==================== block 1
--- src/rtl/pipelined_n_to_1_mux.sv ---
// pipelined_n_to_1_mux
// Two-stage registered N:1 multiplexer with valid/ready flow control.
// Stage 1 captures a lower-half and an upper-half candidate plus the
// select and valid bits. Stage 2 picks between the two halves using the
// select MSB.
// Define MUX_SCAN_EN to build an internal scan counter. When scan_mode=1,
// that counter supplies the select instead of selector_bits.
// NUM_INPUTS must be a power of two (2..256). DATA_WIDTH may be 1..64.

module pipelined_n_to_1_mux #(
  parameter int NUM_INPUTS = 8,
  parameter int DATA_WIDTH = 1
) (
  input  logic                               clk,
  input  logic                               reset,
  input  logic [NUM_INPUTS*DATA_WIDTH-1:0]   input_lines,
  input  logic [$clog2(NUM_INPUTS)-1:0]      selector_bits,
  input  logic                               in_valid,
  output logic                               in_ready,
  input  logic                               scan_mode,
  output logic [DATA_WIDTH-1:0]              output_line,
  output logic [$clog2(NUM_INPUTS)-1:0]      active_sel,
  output logic                               out_valid,
  input  logic                               out_ready
);

  localparam int SEL_WIDTH = $clog2(NUM_INPUTS);

  // ---------------------------------------------------------------------------
  // Flow control
  // ---------------------------------------------------------------------------
  logic                  en;
  logic                  accept;
  logic [SEL_WIDTH-1:0]  sel_used;

  // Stage 1 state
  logic [DATA_WIDTH-1:0] lo_data_reg, lo_data_next;
  logic [DATA_WIDTH-1:0] hi_data_reg, hi_data_next;
  logic [SEL_WIDTH-1:0]  s1_sel_reg,  s1_sel_next;
  logic                  s1_valid_reg, s1_valid_next;

  // Stage 2 (output) state
  logic [DATA_WIDTH-1:0] out_data_reg, out_data_next;
  logic [SEL_WIDTH-1:0]  out_sel_reg,  out_sel_next;
  logic                  out_valid_reg, out_valid_next;

  // Candidates produced by the first-level half multiplexers
  logic [DATA_WIDTH-1:0] lo_pick;
  logic [DATA_WIDTH-1:0] hi_pick;

  // The pipeline advances whenever the output slot is empty or is being drained
  assign en       = !out_valid_reg || out_ready;
  assign in_ready = en;
  // A reset cycle never accepts a sample, even though in_ready may read 1
  assign accept   = in_valid && en && !reset;

  // ---------------------------------------------------------------------------
  // Unpack the flattened input bus into one entry per channel
  // ---------------------------------------------------------------------------
  logic [DATA_WIDTH-1:0] channel [NUM_INPUTS];

  genvar gi;
  generate
    for (gi = 0; gi < NUM_INPUTS; gi++) begin : g_unpack
      assign channel[gi] = input_lines[gi*DATA_WIDTH +: DATA_WIDTH];
    end
  endgenerate

  // ---------------------------------------------------------------------------
  // Select source: optional scan counter or external selector_bits
  // ---------------------------------------------------------------------------
`ifdef MUX_SCAN_EN
  logic [SEL_WIDTH-1:0] scan_cnt_reg;
  logic [SEL_WIDTH-1:0] scan_cnt_next;

  // Counter steps once per accepted scan-mode transfer.
  // It wraps naturally because NUM_INPUTS is a power of two.
  always_comb begin
    scan_cnt_next = scan_cnt_reg;
    if (accept && scan_mode) begin
      scan_cnt_next = scan_cnt_reg + SEL_WIDTH'(1);
    end
  end

  // Scan counter register
  always_ff @(posedge clk) begin
    if (reset) begin
      scan_cnt_reg <= '0;
    end else begin
      scan_cnt_reg <= scan_cnt_next;
    end
  end

  assign sel_used = scan_mode ? scan_cnt_reg : selector_bits;
`else
  // scan_mode is kept on the port list but has no function in this build
  logic unused_scan_mode;
  assign unused_scan_mode = scan_mode;
  assign sel_used         = selector_bits;
`endif

  // ---------------------------------------------------------------------------
  // First-level half multiplexers
  // ---------------------------------------------------------------------------
  generate
    if (NUM_INPUTS == 2) begin : g_two
      // Each half contains a single channel, so no lower select bits exist
      assign lo_pick = channel[0];
      assign hi_pick = channel[1];
    end else begin : g_halves
      logic [SEL_WIDTH-2:0] half_idx;
      assign half_idx = sel_used[SEL_WIDTH-2:0];
      assign lo_pick  = channel[{1'b0, half_idx}];
      assign hi_pick  = channel[{1'b1, half_idx}];
    end
  endgenerate

  // ---------------------------------------------------------------------------
  // Stage 1
  // ---------------------------------------------------------------------------
  // Stage 1 next state.
  // Bubbles clear valid, and data is only captured for real samples.
  always_comb begin
    s1_valid_next = s1_valid_reg;
    s1_sel_next   = s1_sel_reg;
    lo_data_next  = lo_data_reg;
    hi_data_next  = hi_data_reg;
    if (en) begin
      s1_valid_next = in_valid;
      if (in_valid) begin
        s1_sel_next  = sel_used;
        lo_data_next = lo_pick;
        hi_data_next = hi_pick;
      end
    end
  end

  // Stage 1 registers
  always_ff @(posedge clk) begin
    if (reset) begin
      s1_valid_reg <= 1'b0;
      s1_sel_reg   <= '0;
      lo_data_reg  <= '0;
      hi_data_reg  <= '0;
    end else begin
      s1_valid_reg <= s1_valid_next;
      s1_sel_reg   <= s1_sel_next;
      lo_data_reg  <= lo_data_next;
      hi_data_reg  <= hi_data_next;
    end
  end

  // ---------------------------------------------------------------------------
  // Stage 2
  // ---------------------------------------------------------------------------
  // Stage 2 next state.
  // The select MSB chooses the half, and the select travels with the data.
  always_comb begin
    out_valid_next = out_valid_reg;
    out_sel_next   = out_sel_reg;
    out_data_next  = out_data_reg;
    if (en) begin
      out_valid_next = s1_valid_reg;
      if (s1_valid_reg) begin
        out_sel_next  = s1_sel_reg;
        out_data_next = s1_sel_reg[SEL_WIDTH-1] ? hi_data_reg : lo_data_reg;
      end
    end
  end

  // Stage 2 registers
  always_ff @(posedge clk) begin
    if (reset) begin
      out_valid_reg <= 1'b0;
      out_sel_reg   <= '0;
      out_data_reg  <= '0;
    end else begin
      out_valid_reg <= out_valid_next;
      out_sel_reg   <= out_sel_next;
      out_data_reg  <= out_data_next;
    end
  end

  assign output_line = out_data_reg;
  assign active_sel  = out_sel_reg;
  assign out_valid   = out_valid_reg;

endmodule
--- config.mk ---
export PLATFORM = sky130hd
export DESIGN_NAME = pipelined_n_to_1_mux
export DESIGN_NICKNAME = d
export VERILOG_FILES = /design/src/rtl/pipelined_n_to_1_mux.sv
export SDC_FILE = /design/constraint.sdc
export NUM_CORES = 1
export LEC_CHECK = 0
export CAP_MARGIN = 40
export CORE_AREA = 2 2 39 41
export CTS_CLUSTER_SIZE = 8
export DETAILED_ROUTE_END_ITERATION = 6
export DIE_AREA = 0 0 41 43
export PLACE_DENSITY_LB_ADDON = 0.2
export SYNTH_ARGS = -nofsm -noshare
export SYNTH_HDL_FRONTEND = slang
export SYNTH_SLANG_ARGS = --single-unit
--- constraint.sdc ---
create_clock -name clk -period 1.4 [get_ports clk]
set_clock_uncertainty 0.2 [all_clocks]
set_input_delay 0.21 -clock clk [delete_from_list [all_inputs] [get_ports clk]]
set_output_delay 0.21 -clock clk [all_outputs]
set_load 0.02 [all_outputs]
==> results_slide.txt <==
Run Summary

Status
  – Status: finished, final reports clean

Routing
  – Initial DRT Pass Iterations: 4
  – Met3 WL: 57 µm
  – Detailed-route vias per instance: roughly 4.9
  – Top sig layer: met4
  – DRC Markers: 0
  – DR iter-0 viols: 3

Logic synthesis
  – Ys async rst share: 0%
  – Cell count in the Yosys report: 51
  – Post-synthesis register bit count: 11
  – Register share after synthesis: 47.4%
  – AO/OA Area Share: 22.4%
  – Synthesized area: approximately 460 µm²
  – Avg Inst Size Synth: 9.10 µm²
  – Simple share: between 10 and 15%
  – Largest logic family: AND-OR/OR-AND gates
  – Post-synth EDFFs: 0

Finish
  – Dominant logic cell types in the final layout: 12 x clkdlybuf4s50_1, 11 x a21oi_1, 10 x dfxtp_1
  – Multi-input gates: 34
  – Inverters: 3
  – Design area: around 740 µm²
  – Storage cell area: 221 µm²
  – Final Net Count: 96
  – Comb area share: 29.7%
  – Logic area: 220 µm²

Min path
  – Hold Path Depth: 5
  – Hold endpoint: s1_valid_reg
  – Worst hold path class: input port to register

Worst setup path
  – Critical path data arrival time: 930 ps
  – Worst path depth: 1
  – CP max stage delay: 330 ps
  – Crit path buffers/inverters: 1
  – R2R Setup Slk: 140 ps
  – Critical path class: register to output pin
  – Crit path DRT: 990 ps

Power
  – Total Power: between 0.6 and 0.7 mW
  – Worst vdd ir: 0.419 mV
  – Clk. pwr: between 0.2 and 0.25 mW
  – Sw power: between 0.15 and 0.2 mW
  – Clock network fraction of total power: 32.0%
  – Switching Share: 24.3%
  – Int Power: 0.515 mW

Final timing
  – Max-slew violation count: 0
  – Hold Worst Slack: between 200 and 250 ps
  – Final Hold Viols: 0

Clock tree
  – CTS clk-pin slew, worst paths: 70 ps
  – CTS Sinks: 11
  – CTS tree: done
  – Clock Latency Late Sink: roughly 270 ps
  – Num CTS Buffers: 3

Die
  – Die area: 1760 µm²
  – Initial Utilization: 33.5%

Global routing
  – First-pass GRT wire length: 1.73 mm
  – Largest net degree at the start of global routing: 13
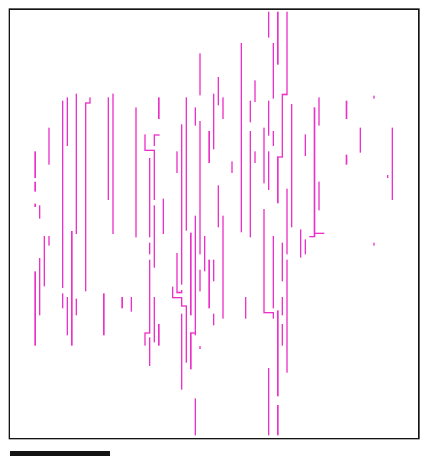
block_1/layer_met2.png
Bar = 10 µm.
76 nets have wire on it. The longest straight run is 18.9 µm. The layer carries 531 µm of wire.
vias post-DR: 469
final WL: 1.02 mm
GR Layer Usage met2: 21.6%

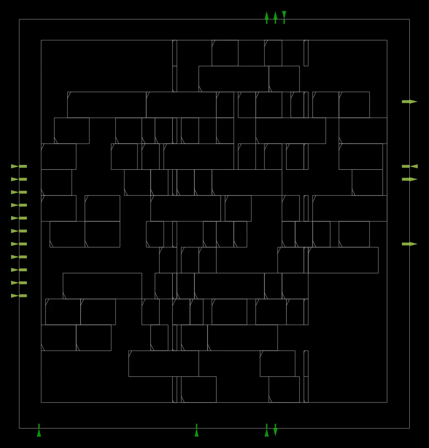
block_1/placement.png
Cell Rows: 14
fraction of area in registers: 29.8%
Final Non-Filler Cells: 95
fill count: 131
seq_cells: 11

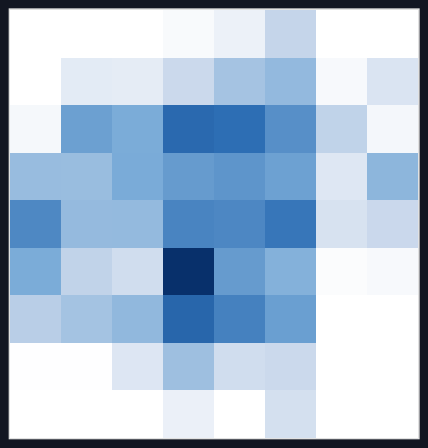
block_1/metal_density.png
The die is cut into 8 by 9 equal tiles; white is low, dark blue is high, scaled to the fullest tile. Values are wire area over tile area, all layers added.
The fullest tile reaches 0.33. The emptiest ninth of the die: bottom right. The densest ninth of the die: middle. 22% of the tiles are over half the peak.
Tot GR Track Use: 15.1%
wire per inst: 10.7 µm


==================== block 2
--- src/rtl/seg_scan_decoder_pkg.sv ---
// Shared definitions for the 7-segment scan decoder: active-low glyph codes,
// FSM state encoding and the decoded-glyph record.
package seg_scan_decoder_pkg;

    // Active-low segment codes, bit0 = a .. bit6 = g
    localparam logic [6:0] SEG_0     = 7'h40;
    localparam logic [6:0] SEG_1     = 7'h79;
    localparam logic [6:0] SEG_2     = 7'h24;
    localparam logic [6:0] SEG_3     = 7'h30;
    localparam logic [6:0] SEG_4     = 7'h19;
    localparam logic [6:0] SEG_5     = 7'h12;
    localparam logic [6:0] SEG_6     = 7'h02;
    localparam logic [6:0] SEG_7     = 7'h78;
    localparam logic [6:0] SEG_8     = 7'h00;
    localparam logic [6:0] SEG_9     = 7'h10;
    localparam logic [6:0] SEG_A     = 7'h08;
    localparam logic [6:0] SEG_B     = 7'h03;
    localparam logic [6:0] SEG_C     = 7'h46;
    localparam logic [6:0] SEG_D     = 7'h21;
    localparam logic [6:0] SEG_E     = 7'h06;
    localparam logic [6:0] SEG_F     = 7'h0E;
    localparam logic [6:0] SEG_BLANK = 7'h7F;

    typedef enum logic [1:0] {
        ST_ALIGN   = 2'd0,
        ST_COLLECT = 2'd1,
        ST_PUBLISH = 2'd2
    } state_t;

    typedef struct packed {
        logic       legal;
        logic       blank;
        logic [3:0] nibble;
    } glyph_t;

endpackage

--- src/rtl/seg_scan_decoder_if.sv ---
// Snooped display bus (segment lines + anodes) and the decoded-word outputs.
interface seg_scan_decoder_if #(
    parameter int DIGITS = 4
);
    logic [6:0]          seg_in;
    logic [DIGITS-1:0]   an_in;
    logic [4*DIGITS-1:0] value;
    logic                valid;
    logic                frame_err;
    logic                no_signal;
    logic [DIGITS-1:0]   blank_mask;

    modport master (
        output seg_in, an_in,
        input  value, valid, frame_err, no_signal, blank_mask
    );

    modport slave (
        input  seg_in, an_in,
        output value, valid, frame_err, no_signal, blank_mask
    );
endinterface

--- src/rtl/seg_pattern_decoder.sv ---
// Combinational glyph lookup: 7 active-low segments -> {legal, blank, nibble}.
// SEG_DEC_BLANK_EN makes the all-off pattern a legal blank digit.
module seg_pattern_decoder
    import seg_scan_decoder_pkg::*;
(
    input  logic [6:0] seg,
    output glyph_t     glyph
);

    // NOTE: every field is defaulted before the case so no path can infer a latch.
    always_comb begin
        glyph = '{legal: 1'b1, blank: 1'b0, nibble: 4'h0};
        case (seg)
            SEG_0: glyph.nibble = 4'h0;
            SEG_1: glyph.nibble = 4'h1;
            SEG_2: glyph.nibble = 4'h2;
            SEG_3: glyph.nibble = 4'h3;
            SEG_4: glyph.nibble = 4'h4;
            SEG_5: glyph.nibble = 4'h5;
            SEG_6: glyph.nibble = 4'h6;
            SEG_7: glyph.nibble = 4'h7;
            SEG_8: glyph.nibble = 4'h8;
            SEG_9: glyph.nibble = 4'h9;
            SEG_A: glyph.nibble = 4'hA;
            SEG_B: glyph.nibble = 4'hB;
            SEG_C: glyph.nibble = 4'hC;
            SEG_D: glyph.nibble = 4'hD;
            SEG_E: glyph.nibble = 4'hE;
            SEG_F: glyph.nibble = 4'hF;
`ifdef SEG_DEC_BLANK_EN
            SEG_BLANK: glyph.blank = 1'b1;
`endif
            default: glyph.legal = 1'b0;
        endcase
    end

endmodule

--- src/rtl/seg_scan_decoder.sv ---
// Snoops a multiplexed active-low 7-segment bus and publishes the displayed hex word.
// Optional SEG_DEC_BLANK_EN (see seg_pattern_decoder) accepts blank digits.
module seg_scan_decoder
    import seg_scan_decoder_pkg::*;
#(
    parameter int DIGITS         = 4,
    parameter int STABLE_CYCLES  = 4,
    parameter int TIMEOUT_CYCLES = 1000000
) (
    input logic               clk,
    input logic               rst_n,
    seg_scan_decoder_if.slave bus
);

    localparam int              SW       = $clog2(STABLE_CYCLES);
    localparam logic [SW-1:0]   STAB_MAX = SW'(STABLE_CYCLES - 1);
    localparam int              TW       = $clog2(TIMEOUT_CYCLES + 1);
    localparam logic [TW-1:0]   TO_MAX   = TW'(TIMEOUT_CYCLES);

    logic [6:0]          seg_m, seg_s, seg_p;
    logic [DIGITS-1:0]   an_m, an_s, an_p;
    logic [SW-1:0]       stab_cnt;
    logic                accept;
    logic                driven, same;

    glyph_t              glyph;
    logic [DIGITS-1:0]   sel;

    state_t              state_q, state_nxt;
    logic [DIGITS-1:0]   cap_q, cap_nxt;
    logic [4*DIGITS-1:0] shadow_q, shadow_nxt;
    logic                err_q, err_nxt;
    logic [DIGITS-1:0]   blank_q, blank_nxt;
    logic                take, restart, publish;

    logic [TW-1:0]       to_cnt;
    logic [4*DIGITS-1:0] value_q;
    logic                valid_q, frame_err_q, no_signal_q;
    logic [DIGITS-1:0]   blank_mask_q;

    assign driven = $onehot(~an_s);
    assign same   = (an_s == an_p) && (seg_s == seg_p);

    // Synchroniser, previous-sample register and stability counter. The accept
    // pulse rises together with the count hitting its ceiling, so an_p/seg_p
    // hold the accepted pattern during the pulse.
    // NOTE: non-blocking assignments make the flop chain independent of statement order.
    always_ff @(posedge clk or negedge rst_n) begin
        if (!rst_n) begin
            seg_m    <= '1;
            seg_s    <= '1;
            seg_p    <= '1;
            an_m     <= '1;
            an_s     <= '1;
            an_p     <= '1;
            stab_cnt <= '0;
            accept   <= 1'b0;
        end else begin
            seg_m  <= bus.seg_in;
            seg_s  <= seg_m;
            seg_p  <= seg_s;
            an_m   <= bus.an_in;
            an_s   <= an_m;
            an_p   <= an_s;
            accept <= 1'b0;
            if (driven && same) begin
                if (stab_cnt != STAB_MAX) begin
                    stab_cnt <= stab_cnt + 1'b1;
                    accept   <= (stab_cnt == STAB_MAX - 1'b1);
                end
            end else begin
                stab_cnt <= '0;
            end
        end
    end

    assign sel = ~an_p;

    seg_pattern_decoder u_pattern (
        .seg   (seg_p),
        .glyph (glyph)
    );

    always_comb begin
        state_nxt  = state_q;
        cap_nxt    = cap_q;
        shadow_nxt = shadow_q;
        err_nxt    = err_q;
        blank_nxt  = blank_q;
        take       = 1'b0;
        restart    = 1'b0;

        case (state_q)
            ST_ALIGN: begin
                if (accept && sel[0]) begin
                    take      = 1'b1;
                    restart   = 1'b1;
                    state_nxt = ST_COLLECT;
                end
            end
            ST_COLLECT: begin
                // Digit 0 reappearing before the frame completes means the scan slipped.
                if (accept && sel[0]) begin
                    take    = 1'b1;
                    restart = 1'b1;
                end else if (accept && |(sel & ~cap_q)) begin
                    take = 1'b1;
                end
            end
            ST_PUBLISH: begin
                cap_nxt   = '0;
                err_nxt   = 1'b0;
                blank_nxt = '0;
                state_nxt = ST_ALIGN;
            end
            default: state_nxt = ST_ALIGN;
        endcase

        if (take) begin
            cap_nxt   = (restart ? '0 : cap_q) | sel;
            err_nxt   = (restart ? 1'b0 : err_q) | ~glyph.legal;
            blank_nxt = (restart ? '0 : blank_q) | (sel & {DIGITS{glyph.blank}});
            for (int i = 0; i < DIGITS; i++) begin
                if (sel[i]) shadow_nxt[4*i +: 4] = glyph.nibble;
            end
            if (&cap_nxt) state_nxt = ST_PUBLISH;
        end
    end

    // Outputs load on the edge into PUBLISH so valid and the new word appear together.
    assign publish = (state_nxt == ST_PUBLISH);

    // NOTE: shadow is ordinary flops rather than a RAM, so it takes the async reset too.
    always_ff @(posedge clk or negedge rst_n) begin
        if (!rst_n) begin
            state_q  <= ST_ALIGN;
            cap_q    <= '0;
            shadow_q <= '0;
            err_q    <= 1'b0;
            blank_q  <= '0;
        end else begin
            state_q  <= state_nxt;
            cap_q    <= cap_nxt;
            shadow_q <= shadow_nxt;
            err_q    <= err_nxt;
            blank_q  <= blank_nxt;
        end
    end

    always_ff @(posedge clk or negedge rst_n) begin
        if (!rst_n) begin
            value_q      <= '0;
            valid_q      <= 1'b0;
            frame_err_q  <= 1'b0;
            blank_mask_q <= '0;
            no_signal_q  <= 1'b0;
            to_cnt       <= '0;
        end else begin
            valid_q <= publish;
            if (publish) begin
                value_q      <= shadow_nxt;
                frame_err_q  <= err_nxt;
                blank_mask_q <= blank_nxt;
                no_signal_q  <= 1'b0;
                to_cnt       <= '0;
            end else if (to_cnt != TO_MAX) begin
                to_cnt <= to_cnt + 1'b1;
                if (to_cnt == TO_MAX - 1'b1) no_signal_q <= 1'b1;
            end
        end
    end

    assign bus.value      = value_q;
    assign bus.valid      = valid_q;
    assign bus.frame_err  = frame_err_q;
    assign bus.no_signal  = no_signal_q;
    assign bus.blank_mask = blank_mask_q;

endmodule

--- src/flat_wrapper.sv ---
// flat-port wrapper written by rule: the top's interface ports become plain ports
module seg_scan_decoder_flat import seg_scan_decoder_pkg::*;
#(
    parameter int DIGITS         = 4,
    parameter int STABLE_CYCLES  = 4,
    parameter int TIMEOUT_CYCLES = 1000000
)
  (clk, rst_n, bus_seg_in, bus_an_in, bus_value, bus_valid, bus_frame_err, bus_no_signal, bus_blank_mask);
  seg_scan_decoder_if #(.DIGITS(DIGITS)) bus_i ();
  input logic clk;
  input logic rst_n;
  input wire logic [$bits(bus_i.seg_in)-1:0] bus_seg_in;
  input wire logic [$bits(bus_i.an_in)-1:0] bus_an_in;
  output wire logic [$bits(bus_i.value)-1:0] bus_value;
  output wire logic [$bits(bus_i.valid)-1:0] bus_valid;
  output wire logic [$bits(bus_i.frame_err)-1:0] bus_frame_err;
  output wire logic [$bits(bus_i.no_signal)-1:0] bus_no_signal;
  output wire logic [$bits(bus_i.blank_mask)-1:0] bus_blank_mask;
  assign bus_i.seg_in = bus_seg_in;
  assign bus_i.an_in = bus_an_in;
  assign bus_value = bus_i.value;
  assign bus_valid = bus_i.valid;
  assign bus_frame_err = bus_i.frame_err;
  assign bus_no_signal = bus_i.no_signal;
  assign bus_blank_mask = bus_i.blank_mask;
  seg_scan_decoder #(.DIGITS(DIGITS), .STABLE_CYCLES(STABLE_CYCLES), .TIMEOUT_CYCLES(TIMEOUT_CYCLES)) u_core (.clk(clk), .rst_n(rst_n), .bus(bus_i));
endmodule
--- config.mk ---
export PLATFORM = sky130hd
export DESIGN_NAME = seg_scan_decoder_flat
export DESIGN_NICKNAME = d
export VERILOG_FILES = /design/src/rtl/seg_scan_decoder_pkg.sv /design/src/rtl/seg_scan_decoder_if.sv /design/src/rtl/seg_pattern_decoder.sv /design/src/rtl/seg_scan_decoder.sv /design/src/flat_wrapper.sv
export SDC_FILE = /design/constraint.sdc
export NUM_CORES = 1
export LEC_CHECK = 0
export ABC_AREA = 1
export ABC_CLOCK_PERIOD_IN_PS = 3000
export CORE_MARGIN = 1
export CORE_UTILIZATION = 35
export DETAILED_ROUTE_END_ITERATION = 8
export GPL_TIMING_DRIVEN = 0
export HOLD_SLACK_MARGIN = 0.06
export SYNTH_ARGS = -nofsm -noshare
export SYNTH_HDL_FRONTEND = slang
export SYNTH_SLANG_ARGS = --single-unit
--- constraint.sdc ---
create_clock -name clk -period 3 [get_ports clk]
set_input_delay 0.6 -clock clk [delete_from_list [all_inputs] [get_ports clk]]
set_output_delay 0.6 -clock clk [all_outputs]
set_load 0.01 [all_outputs]
==> results_slide.txt <==
Run Summary

Clock tree
  – CTS Sinks: 106
  – CTS resizes: 0
  – CTS clk-pin slew, worst paths: 70 ps
  – H-tree depth: 3
  – CTS Buffer Depth: 2
  – Root Buffer: clkbuf_16
  – Post-cts hold buffer count: 0

Finish
  – Seq_cells: 106
  – Design area: 5490 µm²
  – Inverters: 60
  – Area growth syn-to-layout: 18.8%
  – Reg with most FFs: u_core.to_cnt
  – Multi-input gates: 345
  – Final Net Count: 588
  – Storage cell area: 2690 µm²
  – Dominant logic cell types in the final layout: 168 x nand2_1, 73 x dfrtp_1, 49 x inv_1

Power
  – Sw power: approximately 0.63 mW
  – Static Leak: 2.70 nW
  – Clock network fraction of total power: 41.1%
  – Switching Share: around 23%
  – Seq. pwr: 1.49 mW
  – Logic pwr share: under 10%

Logic synthesis
  – Floorplan Nets: around 540
  – Register share after synthesis: 58.3%
  – Count leader, synth: nand2_1
  – Ys async rst share: 100%
  – Synth Area in Adders: roughly 2.3%
  – Synthesized instance count: 520
  – Post-synth EDFFs: 0
  – Largest logic family: simple AND/OR/NAND/NOR gates
  – Cell Type Count: 34
  – Synth area leader: dfrtp_1

Placed design
  – DP HPWL: 6.49 mm
  – DP Area: 5210 µm²

Final timing
  – Fin crit share: between 70% and 80%
  – Final setup margin: 732 ps
  – Max-slew violation count: 0
  – Final setup violation count: 0

Worst setup path
  – CP max stage delay: 550 ps
  – Top delay family on crit path: adder cells
  – Reg2reg start: u_core.an_s[2]
  – CP max FO: 3
  – R2R Setup Slk: approximately 730 ps
  – Critical path class: register to register
  – Worst setup EP type: register

Status
  – Status: finished, final reports clean

Global routing
  – Number of global-route vias before repair: around 3300
  – Busiest grt layer: met2
  – GR Layer Usage met2: 23.8%
  – Antenna violations before repair: 0

Routing
  – Detail Route Antenna Nets: 0
  – Detailed-route vias per instance: 4.55
  – Initial DRT Pass Iterations: 4

Die
  – Initial Utilization: 36.3%
  – Die area: 13700 µm²
  – Die Wd: between 100 and 150 µm
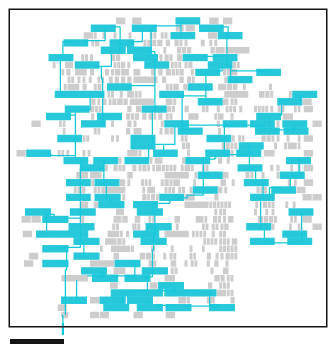
block_2/io_fan.png
Bar = 20 µm.
Cyan stands for rst_n, direction input, end cells 106, buffers 2, wire 771 µm.
I/O pins: 36
port bufs: 35

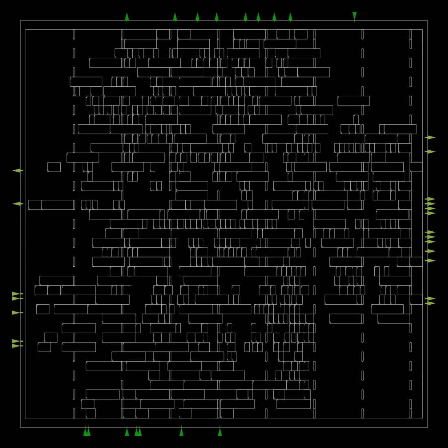
block_2/placement.png
fill count: 1284
final core utilization: 43.2%


==================== block 3
block_3/io_fan.png
Bar = 50 µm.
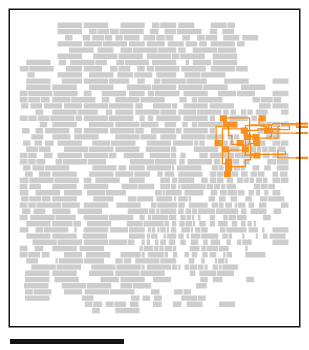
block_3/placement.png
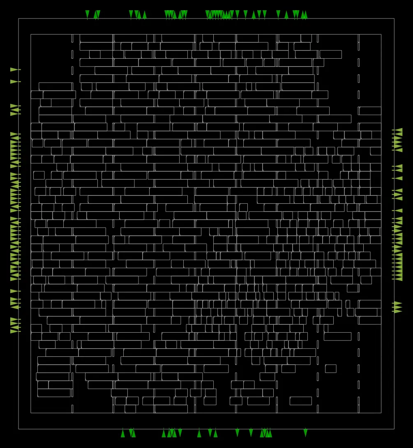
block_3/flops_by_reg.png
Other sequential cells in the stronger gray, the rest of the logic in the fainter gray.
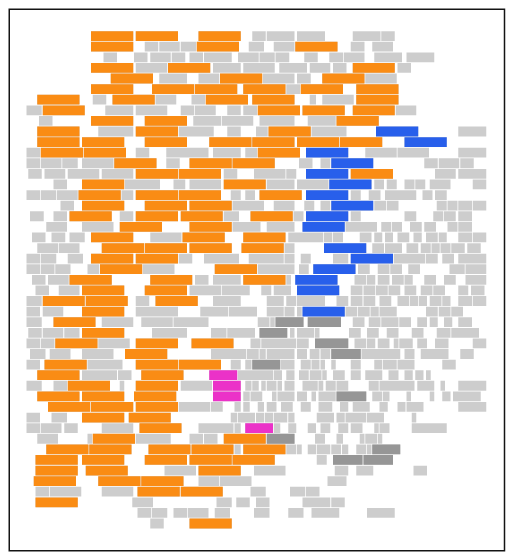
## src/rtl/reg_wb_scheduler.sv

```systemverilog
// reg_wb_scheduler
// Shares the register file's single write port between the pipeline
// write-back slot and an auxiliary unit. Auxiliary results wait in an
// in-order queue and drain into cycles the pipeline leaves idle.
// Per-register pending flags tell the hazard unit what is still queued.
// A stall request is raised when the queue head is starved for too long.

module reg_wb_scheduler #(
    parameter int DATA_W   = 32,
    parameter int DEPTH    = 4,
    parameter int MAX_WAIT = 8
) (
    input  logic                       clk,
    input  logic                       rst,
    input  logic                       wb_en,
    input  logic [3:0]                 dest_wb,
    input  logic [DATA_W-1:0]          result_wb,
    input  logic                       aux_valid,
    output logic                       aux_ready,
    input  logic [3:0]                 aux_dest,
    input  logic [DATA_W-1:0]          aux_data,
    output logic                       rf_wb_en,
    output logic [3:0]                 rf_dest,
    output logic [DATA_W-1:0]          rf_result,
    input  logic [3:0]                 chk_src1,
    input  logic [3:0]                 chk_src2,
    input  logic [3:0]                 chk_dest,
    output logic                       src1_pending,
    output logic                       src2_pending,
    output logic                       dest_pending,
    output logic                       stall_req,
    output logic [$clog2(DEPTH+1)-1:0] queue_count
);

    localparam int PW = $clog2(DEPTH);
    localparam int CW = $clog2(DEPTH + 1);
    localparam int WW = $clog2(MAX_WAIT + 1);

    typedef enum logic [1:0] {
        ST_IDLE  = 2'd0,
        ST_WAIT  = 2'd1,
        ST_FORCE = 2'd2
    } state_t;

    state_t            state, state_nxt;
    logic [WW-1:0]     wait_cnt, wait_cnt_nxt;

    logic [3:0]        dest_q [DEPTH];
    logic [DATA_W-1:0] data_q [DEPTH];
    logic [PW-1:0]     rd_ptr, wr_ptr;
    logic [CW-1:0]     count;

    logic              not_empty;
    logic              push;
    logic              pop;
    logic [DEPTH-1:0]  entry_valid;
    logic [PW-1:0]     offs;

    // Fullness is judged before any same-cycle pop; PC writes are swallowed,
    // and the head drains only when the pipeline leaves the port idle.
    assign not_empty   = (count != '0);
    assign aux_ready   = !rst && (count < CW'(DEPTH));
    assign push        = aux_valid && aux_ready && (aux_dest != 4'd15);
    assign pop         = !rst && !wb_en && not_empty;
    assign queue_count = rst ? '0 : count;
    assign stall_req   = !rst && (state == ST_FORCE);

    // Queue storage and pointers; the count alone separates full from empty.
    always_ff @(posedge clk) begin
        if (rst) begin
            rd_ptr <= '0;
            wr_ptr <= '0;
            count  <= '0;
        end else begin
            if (push) begin
                dest_q[wr_ptr] <= aux_dest;
                data_q[wr_ptr] <= aux_data;
                wr_ptr         <= wr_ptr + PW'(1);
            end
            if (pop) begin
                rd_ptr <= rd_ptr + PW'(1);
            end
            case ({push, pop})
                2'b10:   count <= count + CW'(1);
                2'b01:   count <= count - CW'(1);
                default: count <= count;
            endcase
        end
    end

    // Write-port mux: the pipeline always wins, otherwise the queue head.
    always_comb begin
        rf_wb_en  = 1'b0;
        rf_dest   = dest_q[rd_ptr];
        rf_result = data_q[rd_ptr];
        if (!rst) begin
            if (wb_en) begin
                rf_wb_en  = 1'b1;
                rf_dest   = dest_wb;
                rf_result = result_wb;
            end else if (not_empty) begin
                rf_wb_en  = 1'b1;
            end
        end
    end

    // Mark which physical slots hold live entries, measured from the head.
    always_comb begin
        entry_valid = '0;
        offs        = '0;
        for (int i = 0; i < DEPTH; i++) begin
            offs           = PW'(i) - rd_ptr;
            entry_valid[i] = (CW'(offs) < count);
        end
    end

    // Pending flags: any live entry targeting the checked register.
    always_comb begin
        src1_pending = 1'b0;
        src2_pending = 1'b0;
        dest_pending = 1'b0;
        if (!rst) begin
            for (int i = 0; i < DEPTH; i++) begin
                if (entry_valid[i]) begin
                    if (dest_q[i] == chk_src1 && chk_src1 != 4'd15) src1_pending = 1'b1;
                    if (dest_q[i] == chk_src2 && chk_src2 != 4'd15) src2_pending = 1'b1;
                    if (dest_q[i] == chk_dest && chk_dest != 4'd15) dest_pending = 1'b1;
                end
            end
        end
    end

    // Starvation FSM state and wait-counter registers.
    always_ff @(posedge clk) begin
        if (rst) begin
            state    <= ST_IDLE;
            wait_cnt <= '0;
        end else begin
            state    <= state_nxt;
            wait_cnt <= wait_cnt_nxt;
        end
    end

    // Starvation FSM next state: count blocked head cycles, clear on each pop.
    always_comb begin
        state_nxt    = state;
        wait_cnt_nxt = wait_cnt;
        case (state)
            ST_IDLE: begin
                wait_cnt_nxt = '0;
                if (push) state_nxt = ST_WAIT;
            end
            ST_WAIT: begin
                if (pop) begin
                    wait_cnt_nxt = '0;
                    if (count == CW'(1) && !push) state_nxt = ST_IDLE;
                end else if (wb_en) begin
                    wait_cnt_nxt = wait_cnt + WW'(1);
                    if (wait_cnt + WW'(1) >= WW'(MAX_WAIT)) state_nxt = ST_FORCE;
                end
            end
            ST_FORCE: begin
                if (pop) begin
                    wait_cnt_nxt = '0;
                    if (count == CW'(1) && !push) state_nxt = ST_IDLE;
                    else                          state_nxt = ST_WAIT;
                end
            end
            default: begin
                state_nxt    = ST_IDLE;
                wait_cnt_nxt = '0;
            end
        endcase
    end

endmodule
```

## config.mk

```make
export PLATFORM = sky130hd
export DESIGN_NAME = reg_wb_scheduler
export DESIGN_NICKNAME = d
export VERILOG_FILES = /design/src/rtl/reg_wb_scheduler.sv
export SDC_FILE = /design/constraint.sdc
export NUM_CORES = 1
export LEC_CHECK = 0
export CORE_ASPECT_RATIO = 1.1
export CORE_MARGIN = 4
export CORE_UTILIZATION = 48
export DETAILED_ROUTE_END_ITERATION = 12
export PLACE_DENSITY = 0.79
export SLEW_MARGIN = 20
export SYNTH_ARGS = -nofsm -noshare
export SYNTH_HDL_FRONTEND = slang
export SYNTH_SLANG_ARGS = --single-unit
export TNS_END_PERCENT = 50
```

## constraint.sdc

```tcl
create_clock -name clk -period 2 [get_ports clk]
set_input_delay 0.4 -clock clk [delete_from_list [all_inputs] [get_ports clk]]
set_output_delay 0.4 -clock clk [all_outputs]
set_load 0.05 [all_outputs]
```

==> results_slide.txt <==
Run Summary

Logic synthesis
  – Synthesized instance count: 435
  – Synth area leader: edfxtp_1
  – Yosys synthesis chip area: approximately 7400 µm²
  – Post-synth EDFFs: 144
  – Area share, top type: approximately 58%
  – AO/OA Area Share: 3.50%

Status
  – Failing checks: setup timing
  – Status: complete, but fails checks

Final timing
  – Hold Worst Slack: 501 ps
  – Slew headroom: 72.5%
  – Final setup margin: -458 ps
  – Min Tclk post-route: 2460 ps
  – Peak Freq: 0.407 GHz
  – Final setup violation count: roughly 40

Routing
  – Met3 WL: 1.19 mm
  – Detailed-route vias per instance: ~5.5
  – DR iter-0 viols: ~290

Die
  – Initial Utilization: 49.3%
  – Core ar.: 15100 µm²

Finish
  – Logic area: 2700 µm²
  – Max FFs per register: roughly 130
  – Multi-input gates: 237

Clock tree
  – Post-cts hold buffer count: 0
  – H-tree depth: 4
  – Post CTS Setup Buffer Count: 3

Worst setup path
  – CP max FO: 7
  – Reg2Reg Depth: 9
  – Critical path, cell by cell: buf_6, buf_12, mux4_2, mux2_4, buf_12
  – Reg-to-reg endpoint: count[2]

Power
  – Combinational power: around 2.4 mW
  – Max power group: registers
  – Logic pwr share: 26.1%
  – Worst vdd ir: 0.937 mV
  – Clk. pwr: ~3.2 mW

Job
  – Max-Cap Viols: 0

Global routing
  – Tot GR Track Use: 19.4%
  – Routing usage on met3: 6.01%
## Picture notes: block_3/io_fan.png
Orange stands for chk_src2, direction input, end cells 17, buffers 8, wire 300 µm.
I/O pins: 133
port bufs: 132

## Picture notes: block_3/placement.png
seq_cells: 159
fill count: 990
fraction of area in registers: 44.6%
Final Non-Filler Cells: 824
n_taps: 196

## Picture notes: block_3/flops_by_reg.png
Magenta stands for wait_cnt, placed flops 4. Blue stands for dest_q, placed flops 16. Orange stands for data_q, placed flops 128.
Another 11 sequential cells are not colored.
Seq. pwr: 3.78 mW
final core utilization: 68.7%
Storage cell area: 4640 µm²


==================== block 4
<file path="config.mk">
export PLATFORM = sky130hd
export DESIGN_NAME = uart_tx_feeder
export DESIGN_NICKNAME = d
export VERILOG_FILES = /design/src/rtl/uart_pkg.sv /design/src/rtl/uart_sync_fifo.sv /design/src/rtl/uart_tx_feeder.sv
export SDC_FILE = /design/constraint.sdc
export NUM_CORES = 1
export LEC_CHECK = 0
export ABC_CLOCK_PERIOD_IN_PS = 2300
export CAP_MARGIN = 40
export CORE_ASPECT_RATIO = 2
export CORE_UTILIZATION = 57
export CTS_CLUSTER_DIAMETER = 80
export DETAILED_ROUTE_END_ITERATION = 7
export DONT_BUFFER_PORTS = 1
export GPL_TIMING_DRIVEN = 0
export PLACE_DENSITY_LB_ADDON = 0.25
export REMOVE_ABC_BUFFERS = 1
export SKIP_LAST_GASP = 1
export SLEW_MARGIN = 20
export SYNTH_ARGS = -nofsm -noshare
export SYNTH_HDL_FRONTEND = slang
export SYNTH_SLANG_ARGS = --single-unit
export TNS_END_PERCENT = 10
</file>
<file path="constraint.sdc">
create_clock -name clk -period 2.3 [get_ports clk]
set_clock_uncertainty 0.2 [all_clocks]
set_input_delay 0.46 -clock clk [delete_from_list [all_inputs] [get_ports clk]]
set_output_delay 0.46 -clock clk [all_outputs]
set_load 0.05 [all_outputs]
</file>
<file path="src/rtl/uart_pkg.sv">
// Shared definitions for the UART transmit path: byte width and the
// transmit sequencer state encoding.
package uart_pkg;

   localparam int UART_DW = 8;

   typedef enum logic [1:0] {
      IDLE = 2'd0,
      SEND = 2'd1,
      GAP  = 2'd2
   } state_t;

endpackage

</file>
<file path="src/rtl/uart_sync_fifo.sv">
// Synchronous byte FIFO with registered full/empty flags and an occupancy
// count. Writes while full and reads while empty are ignored.
module uart_sync_fifo
   import uart_pkg::*;
#(
   parameter  int DEPTH = 16,
   localparam int AW    = $clog2(DEPTH)
) (
   input  logic               clk,
   input  logic               rst_n,
   input  logic [UART_DW-1:0] i_wr_data,
   input  logic               i_wr_en,
   input  logic               i_rd_en,
   output logic [UART_DW-1:0] o_rd_data,
   output logic               o_full,
   output logic               o_empty,
   output logic [AW:0]        o_level
);

   logic [UART_DW-1:0] r_mem [DEPTH];
   logic [AW-1:0]      r_wr_ptr;
   logic [AW-1:0]      r_rd_ptr;
   logic [AW:0]        r_level;
   logic               r_full;
   logic               r_empty;
   logic               w_wr_acc;
   logic               w_rd_acc;
   logic [AW:0]        w_level_next;

   assign w_wr_acc = i_wr_en & ~r_full;
   assign w_rd_acc = i_rd_en & ~r_empty;

   always_comb begin
      w_level_next = r_level;
      case ({w_wr_acc, w_rd_acc})
         2'b10:   w_level_next = r_level + (AW+1)'(1);
         2'b01:   w_level_next = r_level - (AW+1)'(1);
         default: w_level_next = r_level;
      endcase
   end

   // Storage carries no reset; stale entries are never visible past rd_ptr.
   always_ff @(posedge clk) begin
      if (w_wr_acc) begin
         r_mem[r_wr_ptr] <= i_wr_data;
      end
   end

   always_ff @(posedge clk or negedge rst_n) begin
      if (!rst_n) begin
         r_wr_ptr <= '0;
         r_rd_ptr <= '0;
         r_level  <= '0;
         r_full   <= 1'b0;
         r_empty  <= 1'b1;
      end else begin
         if (w_wr_acc) begin
            r_wr_ptr <= r_wr_ptr + AW'(1);
         end
         if (w_rd_acc) begin
            r_rd_ptr <= r_rd_ptr + AW'(1);
         end
         r_level <= w_level_next;
         r_full  <= (w_level_next == (AW+1)'(DEPTH));
         r_empty <= (w_level_next == '0);
      end
   end

   assign o_rd_data = r_mem[r_rd_ptr];
   assign o_full    = r_full;
   assign o_empty   = r_empty;
   assign o_level   = r_level;

endmodule

</file>
<file path="src/rtl/uart_tx_feeder.sv">
// Buffered byte feeder for the UART serial sender: holds one byte on tx_data
// with tx_enable high until tx_done. Optional sticky overflow flag is built
// when UART_TX_FEEDER_OVF_EN is defined.
module uart_tx_feeder
   import uart_pkg::*;
#(
   parameter  int DEPTH = 16,
   localparam int AW    = $clog2(DEPTH)
) (
   input  logic               clk,
   input  logic               rst_n,
   input  logic [UART_DW-1:0] wr_data,
   input  logic               wr_en,
   output logic               full,
   output logic               empty,
   output logic [AW:0]        level,
   output logic [UART_DW-1:0] tx_data,
   output logic               tx_enable,
   input  logic               tx_done,
   output logic               busy,
   output logic               ovf,
   input  logic               ovf_clr
);

   state_t             r_state;
   logic [UART_DW-1:0] r_tx_data;
   logic               r_tx_enable;
   logic               r_busy;
   logic               w_rd_acc;
   logic [UART_DW-1:0] w_fifo_data;

   assign w_rd_acc = (r_state == IDLE) & ~empty;

   uart_sync_fifo #(
      .DEPTH(DEPTH)
   ) u_fifo (
      .clk       (clk),
      .rst_n     (rst_n),
      .i_wr_data (wr_data),
      .i_wr_en   (wr_en),
      .i_rd_en   (w_rd_acc),
      .o_rd_data (w_fifo_data),
      .o_full    (full),
      .o_empty   (empty),
      .o_level   (level)
   );

   // GAP keeps tx_enable low for the cycle in which the sender returns to
   // idle, so it cannot restart on the byte it has just finished.
   always_ff @(posedge clk or negedge rst_n) begin
      if (!rst_n) begin
         r_state     <= IDLE;
         r_tx_data   <= '0;
         r_tx_enable <= 1'b0;
         r_busy      <= 1'b0;
      end else begin
         case (r_state)
            IDLE: begin
               if (w_rd_acc) begin
                  r_tx_data   <= w_fifo_data;
                  r_tx_enable <= 1'b1;
                  r_busy      <= 1'b1;
                  r_state     <= SEND;
               end
            end
            SEND: begin
               if (tx_done) begin
                  r_tx_enable <= 1'b0;
                  r_state     <= GAP;
               end
            end
            GAP: begin
               r_busy  <= 1'b0;
               r_state <= IDLE;
            end
            default: begin
               r_tx_enable <= 1'b0;
               r_busy      <= 1'b0;
               r_state     <= IDLE;
            end
         endcase
      end
   end

   assign tx_data   = r_tx_data;
   assign tx_enable = r_tx_enable;
   assign busy      = r_busy;

`ifdef UART_TX_FEEDER_OVF_EN
   logic r_ovf;

   always_ff @(posedge clk or negedge rst_n) begin
      if (!rst_n) begin
         r_ovf <= 1'b0;
      end else if (wr_en & full) begin
         r_ovf <= 1'b1;
      end else if (ovf_clr) begin
         r_ovf <= 1'b0;
      end
   end

   assign ovf = r_ovf;
`else
   logic w_unused_ovf_clr;

   assign w_unused_ovf_clr = ovf_clr;
   assign ovf              = 1'b0;
`endif

endmodule

</file>
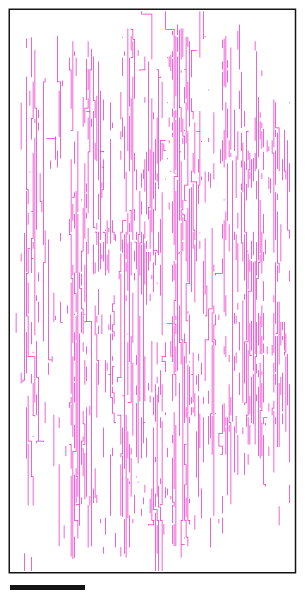
block_4/layer_met2.png
Bar = 20 µm.
The layer carries 6680 µm of wire. The wires run mostly vertical. The layer holds 56% of the routed length.
final WL: 12.0 mm
GR Layer Usage met2: 41.9%
vias post-DR: 3134

==> results_slide.txt <==
Run Summary

Min path
  – Hold Path Depth: 3

Job
  – Max-Cap Viols: 0

Worst setup path
  – Crit path DRT: between 2000 and 2500 ps
  – Worst path depth: 10

Status
  – Failing checks: setup timing
  – Status: complete, but fails checks

Power
  – Logic pwr share: 29.2%
  – Seq. pwr: around 4.6 mW
  – Clk. pwr: 2.51 mW
  – Worst vdd ir: 0.966 mV
  – Max power group: registers
  – Pwr dens: between 1000 and 1500 nW/µm²

Clock tree
  – CTS clk-pin slew, worst paths: 60 ps
  – Clock Latency Late Sink: between 400 and 500 ps
  – Post CTS Setup Buffer Count: 6

Final timing
  – Peak Freq: 0.373 GHz
  – Final setup violation count: 5
  – Final setup margin: -384 ps
  – Min Tclk post-route: 2680 ps

Logic synthesis
  – Ys async rst share: 17.4%
  – Post-synthesis register bit count: ~160
  – Simple share: ~5%
  – Synth area leader: edfxtp_1

Routing
  – Detailed-route vias per instance: 5.90
  – Met3 WL: 449 µm

Placed design
  – DP Area: ~6500 µm²
  – RD Place Congestion: 0.744
  – DP HPWL: 7.75 mm

Global routing
  – Met1 GRT Util: 24.8%
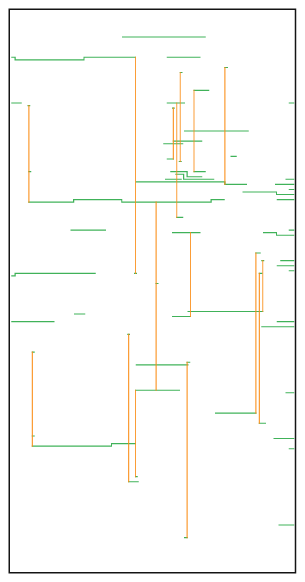
block_4/wires.png
Two of the layers only.
Orange stands for metal 4, wire length 509 µm. Green stands for metal 3, wire length 449 µm.
Tot GR Track Use: 23.1%
wire per inst: 22.5 µm


==================== block 5
$ cat config.mk
export PLATFORM = sky130hd
export DESIGN_NAME = rice_encoder
export DESIGN_NICKNAME = d
export VERILOG_FILES = /design/src/rtl/rice_pkg.sv /design/src/rtl/rice_zigzag.sv /design/src/rtl/rice_encoder.sv
export SDC_FILE = /design/constraint.sdc
export NUM_CORES = 1
export LEC_CHECK = 0
export CORE_UTILIZATION = 55
export CTS_BUF_LIST = sky130_fd_sc_hd__clkbuf_2 sky130_fd_sc_hd__clkbuf_4 sky130_fd_sc_hd__clkbuf_8
export CTS_CLUSTER_SIZE = 12
export DETAILED_ROUTE_END_ITERATION = 8
export DONT_BUFFER_PORTS = 1
export GPL_ROUTABILITY_DRIVEN = 0
export PLACE_DENSITY = 0.81
export RECOVER_POWER = 50
export SLEW_MARGIN = 5
export SYNTH_ARGS = -nofsm -noshare
export SYNTH_HDL_FRONTEND = slang
export SYNTH_SLANG_ARGS = --single-unit
export TNS_END_PERCENT = 1
$ cat constraint.sdc
create_clock -name iClk -period 3.15 [get_ports iClk]
set_input_delay 0.4725 -clock iClk [delete_from_list [all_inputs] [get_ports iClk]]
set_output_delay 0.4725 -clock iClk [all_outputs]
set_load 0.05 [all_outputs]
$ cat src/rtl/rice_pkg.sv
// Shared types and helpers for the FLAC residual Rice encoder path:
// FSM state encoding, fixed widths and the signed-to-unsigned zigzag map.
package rice_pkg;

  localparam int DATA_W = 16;
  localparam int K_W    = 4;
  localparam int Q_W    = 16;

  typedef enum logic [1:0] {
    IDLE  = 2'd0,
    UNARY = 2'd1,
    STOP  = 2'd2,
    REM   = 2'd3
  } riceState_e;

  // Two's complement residual to unsigned: 2d for d >= 0, -2d-1 for d < 0.
  function automatic logic [DATA_W-1:0] zigzag(input logic [DATA_W-1:0] d);
    return {d[DATA_W-2:0], 1'b0} ^ {DATA_W{d[DATA_W-1]}};
  endfunction

endpackage

$ cat src/rtl/rice_zigzag.sv
// Combinational residual mapper: zigzag-maps a signed residual and splits the
// result into Rice quotient (u >> k) and remainder (low k bits of u).
module rice_zigzag
  import rice_pkg::*;
(
  input  logic [DATA_W-1:0] data,
  input  logic [K_W-1:0]    riceParam,
  output logic [Q_W-1:0]    quot,
  output logic [Q_W-1:0]    rem
);

  logic [DATA_W-1:0] mapped_s;
  logic [DATA_W-1:0] mask_s;

  // Map and split; the mask is empty for k = 0 so the remainder is zero.
  always_comb begin
    mapped_s = zigzag(data);
    mask_s   = (16'd1 << riceParam) - 16'd1;
    quot     = mapped_s >> riceParam;
    rem      = mapped_s & mask_s;
  end

endmodule

$ cat src/rtl/rice_encoder.sv
// Residual Rice encoder: accepts one residual per handshake and emits the
// FLAC Rice code MSB-first, one bit per downstream handshake.
module rice_encoder
  import rice_pkg::*;
(
  input  logic              iClk,
  input  logic              iRst,
  input  logic [DATA_W-1:0] iData,
  input  logic [K_W-1:0]    iRiceParam,
  input  logic              iValid,
  output logic              oReady,
  output logic              oBit,
  output logic              oBitValid,
  input  logic              iBitReady,
  output logic [Q_W-1:0]    oMSB,
  output logic [Q_W-1:0]    oLSB,
  output logic              oBusy
);

  riceState_e     state_r;
  logic [Q_W-1:0] cnt_r;
  logic [Q_W-1:0] msb_r;
  logic [Q_W-1:0] lsb_r;
  logic [K_W-1:0] k_r;
  logic [K_W-1:0] idx_r;
  logic           bit_r;
  logic           bitValid_r;
  logic           busy_r;
  logic           ready_r;
  logic [Q_W-1:0] quot_s;
  logic [Q_W-1:0] rem_s;

  rice_zigzag uZigzag (
    .data      (iData),
    .riceParam (iRiceParam),
    .quot      (quot_s),
    .rem       (rem_s)
  );

  // Ready is held low by reset itself so a same-cycle handshake is dropped.
  assign oReady    = ready_r & ~iRst;
  assign oBit      = bit_r;
  assign oBitValid = bitValid_r;
  assign oMSB      = msb_r;
  assign oLSB      = lsb_r;
  assign oBusy     = busy_r;

  // Code emission FSM; oBit is registered from the state being entered.
  always_ff @(posedge iClk) begin
    if (iRst) begin
      state_r    <= IDLE;
      cnt_r      <= 16'd0;
      idx_r      <= 4'd0;
      k_r        <= 4'd0;
      msb_r      <= 16'd0;
      lsb_r      <= 16'd0;
      bit_r      <= 1'b0;
      bitValid_r <= 1'b0;
      busy_r     <= 1'b0;
      ready_r    <= 1'b1;
    end else begin
      case (state_r)
        IDLE: begin
          if (iValid && ready_r) begin
            k_r        <= iRiceParam;
            msb_r      <= quot_s;
            lsb_r      <= rem_s;
            cnt_r      <= quot_s;
            bitValid_r <= 1'b1;
            busy_r     <= 1'b1;
            ready_r    <= 1'b0;
            if (quot_s != 16'd0) begin
              state_r <= UNARY;
              bit_r   <= 1'b0;
            end else begin
              state_r <= STOP;
              bit_r   <= 1'b1;
            end
          end else begin
            state_r <= IDLE;
          end
        end
        UNARY: begin
          if (iBitReady) begin
            cnt_r <= cnt_r - 16'd1;
            if (cnt_r == 16'd1) begin
              state_r <= STOP;
              bit_r   <= 1'b1;
            end else begin
              bit_r <= 1'b0;
            end
          end else begin
            state_r <= UNARY;
          end
        end
        STOP: begin
          if (iBitReady) begin
            if (k_r == 4'd0) begin
              state_r    <= IDLE;
              bit_r      <= 1'b0;
              bitValid_r <= 1'b0;
              busy_r     <= 1'b0;
              ready_r    <= 1'b1;
            end else begin
              state_r <= REM;
              idx_r   <= k_r - 4'd1;
              bit_r   <= lsb_r[k_r - 4'd1];
            end
          end else begin
            state_r <= STOP;
          end
        end
        REM: begin
          if (iBitReady) begin
            if (idx_r == 4'd0) begin
              state_r    <= IDLE;
              bit_r      <= 1'b0;
              bitValid_r <= 1'b0;
              busy_r     <= 1'b0;
              ready_r    <= 1'b1;
            end else begin
              idx_r <= idx_r - 4'd1;
              bit_r <= lsb_r[idx_r - 4'd1];
            end
          end else begin
            state_r <= REM;
          end
        end
        default: begin
          state_r    <= IDLE;
          bitValid_r <= 1'b0;
          busy_r     <= 1'b0;
          ready_r    <= 1'b1;
        end
      endcase
    end
  end

endmodule

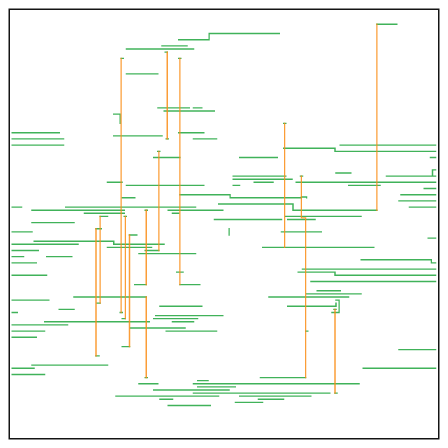
block_5/wires.png
Two of the layers only.
Green stands for metal 3, wire length 1190 µm. Orange stands for metal 4, wire length 406 µm.
final WL: 12.0 mm
Tot GR Track Use: 28.5%
wire per inst: 18.1 µm
vias post-DR: 4289

==> results_slide.txt <==
Run Summary

Logic synthesis
  – Top cells by count: 68 x nor2_1, 63 x a21oi_1, 63 x nand2_1, 61 x dfxtp_1, 37 x clkbuf_1
  – Largest logic family: AND-OR/OR-AND gates
  – Synth area leader: dfxtp_1
  – Register share after synthesis: 26.3%
  – Area share, top type: 26.3%
  – Largest cells by area: dfxtp_1 26%, mux4_2 7.8%, a21oi_1 6.8%
  – Simple share: about a fifth
  – Post-synth EDFFs: 0

Die
  – N_taps: 105
  – Initial Utilization: 56.8%
  – Die area: 8820 µm²
  – Cell Rows: 33

Clock tree
  – Clock Latency Late Sink: between 300 and 400 ps
  – CTS clk-pin slew, worst paths: 70 ps
  – Post-cts hold buffer count: 0
  – Num CTS Buffers: 9

Power
  – Clk. pwr: 0.870 mW
  – Pwr dens: 557 nW/µm²
  – Sw power: approximately 1 mW
  – Int Power: 1.69 mW
  – Static Leak: 1.72 nW
  – Worst vdd ir: between 0.3 and 0.4 mV

Finish
  – Dominant logic cell types in the final layout: 67 x nor2_1, 63 x nand2_1, 63 x a21oi_1
  – Area growth syn-to-layout: 3.50%
  – Share of cells above drive strength 1: 7.75%
  – Final Non-Filler Cells: ~660
  – Storage cell area: approximately 1200 µm²
  – Clock buffer count: 9
  – Bufs w/o clock: 3

Worst setup path
  – Crit path DRT: 3350 ps
  – CP Launch Type: register
  – CP max stage delay: between 500 and 600 ps
  – Worst setup EP type: register
  – Worst path depth: 6
  – Critical path class: register to register
  – R2R Setup Slk: 750 ps

Final timing
  – Hold Worst Slack: 180 ps
  – Clock skew: approximately 11 ps
  – Final setup violation count: 0
  – Max-slew violation count: 0
  – Worst-margin pin slew: 977 ps
  – Final Hold Viols: 0

Job
  – Max-Cap Viols: 0

Routing
  – Detailed-route vias per instance: between 6 and 7
  – Detail Route Antenna Nets: 0
  – DR iter-0 viols: 437

Status
  – Status: finished, final reports clean

Global routing
  – Busiest grt layer: met2
  – Routing usage on met3: 7.36%
  – Number of global-route vias before repair: just under 4000
  – Largest net degree at the start of global routing: approximately 60

Min path
  – Worst hold path class: input port to register

Placed design
  – DP HPWL: 8.65 mm
  – Worst slack, placed: approximately 560 ps
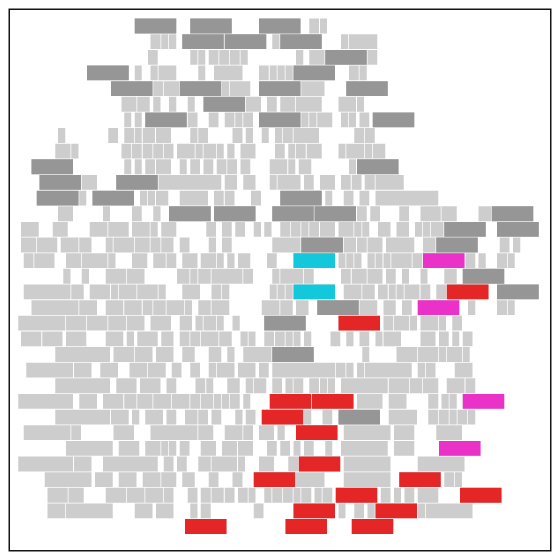
block_5/flops_by_reg.png
Other sequential cells in the stronger gray, the rest of the logic in the fainter gray.
Red stands for oLSB, placed flops 16. Magenta stands for idx_r, placed flops 4. Cyan stands for state_r, placed flops 2.
Another 39 sequential cells are not colored.
Seq. pwr: 1.05 mW
final core utilization: 58.8%


==================== block 6
block_6/io_fan.png
Bar = 20 µm.
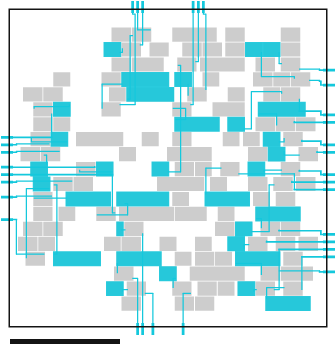
block_6/layer_met2.png
Bar = 20 µm.
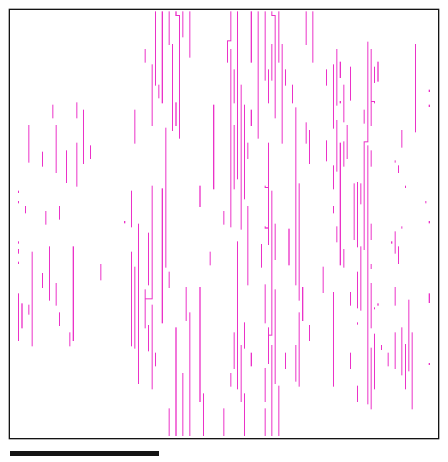
$ cat src/rtl/gmii_pkg.sv
// Shared GMII definitions: FSM state encoding, framing bytes and CRC-32
// constants, plus a small saturating-increment helper.
package gmii_pkg;

  // Receive FSM state encoding
  localparam logic [2:0] ST_DROP   = 3'd0;
  localparam logic [2:0] ST_IDLE   = 3'd1;
  localparam logic [2:0] ST_PREAMB = 3'd2;
  localparam logic [2:0] ST_DATA   = 3'd3;
  localparam logic [2:0] ST_END    = 3'd4;

  // Framing bytes
  localparam logic [7:0] PREAMBLE = 8'h55;
  localparam logic [7:0] SFD      = 8'hD5;

  // Reflected Ethernet CRC-32; residue is checked with no final inversion
  localparam logic [31:0] CRC_POLY    = 32'hEDB88320;
  localparam logic [31:0] CRC_INIT    = 32'hFFFFFFFF;
  localparam logic [31:0] CRC_RESIDUE = 32'hDEBB20E3;

  // End-of-frame status bundle
  typedef struct packed {
    logic        good;
    logic        bad_crc;
    logic        err;
    logic        short_f;
    logic        long_f;
    logic [15:0] len;
  } rx_status_t;

  // Increment that sticks at all ones
  function automatic logic [15:0] sat_inc16(input logic [15:0] v);
    return (v == 16'hFFFF) ? v : v + 16'd1;
  endfunction

endpackage

$ cat src/rtl/gmii_rx_frame_checker_crc32_d8.sv
// Combinational byte-wide CRC-32 update (reflected, LSB first).
// Shared with the transmit side, so it carries no state of its own.
module crc32_d8
  import gmii_pkg::*;
(
  input  logic [31:0] i_crc,
  input  logic [7:0]  i_data,
  output logic [31:0] o_crc
);

  // Fold the byte in, then shift out eight bits against the polynomial
  always_comb begin
    logic [31:0] w_c;
    w_c = i_crc ^ {24'd0, i_data};
    for (int i = 0; i < 8; i++) begin
      w_c = w_c[0] ? ((w_c >> 1) ^ CRC_POLY) : (w_c >> 1);
    end
    o_crc = w_c;
  end

endmodule

$ cat config.mk
export PLATFORM = sky130hd
export DESIGN_NAME = crc32_d8
export DESIGN_NICKNAME = d
export VERILOG_FILES = /design/src/rtl/gmii_pkg.sv /design/src/rtl/gmii_rx_frame_checker_crc32_d8.sv
export SDC_FILE = /design/constraint.sdc
export NUM_CORES = 1
export LEC_CHECK = 0
export CAP_MARGIN = 20
export CORE_UTILIZATION = 30
export DETAILED_ROUTE_END_ITERATION = 10
export GPL_TIMING_DRIVEN = 0
export PLACE_DENSITY = 0.76
export RECOVER_POWER = 50
export REMOVE_ABC_BUFFERS = 1
export SYNTH_ARGS = -nofsm -noshare
export SYNTH_HDL_FRONTEND = slang
export SYNTH_SLANG_ARGS = --single-unit
$ cat constraint.sdc
create_clock -name vclk -period 4.05
set_input_delay 0.6075 -clock vclk [all_inputs]
set_output_delay 0.6075 -clock vclk [all_outputs]
set_load 0.02 [all_outputs]
==> results_slide.txt <==
Run Summary

Global routing
  – GRT Residual Overflow: 0
  – Routing usage on met3: 2.49%
  – Largest net degree at the start of global routing: 9

Routing
  – DR iter-0 viols: 14
  – Top sig layer: met3
  – Wire per inst: 13.3 µm
  – M1 WL: about 890 µm
  – Initial DRT Pass Iterations: 7
  – DRC Markers: 7

Worst setup path
  – CP max FO: 6
  – Top delay family on crit path: XOR/XNOR gates
  – CP dominant cell by count: clkdlybuf4s50_1
  – Crit path buffers/inverters: 2
  – CP max stage delay: 680 ps
  – CP max-delay cell: xnor2_1
  – Worst path depth: 5
  – Critical path data arrival time: 3190 ps
  – Worst setup EP type: output pin

Placed design
  – DP Area: 1680 µm²
  – Inst Count DP: 170
  – RD Place Congestion: 0.662
  – DP HPWL: 1.93 mm

Power
  – Max power group: combinational cells
  – Seq. pwr: 0 mW
  – Int Power: roughly 0.42 mW

Finish
  – Fraction of area in registers: 0%
  – Inverters: 1
  – Clock buffer count: 0
  – Area growth syn-to-layout: 78.9%
  – NonClk Buf Share: 43.6%
  – Dominant logic cell types in the final layout: 61 x clkdlybuf4s50_1, 34 x xnor2_1, 11 x dlygate4sd3_1
  – Final core utilization: 58.5%
  – Multi-input gates: roughly 66

Final timing
  – Slew headroom: 33.1%
  – Hold Worst Slack: 2270 ps
  – Max-slew violation count: 0
  – Final setup violation count: 0

Min path
  – Worst hold path class: input port to output pin

Job
  – Tool warnings: 32
  – Max-Cap Viols: 0

Status
  – Status: complete, but fails checks
  – Failing checks: DRC

Logic synthesis
  – AO/OA Area Share: 0%
  – Register share after synthesis: 0%
  – Largest logic family: XOR/XNOR gates
  – Area share, top type: 28.4%
  – Mux frac, synth: 0%
  – Top cells by count: 30 x xnor2_1, 10 x xnor3_1, 9 x xor2_1, 6 x xnor2_2, 5 x xor3_1
  – Count leader, synth: xnor2_1

Die
  – Die area: 3310 µm²
  – N_taps: 31
  – Die Y: 57.5 µm
  – Core ar.: around 2800 µm²

Clock tree
  – Post-cts hold buffer count: 0
  – CTS resizes: 0
About block_6/io_fan.png:
Cyan stands for o_crc, direction output, end cells 32, buffers 32, wire 526 µm.
I/O pins: 72
port bufs: 72

About block_6/layer_met2.png:
The longest straight run is 34.7 µm. The wires run mostly vertical. The layer holds 49% of the routed length.
vias post-DR: 730
GR Layer Usage met2: 25.1%
final WL: 2.26 mm


==================== block 7
block_7/io_fan.png
Bar = 100 µm.
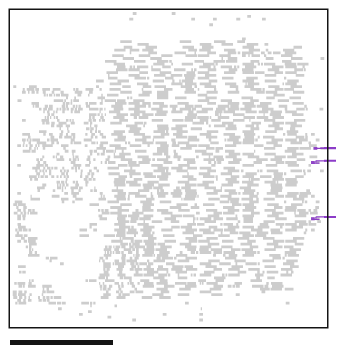
block_7/layer_met2.png
Bar = 100 µm.
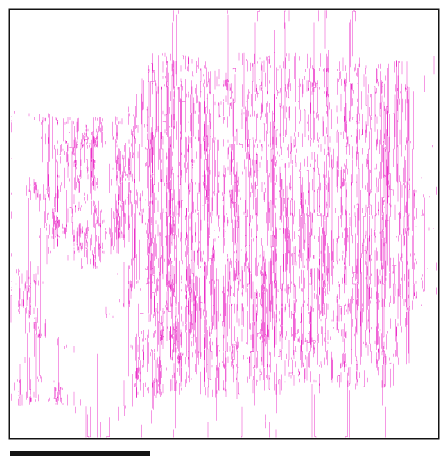
## src/rtl/pce_capture_pkg.sv

```systemverilog
// Shared types for the VCE pixel capture block.
// Holds capture FSM states, the buffered pixel record and field widths.
package pce_capture_pkg;

    localparam int X_W   = 10;
    localparam int Y_W   = 9;
    localparam int RGB_W = 9;
    localparam int HC_W  = 11;
    localparam int VC_W  = 10;

    typedef enum logic [1:0] {
        IDLE,
        SEEK,
        CAPTURE
    } cap_state_t;

    typedef struct packed {
        logic [X_W-1:0]   x;
        logic [Y_W-1:0]   y;
        logic [RGB_W-1:0] rgb;
        logic             sof;
        logic             eol;
    } cap_pixel_t;

endpackage

```

## src/rtl/capture_fifo.sv

```systemverilog
// Synchronous first-word-fall-through FIFO for captured pixels.
// Ports: clock, reset_N (sync, active-low), push/din, pop, dout (head,
// zero when empty), full, empty.
module capture_fifo #(
    parameter int  DEPTH = 16,
    parameter type T     = logic [29:0]
) (
    input  logic clock,
    input  logic reset_N,
    input  logic push,
    input  T     din,
    input  logic pop,
    output T     dout,
    output logic full,
    output logic empty
);

    localparam int AW = $clog2(DEPTH);

    T            mem [DEPTH];
    logic [AW:0] wr_ptr;
    logic [AW:0] rd_ptr;
    logic        do_push;
    logic        do_pop;

    assign empty  = (wr_ptr == rd_ptr);
    assign full   = (wr_ptr[AW] != rd_ptr[AW]) &&
                    (wr_ptr[AW-1:0] == rd_ptr[AW-1:0]);
    assign do_pop = pop && !empty;
    // A full FIFO still takes a write when the head leaves this cycle.
    assign do_push = push && (!full || do_pop);
    assign dout    = empty ? T'(0) : mem[rd_ptr[AW-1:0]];

    always_ff @(posedge clock) begin
        if (do_push) begin
            mem[wr_ptr[AW-1:0]] <= din;
        end
    end

    always_ff @(posedge clock) begin
        if (!reset_N) begin
            wr_ptr <= '0;
            rd_ptr <= '0;
        end else begin
            if (do_push) begin
                wr_ptr <= wr_ptr + 1'b1;
            end
            if (do_pop) begin
                rd_ptr <= rd_ptr + 1'b1;
            end
        end
    end

endmodule

```

## src/rtl/vce_pixel_capture.sv

```systemverilog
// VCE video capture: samples RGB/sync on pixel strobes, recovers x/y from
// sync edges, crops the active window and streams pixels out via a FIFO.
// Ports: clock, reset_N, clock_en, VIDEO_R/G/B, HSYNC_n, VSYNC_n, enable,
// overflow_clr in; pix_* stream (valid/ready), overflow, frame_count out.
module vce_pixel_capture
    import pce_capture_pkg::*;
#(
    parameter int H_OFFSET   = 24,
    parameter int V_OFFSET   = 14,
    parameter int WIDTH      = 256,
    parameter int HEIGHT     = 240,
    parameter int FIFO_DEPTH = 16
) (
    input  logic              clock,
    input  logic              reset_N,
    input  logic              clock_en,
    input  logic [2:0]        VIDEO_R,
    input  logic [2:0]        VIDEO_G,
    input  logic [2:0]        VIDEO_B,
    input  logic              HSYNC_n,
    input  logic              VSYNC_n,
    input  logic              enable,
    input  logic              overflow_clr,
    output logic              pix_valid,
    input  logic              pix_ready,
    output logic [X_W-1:0]    pix_x,
    output logic [Y_W-1:0]    pix_y,
    output logic [RGB_W-1:0]  pix_rgb,
    output logic              pix_sof,
    output logic              pix_eol,
    output logic              overflow,
    output logic [15:0]       frame_count
);

    cap_state_t      state;
    logic            hs_prev;
    logic            vs_prev;
    logic            hs_fall;
    logic            vs_fall;
    logic [HC_W-1:0] h_cnt;
    logic [HC_W-1:0] h_nxt;
    logic [VC_W-1:0] v_cnt;
    logic [VC_W-1:0] v_nxt;
    logic            in_win;
    logic            cap_now;
    logic            frame_any;
    cap_pixel_t      px;
    cap_pixel_t      pend;
    logic            pend_valid;
    cap_pixel_t      head;
    logic            full;
    logic            empty;
    logic            pop;
    logic            drop;

    // Counter values for the strobe being sampled now; the window test
    // and pixel coordinates use these, not the stale registered ones.
    always_comb begin
        hs_fall = hs_prev & ~HSYNC_n;
        vs_fall = vs_prev & ~VSYNC_n;
        h_nxt   = h_cnt;
        if (hs_fall) begin
            h_nxt = '0;
        end else if (h_cnt != '1) begin
            h_nxt = h_cnt + 1'b1;
        end
        v_nxt = v_cnt;
        if (vs_fall) begin
            v_nxt = '0;
        end else if (hs_fall && v_cnt != '1) begin
            v_nxt = v_cnt + 1'b1;
        end
        in_win  = int'(h_nxt) >= H_OFFSET &&
                  int'(h_nxt) <  H_OFFSET + WIDTH &&
                  int'(v_nxt) >= V_OFFSET &&
                  int'(v_nxt) <  V_OFFSET + HEIGHT;
        cap_now = clock_en && enable && state == CAPTURE && in_win;
        px.x    = X_W'(h_nxt - HC_W'(H_OFFSET));
        px.y    = Y_W'(v_nxt - VC_W'(V_OFFSET));
        px.rgb  = {VIDEO_R, VIDEO_G, VIDEO_B};
        px.sof  = (px.x == '0) && (px.y == '0);
        px.eol  = int'(px.x) == WIDTH - 1;
    end

    assign pix_valid = !empty;
    assign pop       = pix_valid && pix_ready;
    assign drop      = pend_valid && full && !pop;

    always_ff @(posedge clock) begin
        if (!reset_N) begin
            state       <= IDLE;
            hs_prev     <= 1'b1;
            vs_prev     <= 1'b1;
            h_cnt       <= '0;
            v_cnt       <= '0;
            pend_valid  <= 1'b0;
            pend        <= '0;
            frame_any   <= 1'b0;
            overflow    <= 1'b0;
            frame_count <= '0;
        end else begin
            if (clock_en) begin
                hs_prev <= HSYNC_n;
                vs_prev <= VSYNC_n;
                h_cnt   <= h_nxt;
                v_cnt   <= v_nxt;
            end
            pend_valid <= cap_now;
            if (cap_now) begin
                pend <= px;
            end
            if (drop) begin
                overflow <= 1'b1;
            end else if (overflow_clr) begin
                overflow <= 1'b0;
            end
            unique case (state)
                IDLE: begin
                    if (clock_en && enable) begin
                        state <= SEEK;
                    end
                end
                SEEK: begin
                    if (!enable) begin
                        state <= IDLE;
                    end else if (clock_en && vs_fall) begin
                        state     <= CAPTURE;
                        frame_any <= 1'b0;
                    end
                end
                CAPTURE: begin
                    if (!enable) begin
                        state <= IDLE;
                    end else if (clock_en) begin
                        // Empty frames do not count as completed.
                        if (vs_fall) begin
                            if (frame_any) begin
                                frame_count <= frame_count + 1'b1;
                            end
                            frame_any <= cap_now;
                        end else if (cap_now) begin
                            frame_any <= 1'b1;
                        end
                    end
                end
                default: state <= IDLE;
            endcase
        end
    end

    capture_fifo #(
        .DEPTH (FIFO_DEPTH),
        .T     (cap_pixel_t)
    ) u_fifo (
        .clock   (clock),
        .reset_N (reset_N),
        .push    (pend_valid),
        .din     (pend),
        .pop     (pop),
        .dout    (head),
        .full    (full),
        .empty   (empty)
    );

    assign pix_x   = head.x;
    assign pix_y   = head.y;
    assign pix_rgb = head.rgb;
    assign pix_sof = head.sof;
    assign pix_eol = head.eol;

endmodule

```

## config.mk

```make
export PLATFORM = sky130hd
export DESIGN_NAME = vce_pixel_capture
export DESIGN_NICKNAME = d
export VERILOG_FILES = /design/src/rtl/pce_capture_pkg.sv /design/src/rtl/capture_fifo.sv /design/src/rtl/vce_pixel_capture.sv
export SDC_FILE = /design/constraint.sdc
export NUM_CORES = 1
export LEC_CHECK = 0
export CELL_PAD_IN_SITES_DETAIL_PLACEMENT = 1
export CELL_PAD_IN_SITES_GLOBAL_PLACEMENT = 1
export CORE_MARGIN = 2
export CORE_UTILIZATION = 25
export DETAILED_ROUTE_END_ITERATION = 12
export GPL_TIMING_DRIVEN = 0
export PLACE_DENSITY = 0.47
export REMOVE_ABC_BUFFERS = 1
export SLEW_MARGIN = 20
export SYNTH_ARGS = -nofsm -noshare
export SYNTH_HDL_FRONTEND = slang
export SYNTH_HIERARCHICAL = 1
export SYNTH_SLANG_ARGS = --single-unit
```

## constraint.sdc

```tcl
create_clock -name clock -period 7.1 [get_ports clock]
set_input_delay 0.71 -clock clock [delete_from_list [all_inputs] [get_ports clock]]
set_output_delay 0.71 -clock clock [all_outputs]
set_load 0.01 [all_outputs]
```

==> results_slide.txt <==
Run Summary

Power
  – Worst vdd ir: between 0.15 and 0.2 mV
  – Static Leak: 8.78 nW
  – Clk. pwr: approximately 3.2 mW
  – Sw power: 1.38 mW

Logic synthesis
  – Yosys synthesis chip area: 22900 µm²
  – Top cells by count: 480 x edfxtp_1, 120 x mux4_2, 88 x dfxtp_1, 61 x o22ai_1, 48 x nor2b_1
  – AO/OA Area Share: 4.48%
  – Post-synth EDFFs: 480
  – Cell Type Count: 68
  – Main flop type: edfxtp_1
  – Largest logic family: multiplexers
  – Synthesized area: about 23000 µm²

Clock tree
  – CTS resizes: 0
  – CTS Sinks: 568
  – H-tree depth: 3

Global routing
  – First-pass GRT wire length: 88.8 mm
  – Busiest grt layer: met2
  – Number of global-route vias before repair: 13000
  – Routing usage on met3: 2.12%

Die
  – N_taps: approximately 1200
  – Die Y: 307 µm
  – Die Wd: approximately 300 µm
  – Core ar.: 91200 µm²

Status
  – Status: finished, final reports clean

Worst setup path
  – Worst setup EP type: output pin
  – Crit path buffers/inverters: 1
  – Worst path depth: 4
  – Reg2reg start: h_cnt[0]
  – R2R Setup Slk: 3240 ps
  – Critical path, cell by cell: or2_2, o22ai_1, nor3_1, clkdlybuf4s50_1
  – Top delay family on crit path: simple AND/OR/NAND/NOR gates

Finish
  – Comb area share: roughly 23%
  – Clock buffer count: 95
  – Dominant logic cell types in the final layout: 480 x edfxtp_1, 120 x mux4_2, 85 x dfxtp_1
  – Inverters: 10
  – Final core utilization: 30.1%
  – Area growth syn-to-layout: 19.7%
  – Final Non-Filler Cells: between 2000 and 3000

Final timing
  – Hold Worst Slack: 493 ps
  – Max-slew violation count: 0
  – Final setup margin: 2720 ps
  – Clock skew: 17.2 ps

Routing
  – Detailed-route vias per instance: 4.60
  – DR iter-0 viols: 607
  – Initial DRT Pass Iterations: 6
  – DRC Markers: 0
  – Wire per inst: 22.9 µm
  – M1 WL: ~26 mm

Min path
  – Hold path start: clock_en
## Picture notes: block_7/io_fan.png
Purple stands for VIDEO_R, direction input, end cells 3, buffers 3, wire 51.6 µm.
I/O pins: 65
port bufs: 64

## Picture notes: block_7/layer_met2.png
The wires run mostly vertical. 1279 nets have wire on it. The layer carries 30.4 mm of wire. The longest straight run is 134 µm.
GR Layer Usage met2: 22.5%
final WL: 59.9 mm
vias post-DR: 12000


==================== block 8
block_8/layer_met2.png
Bar = 20 µm.
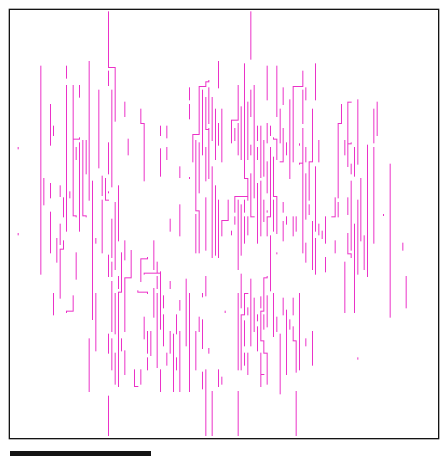
--- src/rtl/phase_arbiter_pkg.sv ---
// Shared encodings for the phase arbiter: per-approach signal codes, controller
// phase codes, timer width and a helper that builds the packed signal bus.
package phase_arbiter_pkg;

  localparam int unsigned TimerW = 8;
  localparam int unsigned NumApp = 4;

  // Per-approach signal field encoding (3 is never driven).
  typedef enum logic [1:0] {
    SigRed    = 2'd0,
    SigYellow = 2'd1,
    SigGreen  = 2'd2
  } sig_e;

  // Controller phase encoding, also exported on the phase output.
  typedef enum logic [1:0] {
    PhAllRed = 2'd0,
    PhGreen  = 2'd1,
    PhYellow = 2'd2
  } phase_e;

  // Packed signal bus: only the granted approach is ever non-red.
  function automatic logic [2*NumApp-1:0] sig_encode(phase_e ph, logic [1:0] g);
    logic [2*NumApp-1:0] s;
    s = '0;
    if (ph == PhGreen) begin
      s[{g, 1'b0} +: 2] = SigGreen;
    end else if (ph == PhYellow) begin
      s[{g, 1'b0} +: 2] = SigYellow;
    end
    return s;
  endfunction

endpackage

--- src/rtl/phase_arbiter_if.sv ---
// Demand/signal bundle between the traffic controller and its environment.
//   req   : level demand per approach (bit 0 = main road)
//   emerg : level emergency preemption per approach (PHASE_EMERG_EN only)
//   sig   : 2-bit signal per approach, approach i on sig[2i+1:2i]
//   grant : approach currently owning the intersection
//   phase : ALLRED=0, GREEN=1, YELLOW=2
// master drives demand, slave (the controller) drives the signals.
// Macro PHASE_EMERG_EN adds the emerg lines.
interface phase_arbiter_if;
  logic [3:0] req;
`ifdef PHASE_EMERG_EN
  logic [3:0] emerg;
`endif
  logic [7:0] sig;
  logic [1:0] grant;
  logic [1:0] phase;

`ifdef PHASE_EMERG_EN
  modport master (output req, output emerg, input sig, input grant, input phase);
  modport slave  (input req, input emerg, output sig, output grant, output phase);
`else
  modport master (output req, input sig, input grant, input phase);
  modport slave  (input req, output sig, output grant, output phase);
`endif
endinterface

--- src/rtl/phase_arbiter_rr_pick4.sv ---
// Combinational 4-way round-robin picker.
//   grant  : current owner; the scan starts at grant+1 and ends at grant
//   req    : demand per approach
//   winner : first requesting approach in scan order, 0 when nobody requests
module rr_pick4 (
  input  logic [1:0] grant,
  input  logic [3:0] req,
  output logic [1:0] winner
);

  logic       found;
  logic [1:0] idx;

  always_comb begin
    winner = 2'd0;
    found  = 1'b0;
    idx    = grant;
    for (int k = 1; k <= 4; k++) begin
      idx = grant + 2'(k);
      if (!found && req[idx]) begin
        winner = idx;
        found  = 1'b1;
      end
    end
  end

endmodule

--- src/rtl/phase_arbiter.sv ---
// Four-approach traffic phase controller: ALLRED -> GREEN -> YELLOW -> ALLRED.
//   clk : sole clock, rising edge
//   rst : asynchronous active-high reset (forces ALLRED, all red, grant 0)
//   bus : phase_arbiter_if.slave (req/emerg in, sig/grant/phase out, all registered)
// Optional feature: define PHASE_EMERG_EN for emergency preemption via bus.emerg.
module phase_arbiter
  import phase_arbiter_pkg::*;
#(
  parameter int unsigned MIN_GREEN = 8,
  parameter int unsigned MAX_GREEN = 20,
  parameter int unsigned YELLOW_T  = 3,
  parameter int unsigned ALLRED_T  = 2
) (
  input logic           clk,
  input logic           rst,
  phase_arbiter_if.slave bus
);

  localparam logic [TimerW-1:0] MinM1    = TimerW'(MIN_GREEN - 1);
  localparam logic [TimerW-1:0] MaxM1    = TimerW'(MAX_GREEN - 1);
  localparam logic [TimerW-1:0] YellowM1 = TimerW'(YELLOW_T - 1);
  localparam logic [TimerW-1:0] AllRedM1 = TimerW'(ALLRED_T - 1);

  phase_e              phase_q, phase_d;
  logic [1:0]          grant_q, grant_d;
  logic [TimerW-1:0]   timer_q, timer_d;
  logic [7:0]          sig_q;

  logic [1:0]          rr_winner;
  logic [1:0]          winner;
  logic [3:0]          gmask;
  logic                others_pending;
  logic                go_yellow;

  rr_pick4 u_pick (
    .grant  (grant_q),
    .req    (bus.req),
    .winner (rr_winner)
  );

`ifdef PHASE_EMERG_EN
  logic [1:0] emerg_pick;

  // Lowest-index emergency wins outright.
  always_comb begin
    emerg_pick = 2'd0;
    for (int k = 3; k >= 0; k--) begin
      if (bus.emerg[k]) emerg_pick = 2'(k);
    end
  end

  assign winner = (|bus.emerg) ? emerg_pick : rr_winner;
`else
  assign winner = rr_winner;
`endif

  // Green exit decision.
  always_comb begin
    gmask          = 4'b0001 << grant_q;
    // A side approach that has lost its demand hands back to the main road.
    others_pending = (|(bus.req & ~gmask)) || ((grant_q != 2'd0) && !bus.req[grant_q]);
    // ">=" on the max bound so a green that outlived the timer range still yields.
    go_yellow      = others_pending &&
                     (((timer_q >= MinM1) && !bus.req[grant_q]) || (timer_q >= MaxM1));
`ifdef PHASE_EMERG_EN
    if (bus.emerg[grant_q]) begin
      go_yellow = 1'b0;
    end else if (|(bus.emerg & ~gmask)) begin
      go_yellow = 1'b1;
    end
`endif
  end

  always_comb begin
    phase_d = phase_q;
    grant_d = grant_q;
    timer_d = (timer_q == '1) ? timer_q : timer_q + 1'b1;
    unique case (phase_q)
      PhAllRed: begin
        if (timer_q >= AllRedM1) begin
          phase_d = PhGreen;
          grant_d = winner;
          timer_d = '0;
        end
      end
      PhGreen: begin
        if (go_yellow) begin
          phase_d = PhYellow;
          timer_d = '0;
        end
      end
      PhYellow: begin
        if (timer_q >= YellowM1) begin
          phase_d = PhAllRed;
          timer_d = '0;
        end
      end
      default: begin
        phase_d = PhAllRed;
        timer_d = '0;
      end
    endcase
  end

  // Signals are registered from next-state so they line up with phase/grant.
  always_ff @(posedge clk or posedge rst) begin
    if (rst) begin
      phase_q <= PhAllRed;
      grant_q <= 2'd0;
      timer_q <= '0;
      sig_q   <= '0;
    end else begin
      phase_q <= phase_d;
      grant_q <= grant_d;
      timer_q <= timer_d;
      sig_q   <= sig_encode(phase_d, grant_d);
    end
  end

  assign bus.sig   = sig_q;
  assign bus.grant = grant_q;
  assign bus.phase = phase_q;

endmodule
--- src/flat_wrapper.sv ---
// flat-port wrapper written by rule: the top's interface ports become plain ports
module phase_arbiter_flat import phase_arbiter_pkg::*;
#(
  parameter int unsigned MIN_GREEN = 8,
  parameter int unsigned MAX_GREEN = 20,
  parameter int unsigned YELLOW_T  = 3,
  parameter int unsigned ALLRED_T  = 2
)
  (clk, rst, bus_req, bus_sig, bus_grant, bus_phase);
  phase_arbiter_if bus_i ();
  input logic clk;
  input logic rst;
  input wire logic [$bits(bus_i.req)-1:0] bus_req;
  output wire logic [$bits(bus_i.sig)-1:0] bus_sig;
  output wire logic [$bits(bus_i.grant)-1:0] bus_grant;
  output wire logic [$bits(bus_i.phase)-1:0] bus_phase;
  assign bus_i.req = bus_req;
  assign bus_sig = bus_i.sig;
  assign bus_grant = bus_i.grant;
  assign bus_phase = bus_i.phase;
  phase_arbiter #(.MIN_GREEN(MIN_GREEN), .MAX_GREEN(MAX_GREEN), .YELLOW_T(YELLOW_T), .ALLRED_T(ALLRED_T)) u_core (.clk(clk), .rst(rst), .bus(bus_i));
endmodule
--- config.mk ---
export PLATFORM = sky130hd
export DESIGN_NAME = phase_arbiter_flat
export DESIGN_NICKNAME = d
export VERILOG_FILES = /design/src/rtl/phase_arbiter_pkg.sv /design/src/rtl/phase_arbiter_if.sv /design/src/rtl/phase_arbiter_rr_pick4.sv /design/src/rtl/phase_arbiter.sv /design/src/flat_wrapper.sv
export SDC_FILE = /design/constraint.sdc
export NUM_CORES = 1
export LEC_CHECK = 0
export ABC_AREA = 1
export CAP_MARGIN = 30
export CORE_MARGIN = 4
export CORE_UTILIZATION = 50
export CTS_BUF_LIST = sky130_fd_sc_hd__clkbuf_8
export CTS_CLUSTER_DIAMETER = 50
export DETAILED_ROUTE_END_ITERATION = 12
export PLACE_DENSITY = 0.74
export RECOVER_POWER = 50
export SYNTH_ARGS = -nofsm -noshare
export SYNTH_HDL_FRONTEND = slang
export SYNTH_SLANG_ARGS = --single-unit
--- constraint.sdc ---
create_clock -name clk -period 4.5 [get_ports clk]
set_input_delay 1.35 -clock clk [delete_from_list [all_inputs] [get_ports clk]]
set_output_delay 1.35 -clock clk [all_outputs]
set_load 0.01 [all_outputs]
==> results_slide.txt <==
Run Summary

Final timing
  – Clock skew: 7.57 ps
  – RSZ-0062 raised after global routing: false
  – Hold Worst Slack: 659 ps
  – Peak Freq: 0.343 GHz
  – Final Hold Viols: 0
  – Final setup margin: 1580 ps
  – Min Tclk post-route: 2920 ps
  – Final setup violation count: 0
  – Setup TNS: 0 ps

Min path
  – Worst hold path class: register to register
  – Hold endpoint: u_core.timer_q[2]
  – Hold Path Depth: 2

Logic synthesis
  – Floorplan Nets: 193
  – Ys async rst share: 100%
  – Cell count in the Yosys report: roughly 180
  – Yosys synthesis chip area: ~1400 µm²
  – Post-synth EDFFs: 0
  – Post-synthesis register bit count: 20
  – Synth area leader: dfrtp_1
  – Count leader, synth: nand2_1

Worst setup path
  – Critical path data arrival time: 1570 ps
  – End point of the critical path: bus_grant[0]
  – Reg-to-reg endpoint: u_core.bus.sig[2]
  – Crit path buffers/inverters: 1
  – CP max stage delay: 670 ps
  – Worst setup EP type: output pin
  – Reg2reg start: u_core.bus.grant[0]
  – Worst Setup SP: u_core.bus.grant[0]
  – CP max-delay cell: dfrtp_1
  – Critical path class: register to output pin
  – Top delay family on crit path: flip-flops

Routing
  – DRC Markers: 0
  – DR iter-0 viols: 54
  – M1 WL: 1.39 mm
  – Wire per inst: 13.0 µm
  – Met2 wire length: 1.38 mm

Finish
  – ClkCell Share: ~4.3%
  – Diodes inserted: 0
  – Logic area: 769 µm²
  – Inverters: 29
  – Share of cells above drive strength 1: 16.6%

Placed design
  – Inst Count DP: roughly 230
  – Worst slack, placed: 1490 ps
  – RD Place Congestion: 0.942
  – DP Area: approximately 1600 µm²

Clock tree
  – Clock Latency Late Sink: 260 ps
  – H-tree depth: 1
  – Post-cts hold buffer count: 0
  – CTS resizes: 0

Global routing
  – Tot GR Track Use: a little under a fifth
  – Busiest grt layer: met2
  – Largest net degree at the start of global routing: 21
  – Routing usage on met3: under 10%
  – Antenna violations before repair: 0

Power
  – Int Power: 0.608 mW
  – Total Power: between 1 and 1.5 mW
  – Worst vdd ir: 0.554 mV
  – Static Leak: 0.863 nW
  – Clk. pwr: ~0.18 mW
  – Seq. pwr: 0.295 mW
  – Sw power: roughly 0.57 mW

Die
  – Cell Rows: 18
  – Initial Utilization: 54.4%
  – Core ar.: approximately 2600 µm²
  – N_taps: 30

Status
  – Status: finished, final reports clean
About block_8/layer_met2.png:
The layer holds 46% of the routed length. 171 nets have wire on it. The layer carries 1380 µm of wire.
GR Layer Usage met2: 28.1%
vias post-DR: 1205
final WL: 2.98 mm


==================== block 9
## config.mk

```make
export PLATFORM = sky130hd
export DESIGN_NAME = output_channel_buffer_array
export DESIGN_NICKNAME = d
export VERILOG_FILES = /design/src/rtl/output_channel_buffer_array.sv
export SDC_FILE = /design/constraint.sdc
export NUM_CORES = 1
export LEC_CHECK = 0
export ABC_AREA = 1
export CAP_MARGIN = 20
export CORE_UTILIZATION = 45
export DETAILED_ROUTE_END_ITERATION = 8
export MAX_ROUTING_LAYER = met4
export PLACE_DENSITY = 0.73
export SLEW_MARGIN = 20
export SYNTH_ARGS = -nofsm -noshare
export SYNTH_HDL_FRONTEND = slang
export SYNTH_SLANG_ARGS = --single-unit
```

## constraint.sdc

```tcl
create_clock -name clock -period 8.67 [get_ports clock]
set_input_delay 0.867 -clock clock [delete_from_list [all_inputs] [get_ports clock]]
set_output_delay 0.867 -clock clock [all_outputs]
set_load 0.01 [all_outputs]
```

## src/rtl/output_channel_buffer_array.sv

```systemverilog
// ---------------------------------------------------------------------------
// output_channel_buffer_array
//
// Purpose:
//   A bank of small, independent FIFOs, one for each output channel. It sits
//   between the PE writeback stage and the interconnect. A writeback word is
//   enqueued into every channel whose bit is set in the writeback OCI mask.
//   Each channel then drains its head entry to the network over its own
//   valid/ready handshake.
//
//   The per-channel full status is decoded from registered state only. The
//   trigger stage can therefore consume it without creating a combinational
//   loop back through writeback_oci or output_channel_ready.
//
// Ports:
//   clock                       sole clock; all state updates on rising edge
//   reset                       synchronous, active-high; discards all contents
//   writeback_oci               bit i set -> enqueue {tag,data} to channel i
//   writeback_tag               tag enqueued to every selected channel
//   writeback_data              data enqueued to every selected channel
//   output_channel_valid        channel i head entry valid
//   output_channel_tag          head tags, channel i at [i*TAG_WIDTH +: TAG_WIDTH]
//   output_channel_data         head data, channel i at [i*WORD_WIDTH +: WORD_WIDTH]
//   output_channel_ready        network accepts channel i head this cycle
//   output_channel_full_status  channel i holds DEPTH entries
//   output_channel_overflow     sticky; a write to channel i was dropped
// ---------------------------------------------------------------------------
module output_channel_buffer_array #(
  parameter int NUM_OUTPUT_CHANNELS = 4,
  parameter int WORD_WIDTH          = 32,
  parameter int TAG_WIDTH           = 3,
  parameter int DEPTH               = 2
) (
  input  logic                                      clock,
  input  logic                                      reset,
  input  logic [NUM_OUTPUT_CHANNELS-1:0]            writeback_oci,
  input  logic [TAG_WIDTH-1:0]                      writeback_tag,
  input  logic [WORD_WIDTH-1:0]                     writeback_data,
  output logic [NUM_OUTPUT_CHANNELS-1:0]            output_channel_valid,
  output logic [NUM_OUTPUT_CHANNELS*TAG_WIDTH-1:0]  output_channel_tag,
  output logic [NUM_OUTPUT_CHANNELS*WORD_WIDTH-1:0] output_channel_data,
  input  logic [NUM_OUTPUT_CHANNELS-1:0]            output_channel_ready,
  output logic [NUM_OUTPUT_CHANNELS-1:0]            output_channel_full_status,
  output logic [NUM_OUTPUT_CHANNELS-1:0]            output_channel_overflow
);

  // A stored entry packs the tag above the data word.
  localparam int ENTRY_WIDTH = TAG_WIDTH + WORD_WIDTH;

  // Pointers need at least one bit, even when DEPTH is 1.
  localparam int PTR_WIDTH   = (DEPTH > 1) ? $clog2(DEPTH) : 1;
  localparam int COUNT_WIDTH = $clog2(DEPTH + 1);

  localparam logic [PTR_WIDTH-1:0]   LAST_SLOT  = PTR_WIDTH'(DEPTH - 1);
  localparam logic [COUNT_WIDTH-1:0] FULL_COUNT = COUNT_WIDTH'(DEPTH);
  localparam logic [COUNT_WIDTH-1:0] ONE_COUNT  = COUNT_WIDTH'(1);

  // DEPTH need not be a power of two. Pointers therefore wrap explicitly
  // instead of relying on natural binary rollover.
  function automatic logic [PTR_WIDTH-1:0] advance_ptr(input logic [PTR_WIDTH-1:0] ptr);
    if (ptr == LAST_SLOT) begin
      return '0;
    end
    return ptr + PTR_WIDTH'(1);
  endfunction

  genvar ch;
  generate
    for (ch = 0; ch < NUM_OUTPUT_CHANNELS; ch++) begin : g_channel

      logic [ENTRY_WIDTH-1:0] storage [DEPTH];

      logic [PTR_WIDTH-1:0]   head;
      logic [PTR_WIDTH-1:0]   tail;
      logic [PTR_WIDTH-1:0]   head_next;
      logic [PTR_WIDTH-1:0]   tail_next;
      logic [COUNT_WIDTH-1:0] count;
      logic [COUNT_WIDTH-1:0] count_next;
      logic                   overflow;
      logic                   overflow_next;

      logic                   is_valid;
      logic                   is_full;
      logic                   dequeue;
      logic                   enqueue_request;
      logic                   enqueue_accept;
      logic                   enqueue_drop;
      logic [ENTRY_WIDTH-1:0] head_entry;

      // Status is a pure decode of the registered count. Nothing here looks at
      // writeback_oci or ready, so the trigger stage sees a clean registered
      // signal.
      assign is_valid = (count != '0);
      assign is_full  = (count == FULL_COUNT);

      // A full channel can still take a write when its head leaves in the same
      // cycle. The slot being freed is the one the new word reuses, so the
      // count holds at DEPTH and nothing is lost.
      assign dequeue         = is_valid & output_channel_ready[ch];
      assign enqueue_request = writeback_oci[ch];
      assign enqueue_accept  = enqueue_request & (~is_full | dequeue);
      assign enqueue_drop    = enqueue_request & ~enqueue_accept;

      // Next-state logic for the pointers, the occupancy count and the sticky
      // overflow flag. A dropped write changes nothing except the overflow flag.
      always_comb begin
        head_next     = head;
        tail_next     = tail;
        count_next    = count;
        overflow_next = overflow | enqueue_drop;

        if (dequeue) begin
          head_next = advance_ptr(head);
        end
        if (enqueue_accept) begin
          tail_next = advance_ptr(tail);
        end

        unique case ({enqueue_accept, dequeue})
          2'b10:   count_next = count + ONE_COUNT;
          2'b01:   count_next = count - ONE_COUNT;
          default: count_next = count;
        endcase
      end

      // Control state register. Reset has priority over any simultaneous
      // enqueue or dequeue, and it empties the channel without touching
      // storage.
      always_ff @(posedge clock) begin
        if (reset) begin
          head     <= '0;
          tail     <= '0;
          count    <= '0;
          overflow <= 1'b0;
        end else begin
          head     <= head_next;
          tail     <= tail_next;
          count    <= count_next;
          overflow <= overflow_next;
        end
      end

      // Entry storage is left unreset because a stale entry is never visible.
      // Valid drops to 0 and the head is only ever read behind a valid count.
      // The write is suppressed during reset so that the write stays consistent
      // with the pointers being cleared.
      always_ff @(posedge clock) begin
        if (!reset && enqueue_accept) begin
          storage[tail] <= {writeback_tag, writeback_data};
        end
      end

      // The head entry is presented combinationally from storage. A freshly
      // written word therefore appears one cycle after it is enqueued, and
      // there is no bypass from writeback.
      assign head_entry = storage[head];

      assign output_channel_valid[ch]                          = is_valid;
      assign output_channel_full_status[ch]                    = is_full;
      assign output_channel_overflow[ch]                       = overflow;
      assign output_channel_tag[ch*TAG_WIDTH +: TAG_WIDTH]     = head_entry[ENTRY_WIDTH-1 -: TAG_WIDTH];
      assign output_channel_data[ch*WORD_WIDTH +: WORD_WIDTH]  = head_entry[WORD_WIDTH-1:0];

    end
  endgenerate

endmodule

```

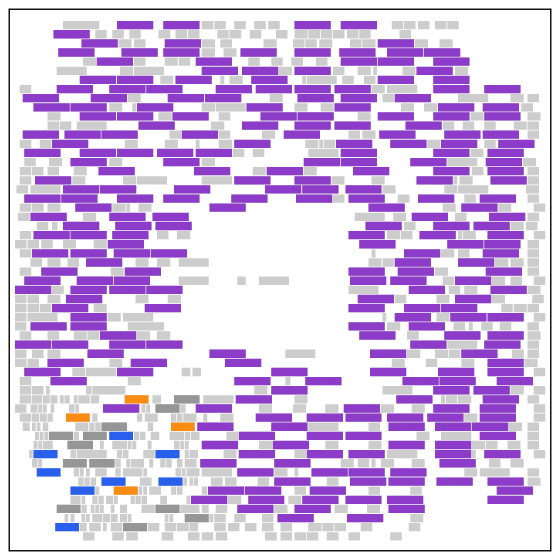
block_9/flops_by_reg.png
Other sequential cells in the stronger gray, the rest of the logic in the fainter gray.
Purple stands for g_channel.storage, placed flops 280, where spread over the die. Orange stands for g_channel.tail, placed flops 4, where bottom left. Blue stands for g_channel.count, placed flops 8, where bottom left.
Another 12 sequential cells are not colored.
Seq. pwr: 1.73 mW
final core utilization: 59.3%
fraction of area in registers: 61.1%
Storage cell area: 8890 µm²

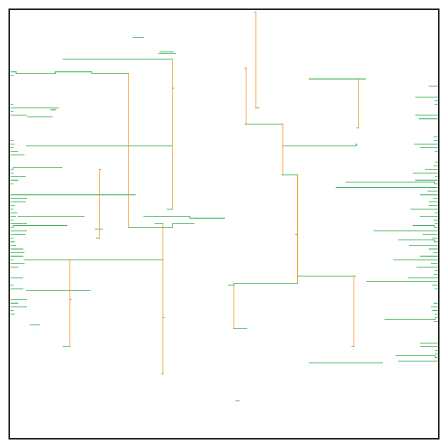
block_9/wires.png
Two of the layers only.
Green stands for metal 3, wire length 1110 µm. Orange stands for metal 4, wire length 407 µm.
Tot GR Track Use: 17.2%
vias post-DR: 5817
final WL: 22.0 mm
wire per inst: 19.0 µm

==> results_slide.txt <==
Run Summary

Final timing
  – Clock skew: 3.95 ps
  – RSZ-0062 raised after global routing: false
  – Worst-margin pin slew: approximately 1100 ps
  – Fin crit share: 39.1%
  – Slew headroom: 29.8%
  – Final Hold Viols: 0
  – Final setup violation count: 0
  – Setup TNS: 0 ps

Global routing
  – Met1 GRT Util: 22.3%
  – GRT Residual Overflow: 0

Placed design
  – Worst slack, placed: 5600 ps
  – RD Place Congestion: 0.708
  – DP HPWL: about 13 mm

Finish
  – NonClk Buf Share: roughly 14%
  – Comb area share: 15.0%
  – Most instantiated logic cell after routing: edfxtp_1
  – Dominant logic cell types in the final layout: 280 x edfxtp_1, 196 x clkdlybuf4s50_1, 140 x mux2_2
  – Fill count: 1867
  – Diodes inserted: 0
  – Max FFs per register: 280
  – Inverters: 25
  – Reg with most FFs: g_channel.storage
  – Logic area: 2180 µm²
  – Final Net Count: 854

Die
  – Die Y: 161 µm
  – Die Wd: approximately 160 µm
  – N_taps: around 320

Power
  – Max power group: registers
  – Total Power: 3.37 mW
  – Int Power: between 2 and 3 mW
  – Reg power frac: 51.4%
  – Static Leak: roughly 5 nW

Clock tree
  – H-tree depth: 1
  – CTS tree: done
  – Num CTS Buffers: 30
  – Post-cts hold buffer count: 0
  – Post CTS Setup Buffer Count: 0
  – CTS Buffer Depth: 3

Worst setup path
  – Reg2reg start: g_channel[2].count[0]
  – Top delay family on crit path: flip-flops
  – R2R Setup Slk: approximately 6600 ps
  – Worst setup EP type: output pin
  – Crit path DRT: between 7000 and 8000 ps
  – Worst path depth: 2
  – Critical path, cell by cell: mux2_2, clkdlybuf4s50_1
  – Reg-to-reg endpoint: g_channel[2].storage[0][17]
  – CP max stage delay: 1020 ps

Logic synthesis
  – Ys async rst share: 0%
  – Main flop type: edfxtp_1
  – Post-synth EDFFs: ~280
  – Count leader, synth: edfxtp_1
  – Floorplan Nets: 646
  – Simple share: 2.49%
  – Cell count in the Yosys report: 599
  – Total of warnings raised by yosys: 0
  – Synth Area in Adders: 0.220%
  – Post-synthesis register bit count: 304
  – Register share after synthesis: 78.2%
  – Synth area leader: edfxtp_1

Min path
  – Worst hold path class: register to register
  – Hold Path Depth: 1
  – Hold path start: g_channel[0].head

Routing
  – Initial DRT Pass Iterations: 4
  – Met3 WL: 1.11 mm
  – Detail Route Antenna Nets: 0
  – Met2 wire length: 10.7 mm

Status
  – Status: finished, final reports clean

==================== block 10
block_10/placement.png
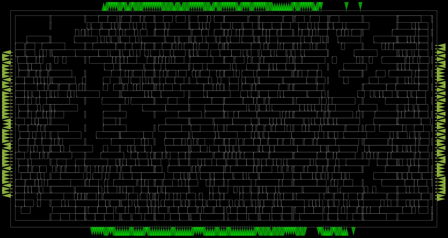
block_10/wires.png
Two of the layers only.
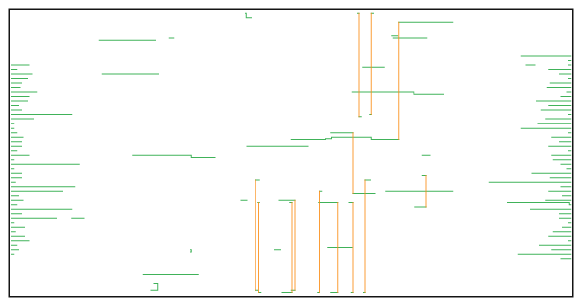
block_10/io_fan.png
Bar = 50 µm.
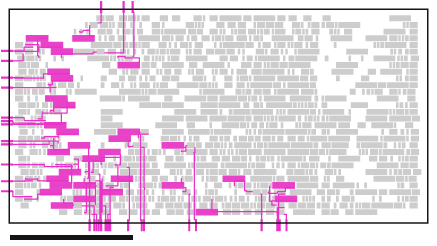
## config.mk

```make
export PLATFORM = sky130hd
export DESIGN_NAME = apb_master_arb_flat
export DESIGN_NICKNAME = d
export VERILOG_FILES = /design/src/rtl/apb_pkg.sv /design/src/rtl/apb_if.sv /design/src/rtl/apb_rr_arbiter.sv /design/src/rtl/apb_master_arb.sv /design/src/flat_wrapper.sv
export SDC_FILE = /design/constraint.sdc
export NUM_CORES = 1
export LEC_CHECK = 0
export ABC_AREA = 1
export CORE_ASPECT_RATIO = 0.5
export CORE_MARGIN = 1.5
export CORE_UTILIZATION = 40
export DETAILED_ROUTE_END_ITERATION = 8
export GPL_TIMING_DRIVEN = 1
export PLACE_DENSITY = 0.81
export SYNTH_ARGS = -nofsm -noshare
export SYNTH_HDL_FRONTEND = slang
export SYNTH_SLANG_ARGS = --single-unit
```

## constraint.sdc

```tcl
create_clock -name PCLK -period 1.8 [get_ports PCLK]
set_input_delay 0.27 -clock PCLK [delete_from_list [all_inputs] [get_ports PCLK]]
set_output_delay 0.27 -clock PCLK [all_outputs]
set_load 0.03 [all_outputs]
```

## src/rtl/apb_pkg.sv

```systemverilog
// rtl/apb_pkg.sv - shared types and widths for the APB master arbiter
package apb_pkg;

  localparam int APB_ADDR_W = 32;
  localparam int APB_DATA_W = 32;

  typedef logic [2:0] apb_prot_t;

  typedef enum logic [1:0] {
    IDLE   = 2'd0,
    SETUP  = 2'd1,
    ACCESS = 2'd2
  } apb_state_e;

endpackage

```

## src/rtl/apb_if.sv

```systemverilog
// rtl/apb_if.sv - APB bus signal bundle with master and slave views
interface apb_if #(
  parameter int ADDR_W = apb_pkg::APB_ADDR_W,
  parameter int DATA_W = apb_pkg::APB_DATA_W
);
  import apb_pkg::*;

  logic                PSEL;
  logic                PENABLE;
  logic                PWRITE;
  logic [ADDR_W-1:0]   PADDR;
  logic [DATA_W-1:0]   PWDATA;
  logic [DATA_W/8-1:0] PSTRB;
  apb_prot_t           PPROT;
  logic [DATA_W-1:0]   PRDATA;
  logic                PREADY;
  logic                PSLVERR;

  modport master (
    output PSEL, PENABLE, PWRITE, PADDR, PWDATA, PSTRB, PPROT,
    input  PRDATA, PREADY, PSLVERR
  );

  modport slave (
    input  PSEL, PENABLE, PWRITE, PADDR, PWDATA, PSTRB, PPROT,
    output PRDATA, PREADY, PSLVERR
  );

endinterface

```

## src/rtl/apb_rr_arbiter.sv

```systemverilog
// rtl/apb_rr_arbiter.sv - combinational round-robin pick starting after ptr
module apb_rr_arbiter #(
  parameter int NUM_REQ = 2,
  parameter int IDX_W   = (NUM_REQ > 1) ? $clog2(NUM_REQ) : 1
) (
  input  logic [NUM_REQ-1:0] req,
  input  logic [IDX_W-1:0]   ptr,
  input  logic               en,
  output logic [NUM_REQ-1:0] gnt,
  output logic [IDX_W-1:0]   idx
);

  logic             found;
  logic [IDX_W-1:0] cand;

  // Scan requesters in order ptr+1, ptr+2, ... and take the first one pending.
  always_comb begin
    gnt   = '0;
    idx   = '0;
    found = 1'b0;
    cand  = '0;
    for (int i = 1; i <= NUM_REQ; i++) begin
      cand = IDX_W'((int'(ptr) + i) % NUM_REQ);
      if (en && !found && req[cand]) begin
        found     = 1'b1;
        gnt[cand] = 1'b1;
        idx       = cand;
      end
    end
  end

endmodule

```

## src/rtl/apb_master_arb.sv

```systemverilog
// rtl/apb_master_arb.sv - round-robin multi-requester APB master
module apb_master_arb #(
  parameter int NUM_REQ     = 2,
  parameter int ADDR_W      = apb_pkg::APB_ADDR_W,
  parameter int DATA_W      = apb_pkg::APB_DATA_W,
  parameter int TIMEOUT_CYC = 16
) (
  input  logic                      PCLK,
  input  logic                      PRESET,
  input  logic [NUM_REQ-1:0]        req_valid,
  output logic [NUM_REQ-1:0]        req_ready,
  input  logic [NUM_REQ-1:0]        req_write,
  input  logic [NUM_REQ*ADDR_W-1:0] req_addr,
  input  logic [NUM_REQ*DATA_W-1:0] req_wdata,
  input  logic [NUM_REQ*DATA_W/8-1:0] req_strb,
  input  logic [NUM_REQ*3-1:0]      req_prot,
  output logic [NUM_REQ-1:0]        rsp_valid,
  output logic [DATA_W-1:0]         rsp_rdata,
  output logic                      rsp_err,
  apb_if.master                     apb
);
  import apb_pkg::*;

  localparam int STRB_W = DATA_W / 8;
  localparam int IDX_W  = (NUM_REQ > 1) ? $clog2(NUM_REQ) : 1;
  // A zero timeout still needs a one-bit counter to keep the logic well formed.
  localparam int CNT_W  = (TIMEOUT_CYC > 0) ? $clog2(TIMEOUT_CYC + 1) : 1;
  localparam logic [CNT_W-1:0] CNT_LAST = CNT_W'((TIMEOUT_CYC > 0) ? TIMEOUT_CYC - 1 : 0);

  apb_state_e          state;
  logic [IDX_W-1:0]    ptr;
  logic [IDX_W-1:0]    cur;
  logic [CNT_W-1:0]    cnt;

  logic [NUM_REQ-1:0]  gnt;
  logic [IDX_W-1:0]    gnt_idx;
  logic                accept;
  logic                timeout_hit;

  logic                sel_write;
  logic [ADDR_W-1:0]   sel_addr;
  logic [DATA_W-1:0]   sel_wdata;
  logic [STRB_W-1:0]   sel_strb;
  apb_prot_t           sel_prot;

  apb_rr_arbiter #(
    .NUM_REQ (NUM_REQ),
    .IDX_W   (IDX_W)
  ) u_arb (
    .req (req_valid),
    .ptr (ptr),
    .en  ((state == IDLE) && PRESET),
    .gnt (gnt),
    .idx (gnt_idx)
  );

  assign req_ready   = gnt;
  assign accept      = |gnt;
  assign timeout_hit = (TIMEOUT_CYC != 0) && (cnt == CNT_LAST);

  // Winner's fields, muxed straight from the flattened request buses.
  assign sel_write = req_write[gnt_idx];
  assign sel_addr  = req_addr[int'(gnt_idx) * ADDR_W +: ADDR_W];
  assign sel_wdata = req_wdata[int'(gnt_idx) * DATA_W +: DATA_W];
  assign sel_strb  = sel_write ? req_strb[int'(gnt_idx) * STRB_W +: STRB_W] : '0;
  assign sel_prot  = req_prot[int'(gnt_idx) * 3 +: 3];

  // Transfer FSM: bus outputs and responses are all registered here.
  always_ff @(posedge PCLK or negedge PRESET) begin
    if (!PRESET) begin
      state       <= IDLE;
      ptr         <= IDX_W'(NUM_REQ - 1);
      cur         <= '0;
      cnt         <= '0;
      apb.PSEL    <= 1'b0;
      apb.PENABLE <= 1'b0;
      apb.PWRITE  <= 1'b0;
      apb.PADDR   <= '0;
      apb.PWDATA  <= '0;
      apb.PSTRB   <= '0;
      apb.PPROT   <= '0;
      rsp_valid   <= '0;
      rsp_rdata   <= '0;
      rsp_err     <= 1'b0;
    end else begin
      rsp_valid <= '0;
      case (state)
        IDLE: begin
          if (accept) begin
            apb.PSEL    <= 1'b1;
            apb.PENABLE <= 1'b0;
            apb.PWRITE  <= sel_write;
            apb.PADDR   <= sel_addr;
            apb.PWDATA  <= sel_wdata;
            apb.PSTRB   <= sel_strb;
            apb.PPROT   <= sel_prot;
            cur         <= gnt_idx;
            ptr         <= gnt_idx;
            state       <= SETUP;
          end
        end
        SETUP: begin
          apb.PENABLE <= 1'b1;
          cnt         <= '0;
          state       <= ACCESS;
        end
        ACCESS: begin
          if (apb.PREADY) begin
            rsp_rdata   <= apb.PWRITE ? '0 : apb.PRDATA;
            rsp_err     <= apb.PSLVERR;
            rsp_valid   <= NUM_REQ'(1) << cur;
            apb.PSEL    <= 1'b0;
            apb.PENABLE <= 1'b0;
            state       <= IDLE;
          end else if (timeout_hit) begin
            rsp_rdata   <= '0;
            rsp_err     <= 1'b1;
            rsp_valid   <= NUM_REQ'(1) << cur;
            apb.PSEL    <= 1'b0;
            apb.PENABLE <= 1'b0;
            state       <= IDLE;
          end else begin
            cnt <= cnt + 1'b1;
          end
        end
        default: begin
          apb.PSEL    <= 1'b0;
          apb.PENABLE <= 1'b0;
          state       <= IDLE;
        end
      endcase
    end
  end

endmodule

```

## src/flat_wrapper.sv

```systemverilog
// flat-port wrapper written by rule: the top's interface ports become plain ports
module apb_master_arb_flat import apb_pkg::*;
#(
  parameter int NUM_REQ     = 2,
  parameter int ADDR_W      = apb_pkg::APB_ADDR_W,
  parameter int DATA_W      = apb_pkg::APB_DATA_W,
  parameter int TIMEOUT_CYC = 16
)
  (PCLK, PRESET, req_valid, req_ready, req_write, req_addr, req_wdata, req_strb, req_prot, rsp_valid, rsp_rdata, rsp_err, apb_PSEL, apb_PENABLE, apb_PWRITE, apb_PADDR, apb_PWDATA, apb_PSTRB, apb_PPROT, apb_PRDATA, apb_PREADY, apb_PSLVERR);
  apb_if #(.ADDR_W(ADDR_W), .DATA_W(DATA_W)) apb_i ();
  input  logic PCLK;
  input  logic PRESET;
  input  logic [NUM_REQ-1:0] req_valid;
  output logic [NUM_REQ-1:0] req_ready;
  input  logic [NUM_REQ-1:0] req_write;
  input  logic [NUM_REQ*ADDR_W-1:0] req_addr;
  input  logic [NUM_REQ*DATA_W-1:0] req_wdata;
  input  logic [NUM_REQ*DATA_W/8-1:0] req_strb;
  input  logic [NUM_REQ*3-1:0] req_prot;
  output logic [NUM_REQ-1:0] rsp_valid;
  output logic [DATA_W-1:0] rsp_rdata;
  output logic rsp_err;
  output wire logic [$bits(apb_i.PSEL)-1:0] apb_PSEL;
  output wire logic [$bits(apb_i.PENABLE)-1:0] apb_PENABLE;
  output wire logic [$bits(apb_i.PWRITE)-1:0] apb_PWRITE;
  output wire logic [$bits(apb_i.PADDR)-1:0] apb_PADDR;
  output wire logic [$bits(apb_i.PWDATA)-1:0] apb_PWDATA;
  output wire logic [$bits(apb_i.PSTRB)-1:0] apb_PSTRB;
  output wire logic [$bits(apb_i.PPROT)-1:0] apb_PPROT;
  input wire logic [$bits(apb_i.PRDATA)-1:0] apb_PRDATA;
  input wire logic [$bits(apb_i.PREADY)-1:0] apb_PREADY;
  input wire logic [$bits(apb_i.PSLVERR)-1:0] apb_PSLVERR;
  assign apb_PSEL = apb_i.PSEL;
  assign apb_PENABLE = apb_i.PENABLE;
  assign apb_PWRITE = apb_i.PWRITE;
  assign apb_PADDR = apb_i.PADDR;
  assign apb_PWDATA = apb_i.PWDATA;
  assign apb_PSTRB = apb_i.PSTRB;
  assign apb_PPROT = apb_i.PPROT;
  assign apb_i.PRDATA = apb_PRDATA;
  assign apb_i.PREADY = apb_PREADY;
  assign apb_i.PSLVERR = apb_PSLVERR;
  apb_master_arb #(.NUM_REQ(NUM_REQ), .ADDR_W(ADDR_W), .DATA_W(DATA_W), .TIMEOUT_CYC(TIMEOUT_CYC)) u_core (.PCLK(PCLK), .PRESET(PRESET), .req_valid(req_valid), .req_ready(req_ready), .req_write(req_write), .req_addr(req_addr), .req_wdata(req_wdata), .req_strb(req_strb), .req_prot(req_prot), .rsp_valid(rsp_valid), .rsp_rdata(rsp_rdata), .rsp_err(rsp_err), .apb(apb_i));
endmodule
```

==> results_slide.txt <==
Run Summary

Finish
  – Final Net Count: ~1200
  – NonClk Buf Share: 35.4%
  – Diodes inserted: 0
  – Fraction of area in registers: 30.7%
  – Design area: 9530 µm²
  – Fill count: 1032
  – Multi-input gates: 436
  – Largest regs: u_core.apb.PADDR (32), u_core.apb.PWDATA (32), u_core.rsp_rdata (32)
  – Area growth syn-to-layout: 71.7%

Power
  – Logic pwr share: 51.7%
  – Clk. pwr: 3.16 mW
  – Combinational power: 8.27 mW
  – Seq. pwr: approximately 4.6 mW
  – Worst vdd ir: 0.914 mV
  – Static Leak: 4.82 nW

Clock tree
  – Num CTS Buffers: 17
  – CTS Buffer Depth: 2
  – CTS tree: done
  – CTS resizes: 13
  – CTS clk-pin slew, worst paths: ~60 ps

Status
  – Failing checks: hold timing
  – Status: complete, but fails checks

Routing
  – Detail Route Antenna Nets: 0
  – DRC Markers: 0
  – M1 WL: 7.06 mm
  – DR iter-0 viols: roughly 360
  – Initial DRT Pass Iterations: 5
  – Top sig layer: met4

Final timing
  – RSZ-0062 raised after global routing: true
  – Hold Worst Slack: -21.7 ps
  – Final setup violation count: 0
  – Worst-margin pin slew: around 640 ps
  – Final setup margin: 19.7 ps
  – Final Hold Viols: roughly 47
  – Setup TNS: 0 ps

Die
  – Die area: around 15000 µm²
  – Initial Utilization: 41.0%

Logic synthesis
  – Synth Area in XOR/XNOR: less than 1%
  – Floorplan Nets: roughly 860
  – Post-synth EDFFs: 0
  – Ys async rst share: 100%
  – Cell count in the Yosys report: 675
  – Main flop type: dfrtp_1
  – Top cells by count: 299 x nand2_1, 116 x dfrtp_1, 79 x inv_1, 57 x o211ai_1, 44 x nand3_1
  – Total of warnings raised by yosys: 0
  – Largest logic family: simple AND/OR/NAND/NOR gates

Worst setup path
  – Crit path buffers/inverters: 4
  – Worst path depth: 6
  – CP max stage delay: approximately 570 ps
  – Reg-to-reg endpoint: u_core.apb.PWDATA[26]
  – CP Launch Type: register

Min path
  – Worst hold path class: input port to async pin

Placed design
  – DP Area: 8780 µm²
  – Inst Count DP: 1143

Global routing
  – First-pass GRT wire length: 26.6 mm
About block_10/placement.png:
final core utilization: 70.4%
n_taps: 192

About block_10/wires.png:
Green stands for metal 3, wire length 786 µm. Orange stands for metal 4, wire length 359 µm.
vias post-DR: 5552
Tot GR Track Use: 23.1%
wire per inst: 14.3 µm
final WL: 17.0 mm

About block_10/io_fan.png:
Magenta stands for apb_PADDR, direction output, end cells 32, buffers 32, wire 989 µm.
I/O pins: 293
port bufs: 292


==================== block 11
[src/rtl/uart_rx_cfg_if.sv]
// Receive-side bundle for uart_rx_cfg: serial line, FIFO pop/clear controls and head-entry status.
// The module drives the outputs; the consumer drives the line and the controls.
interface uart_rx_cfg_if #(
    parameter int unsigned DATA_BITS = 8
);
    logic                 i_RX;
    logic                 i_READ;
    logic                 i_CLR_OVR;
    logic                 o_READY;
    logic [DATA_BITS-1:0] o_DATA;
    logic                 o_PARITY_ERR;
    logic                 o_FRAME_ERR;
    logic                 o_OVERRUN;

    modport slave (
        input  i_RX, i_READ, i_CLR_OVR,
        output o_READY, o_DATA, o_PARITY_ERR, o_FRAME_ERR, o_OVERRUN
    );

    modport master (
        output i_RX, i_READ, i_CLR_OVR,
        input  o_READY, o_DATA, o_PARITY_ERR, o_FRAME_ERR, o_OVERRUN
    );
endinterface

[src/rtl/uart_rx_cfg.sv]
// Configurable UART receiver: 2-flop line synchronizer, mid-bit sampling FSM and a
// first-word-fall-through receive FIFO carrying {data, parity_err, frame_err} per frame.
module uart_rx_cfg #(
    parameter int unsigned CLOCK_RATE = 100000000,
    parameter int unsigned BAUD_RATE  = 9600,
    parameter int unsigned DATA_BITS  = 8,
    parameter int unsigned PARITY     = 0,
    parameter int unsigned STOP_BITS  = 1,
    parameter int unsigned FIFO_DEPTH = 4
) (
    input  logic          i_CLK,
    input  logic          i_RST,
    uart_rx_cfg_if.slave  bus
);

    localparam int unsigned CLKS_PER_BIT = CLOCK_RATE / BAUD_RATE;
    localparam int unsigned HALF_BIT     = CLKS_PER_BIT / 2;
    localparam int unsigned CNT_W        = 16;
    localparam int unsigned IDX_W        = 4;
    localparam int unsigned PTR_W        = $clog2(FIFO_DEPTH);
    localparam int unsigned ENT_W        = DATA_BITS + 2;

    typedef enum logic [2:0] {
        S_IDLE,
        S_START,
        S_DATA,
        S_PARITY,
        S_STOP,
        S_WAIT_HIGH
    } state_e;

    state_e               state_q, state_d;
    logic [CNT_W-1:0]     cnt_q, cnt_d;
    logic [IDX_W-1:0]     idx_q, idx_d;
    logic [DATA_BITS-1:0] shift_q, shift_d;
    logic                 par_q, par_d;
    logic                 ferr_q, ferr_d;
    logic                 rx_meta_q, rx_sync_q;

    logic                 bit_done_c;
    logic                 push_c;
    logic                 perr_c;
    logic                 ferr_c;
    logic [ENT_W-1:0]     entry_c;

    logic [ENT_W-1:0]     mem_q [FIFO_DEPTH];
    logic [PTR_W:0]       wr_ptr_q, rd_ptr_q;
    logic                 ovr_q;
    logic                 empty_c, full_c, pop_c, wr_en_c, ovr_set_c;
    logic [ENT_W-1:0]     head_c;

    // Line synchronizer; idles high so reset never looks like a start bit.
    always_ff @(posedge i_CLK or posedge i_RST) begin
        if (i_RST) begin
            rx_meta_q <= 1'b1;
            rx_sync_q <= 1'b1;
        end else begin
            rx_meta_q <= bus.i_RX;
            rx_sync_q <= rx_meta_q;
        end
    end

    always_ff @(posedge i_CLK or posedge i_RST) begin
        if (i_RST) begin
            state_q <= S_IDLE;
            cnt_q   <= '0;
            idx_q   <= '0;
            shift_q <= '0;
            par_q   <= 1'b0;
            ferr_q  <= 1'b0;
        end else begin
            state_q <= state_d;
            cnt_q   <= cnt_d;
            idx_q   <= idx_d;
            shift_q <= shift_d;
            par_q   <= par_d;
            ferr_q  <= ferr_d;
        end
    end

    assign bit_done_c = (cnt_q == CNT_W'(CLKS_PER_BIT - 1));

    always_comb begin
        state_d = state_q;
        cnt_d   = cnt_q;
        idx_d   = idx_q;
        shift_d = shift_q;
        par_d   = par_q;
        ferr_d  = ferr_q;
        push_c  = 1'b0;

        case (state_q)
            S_IDLE: begin
                cnt_d  = '0;
                idx_d  = '0;
                par_d  = 1'b0;
                ferr_d = 1'b0;
                if (!rx_sync_q) begin
                    state_d = S_START;
                end
            end

            // Re-check the start bit half a bit in; a high line here is a glitch.
            S_START: begin
                if (cnt_q == CNT_W'(HALF_BIT - 1)) begin
                    cnt_d   = '0;
                    state_d = rx_sync_q ? S_IDLE : S_DATA;
                end else begin
                    cnt_d = cnt_q + 1'b1;
                end
            end

            S_DATA: begin
                if (bit_done_c) begin
                    cnt_d   = '0;
                    shift_d = {rx_sync_q, shift_q[DATA_BITS-1:1]};
                    if (idx_q == IDX_W'(DATA_BITS - 1)) begin
                        idx_d   = '0;
                        state_d = (PARITY != 0) ? S_PARITY : S_STOP;
                    end else begin
                        idx_d = idx_q + 1'b1;
                    end
                end else begin
                    cnt_d = cnt_q + 1'b1;
                end
            end

            S_PARITY: begin
                if (bit_done_c) begin
                    cnt_d   = '0;
                    par_d   = rx_sync_q;
                    state_d = S_STOP;
                end else begin
                    cnt_d = cnt_q + 1'b1;
                end
            end

            // Last stop sample pushes the frame; a low line there means a break is in progress.
            S_STOP: begin
                if (bit_done_c) begin
                    cnt_d  = '0;
                    ferr_d = ferr_q | ~rx_sync_q;
                    if (idx_q == IDX_W'(STOP_BITS - 1)) begin
                        push_c  = 1'b1;
                        idx_d   = '0;
                        state_d = rx_sync_q ? S_IDLE : S_WAIT_HIGH;
                    end else begin
                        idx_d = idx_q + 1'b1;
                    end
                end else begin
                    cnt_d = cnt_q + 1'b1;
                end
            end

            S_WAIT_HIGH: begin
                cnt_d = '0;
                if (rx_sync_q) begin
                    state_d = S_IDLE;
                end
            end

            default: begin
                state_d = S_IDLE;
                cnt_d   = '0;
                idx_d   = '0;
            end
        endcase
    end

    always_comb begin
        perr_c = 1'b0;
        if (PARITY == 1) begin
            perr_c = ~(^shift_q ^ par_q);
        end else if (PARITY == 2) begin
            perr_c = ^shift_q ^ par_q;
        end
    end

    assign ferr_c  = ferr_q | ~rx_sync_q;
    assign entry_c = {shift_q, perr_c, ferr_c};

    // FIFO bookkeeping: the extra pointer MSB separates full from empty.
    assign empty_c   = (wr_ptr_q == rd_ptr_q);
    assign full_c    = (wr_ptr_q[PTR_W] != rd_ptr_q[PTR_W]) &&
                       (wr_ptr_q[PTR_W-1:0] == rd_ptr_q[PTR_W-1:0]);
    assign pop_c     = bus.i_READ && !empty_c;
    assign wr_en_c   = push_c && (!full_c || pop_c);
    assign ovr_set_c = push_c && full_c && !pop_c;

    always_ff @(posedge i_CLK or posedge i_RST) begin
        if (i_RST) begin
            mem_q    <= '{default: '0};
            wr_ptr_q <= '0;
            rd_ptr_q <= '0;
            ovr_q    <= 1'b0;
        end else begin
            if (wr_en_c) begin
                mem_q[wr_ptr_q[PTR_W-1:0]] <= entry_c;
                wr_ptr_q                   <= wr_ptr_q + 1'b1;
            end
            if (pop_c) begin
                rd_ptr_q <= rd_ptr_q + 1'b1;
            end
            // A new overrun wins over a clear in the same cycle.
            if (ovr_set_c) begin
                ovr_q <= 1'b1;
            end else if (bus.i_CLR_OVR) begin
                ovr_q <= 1'b0;
            end
        end
    end

    assign head_c           = mem_q[rd_ptr_q[PTR_W-1:0]];
    assign bus.o_READY      = !empty_c;
    assign bus.o_DATA       = head_c[ENT_W-1:2];
    assign bus.o_PARITY_ERR = head_c[1];
    assign bus.o_FRAME_ERR  = head_c[0];
    assign bus.o_OVERRUN    = ovr_q;

endmodule
[src/flat_wrapper.sv]
// flat-port wrapper written by rule: the top's interface ports become plain ports
module uart_rx_cfg_flat 
#(
    parameter int unsigned CLOCK_RATE = 100000000,
    parameter int unsigned BAUD_RATE  = 9600,
    parameter int unsigned DATA_BITS  = 8,
    parameter int unsigned PARITY     = 0,
    parameter int unsigned STOP_BITS  = 1,
    parameter int unsigned FIFO_DEPTH = 4
)
  (i_CLK, i_RST, bus_i_RX, bus_i_READ, bus_i_CLR_OVR, bus_o_READY, bus_o_DATA, bus_o_PARITY_ERR, bus_o_FRAME_ERR, bus_o_OVERRUN);
  uart_rx_cfg_if #(.DATA_BITS(DATA_BITS)) bus_i ();
  input  logic i_CLK;
  input  logic i_RST;
  input wire logic [$bits(bus_i.i_RX)-1:0] bus_i_RX;
  input wire logic [$bits(bus_i.i_READ)-1:0] bus_i_READ;
  input wire logic [$bits(bus_i.i_CLR_OVR)-1:0] bus_i_CLR_OVR;
  output wire logic [$bits(bus_i.o_READY)-1:0] bus_o_READY;
  output wire logic [$bits(bus_i.o_DATA)-1:0] bus_o_DATA;
  output wire logic [$bits(bus_i.o_PARITY_ERR)-1:0] bus_o_PARITY_ERR;
  output wire logic [$bits(bus_i.o_FRAME_ERR)-1:0] bus_o_FRAME_ERR;
  output wire logic [$bits(bus_i.o_OVERRUN)-1:0] bus_o_OVERRUN;
  assign bus_i.i_RX = bus_i_RX;
  assign bus_i.i_READ = bus_i_READ;
  assign bus_i.i_CLR_OVR = bus_i_CLR_OVR;
  assign bus_o_READY = bus_i.o_READY;
  assign bus_o_DATA = bus_i.o_DATA;
  assign bus_o_PARITY_ERR = bus_i.o_PARITY_ERR;
  assign bus_o_FRAME_ERR = bus_i.o_FRAME_ERR;
  assign bus_o_OVERRUN = bus_i.o_OVERRUN;
  uart_rx_cfg #(.CLOCK_RATE(CLOCK_RATE), .BAUD_RATE(BAUD_RATE), .DATA_BITS(DATA_BITS), .PARITY(PARITY), .STOP_BITS(STOP_BITS), .FIFO_DEPTH(FIFO_DEPTH)) u_core (.i_CLK(i_CLK), .i_RST(i_RST), .bus(bus_i));
endmodule
[config.mk]
export PLATFORM = sky130hd
export DESIGN_NAME = uart_rx_cfg_flat
export DESIGN_NICKNAME = d
export VERILOG_FILES = /design/src/rtl/uart_rx_cfg_if.sv /design/src/rtl/uart_rx_cfg.sv /design/src/flat_wrapper.sv
export SDC_FILE = /design/constraint.sdc
export NUM_CORES = 1
export LEC_CHECK = 0
export ABC_AREA = 1
export CORE_MARGIN = 1
export CORE_UTILIZATION = 35
export CTS_CLUSTER_DIAMETER = 40
export DETAILED_ROUTE_END_ITERATION = 10
export PLACE_DENSITY = 0.56
export SETUP_SLACK_MARGIN = 0.02
export SLEW_MARGIN = 5
export SYNTH_ARGS = -nofsm -noshare
export SYNTH_HDL_FRONTEND = slang
export SYNTH_SLANG_ARGS = --single-unit
[constraint.sdc]
create_clock -name i_CLK -period 3 [get_ports i_CLK]
set_input_delay 0.6 -clock i_CLK [delete_from_list [all_inputs] [get_ports i_CLK]]
set_output_delay 0.6 -clock i_CLK [all_outputs]
set_load 0.02 [all_outputs]
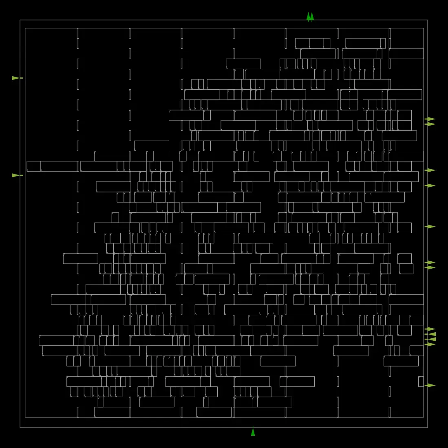
block_11/placement.png
fraction of area in registers: 42.3%
Cell Rows: 38
final core utilization: 41.7%

==> results_slide.txt <==
Run Summary

Worst setup path
  – Critical path class: register to output pin
  – CP max FO: 19
  – Crit path DRT: 2400 ps
  – Critical path, cell by cell: inv_2, o21ai_0, o22ai_1, clkdlybuf4s50_1
  – CP max-delay cell: clkdlybuf4s50_1
  – Top delay family on crit path: buffers and inverters
  – CP Launch Type: register
  – End point of the critical path: bus_o_DATA[3]
  – Crit path buffers/inverters: 2
  – CP max stage delay: 640 ps

Finish
  – Multi-input gates: 364
  – Max FFs per register: 36
  – Seq_cells: a little under 80
  – Diodes inserted: 0
  – ClkCell Share: 6.94%
  – Final Non-Filler Cells: roughly 660
  – Share of cells above drive strength 1: 6.80%
  – Final Net Count: 523
  – Dominant logic cell types in the final layout: 146 x nand2_1, 75 x dfrtp_1, 56 x nor2_1

Min path
  – Worst hold path class: register to register
  – Hold endpoint: u_core.rx_sync_q

Logic synthesis
  – Register share after synthesis: 48.8%
  – Area share, top type: a little under half
  – Synthesized instance count: 494
  – Post-synthesis register bit count: 77
  – AO/OA Area Share: 9.15%
  – Mux frac, synth: 0%
  – Floorplan Nets: about 510
  – Ys async rst share: 100%
  – Total of warnings raised by yosys: 0
  – Post-synth EDFFs: 0
  – Avg Inst Size Synth: 8.00 µm²
  – Cell Type Count: 31
  – Synth Area in XOR/XNOR: 2.22%
  – Largest logic family: simple AND/OR/NAND/NOR gates
  – Simple share: 31.2%

Final timing
  – RSZ-0062 raised after global routing: false
  – Final setup margin: ~240 ps
  – Min Tclk post-route: between 2000 and 3000 ps
  – Final setup violation count: 0
  – Hold Worst Slack: 356 ps
  – Final Hold Viols: 0

Global routing
  – Busiest grt layer: met2
  – Tot GR Track Use: ~17%
  – Number of global-route vias before repair: 3098
  – Routing usage on met3: 3.25%
  – First-pass GRT wire length: 15.3 mm

Die
  – Die Wd: approximately 110 µm
  – I/O pins: 17

Clock tree
  – CTS tree: done
  – CTS Buffer Depth: 2
  – Clock Latency Late Sink: 330 ps
  – H-tree depth: 3

Routing
  – Met2 wire length: 4.18 mm
  – M1 WL: 4.48 mm
  – Initial DRT Pass Iterations: 5
  – Top sig layer: met4

Status
  – Status: finished, final reports clean

Job
  – Max-Cap Viols: 0

Power
  – Total Power: 2.97 mW
  – Static Leak: 2.24 nW
  – Logic pwr share: 23.2%
  – Seq. pwr: 1.12 mW
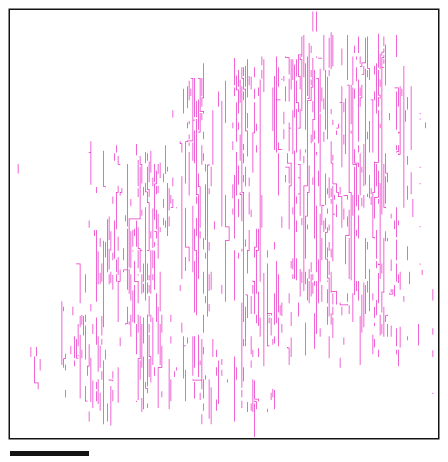
block_11/layer_met2.png
Bar = 20 µm.
The longest straight run is 51.0 µm. The layer holds 46% of the routed length. The layer carries 4180 µm of wire.
vias post-DR: 3316
final WL: 9.00 mm
GR Layer Usage met2: 26.3%



==> screenshots <==
Wiring by layer.
Two of the layers only.
picture 1
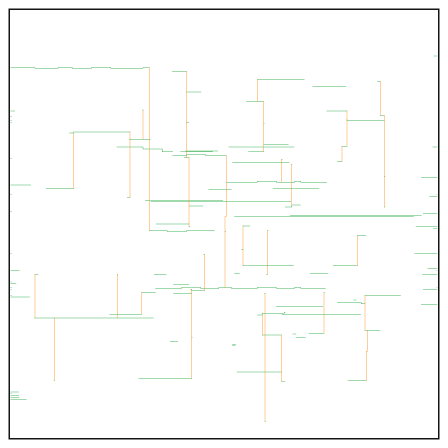
picture 2
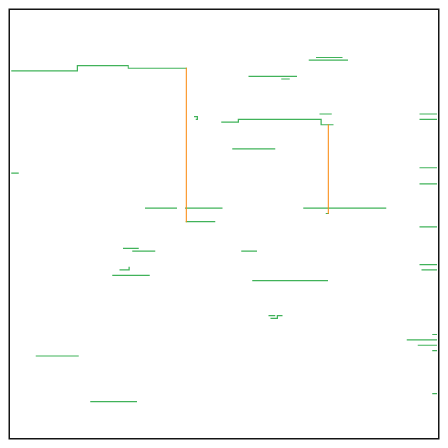
picture 3
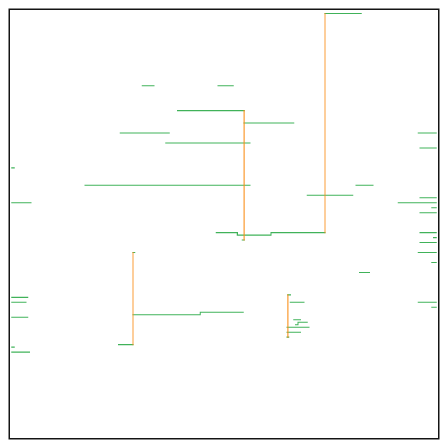
picture 4
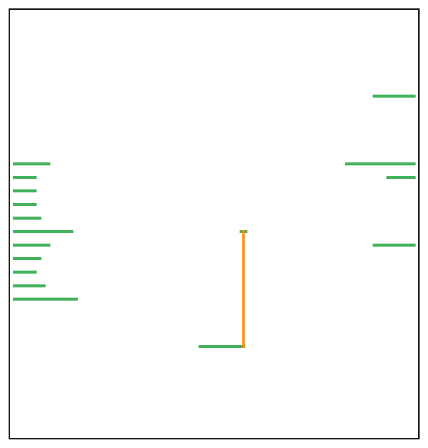
picture 5
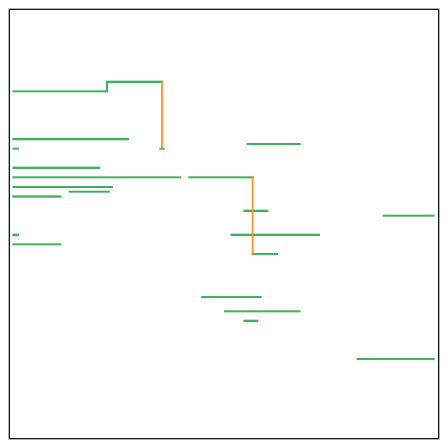
picture 6
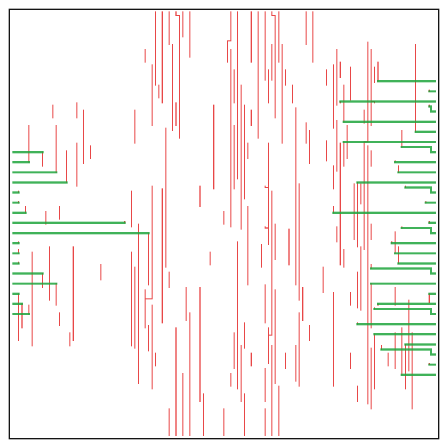
Block 7 is picture 1.
Block 6 is picture 6.
Block 1 is picture 4.
Block 11 is picture 2.
Block 2 is picture 3.
Block 8 is picture 5.


==> screenshots <==
I/O nets highlighted.
shot_01.png
Bar = 20 µm.
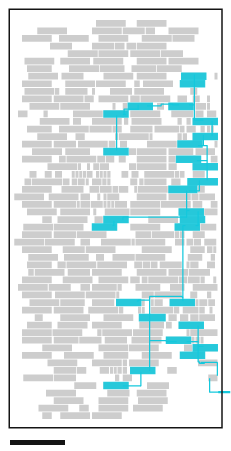
shot_02.png
Bar = 20 µm.
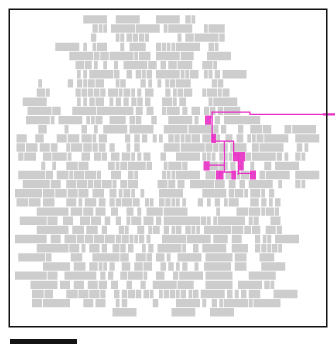
shot_03.png
Bar = 50 µm.
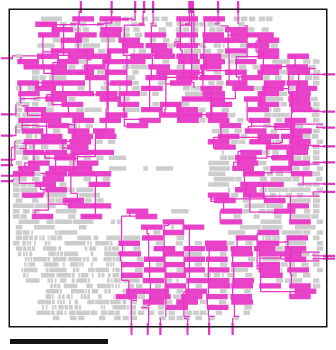
shot_04.png
Bar = 20 µm.
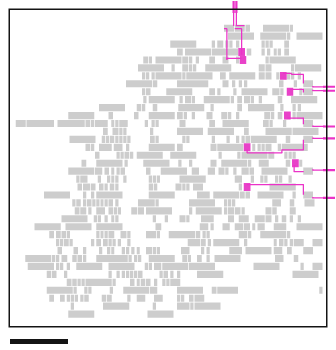
shot_05.png
Bar = 20 µm.
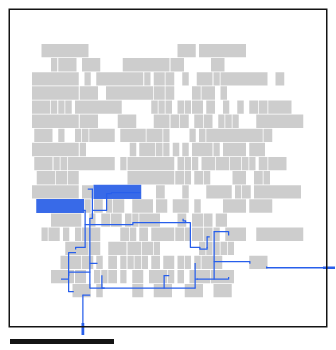
shot_06.png
Bar = 10 µm.
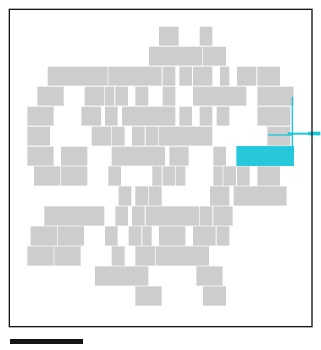
shot_01.png -> block 4
shot_03.png -> block 9
shot_05.png -> block 8
shot_04.png -> block 11
shot_02.png -> block 5
shot_06.png -> block 1
- largest die: shot_03.png

Power and IR drop assume default switching activity.
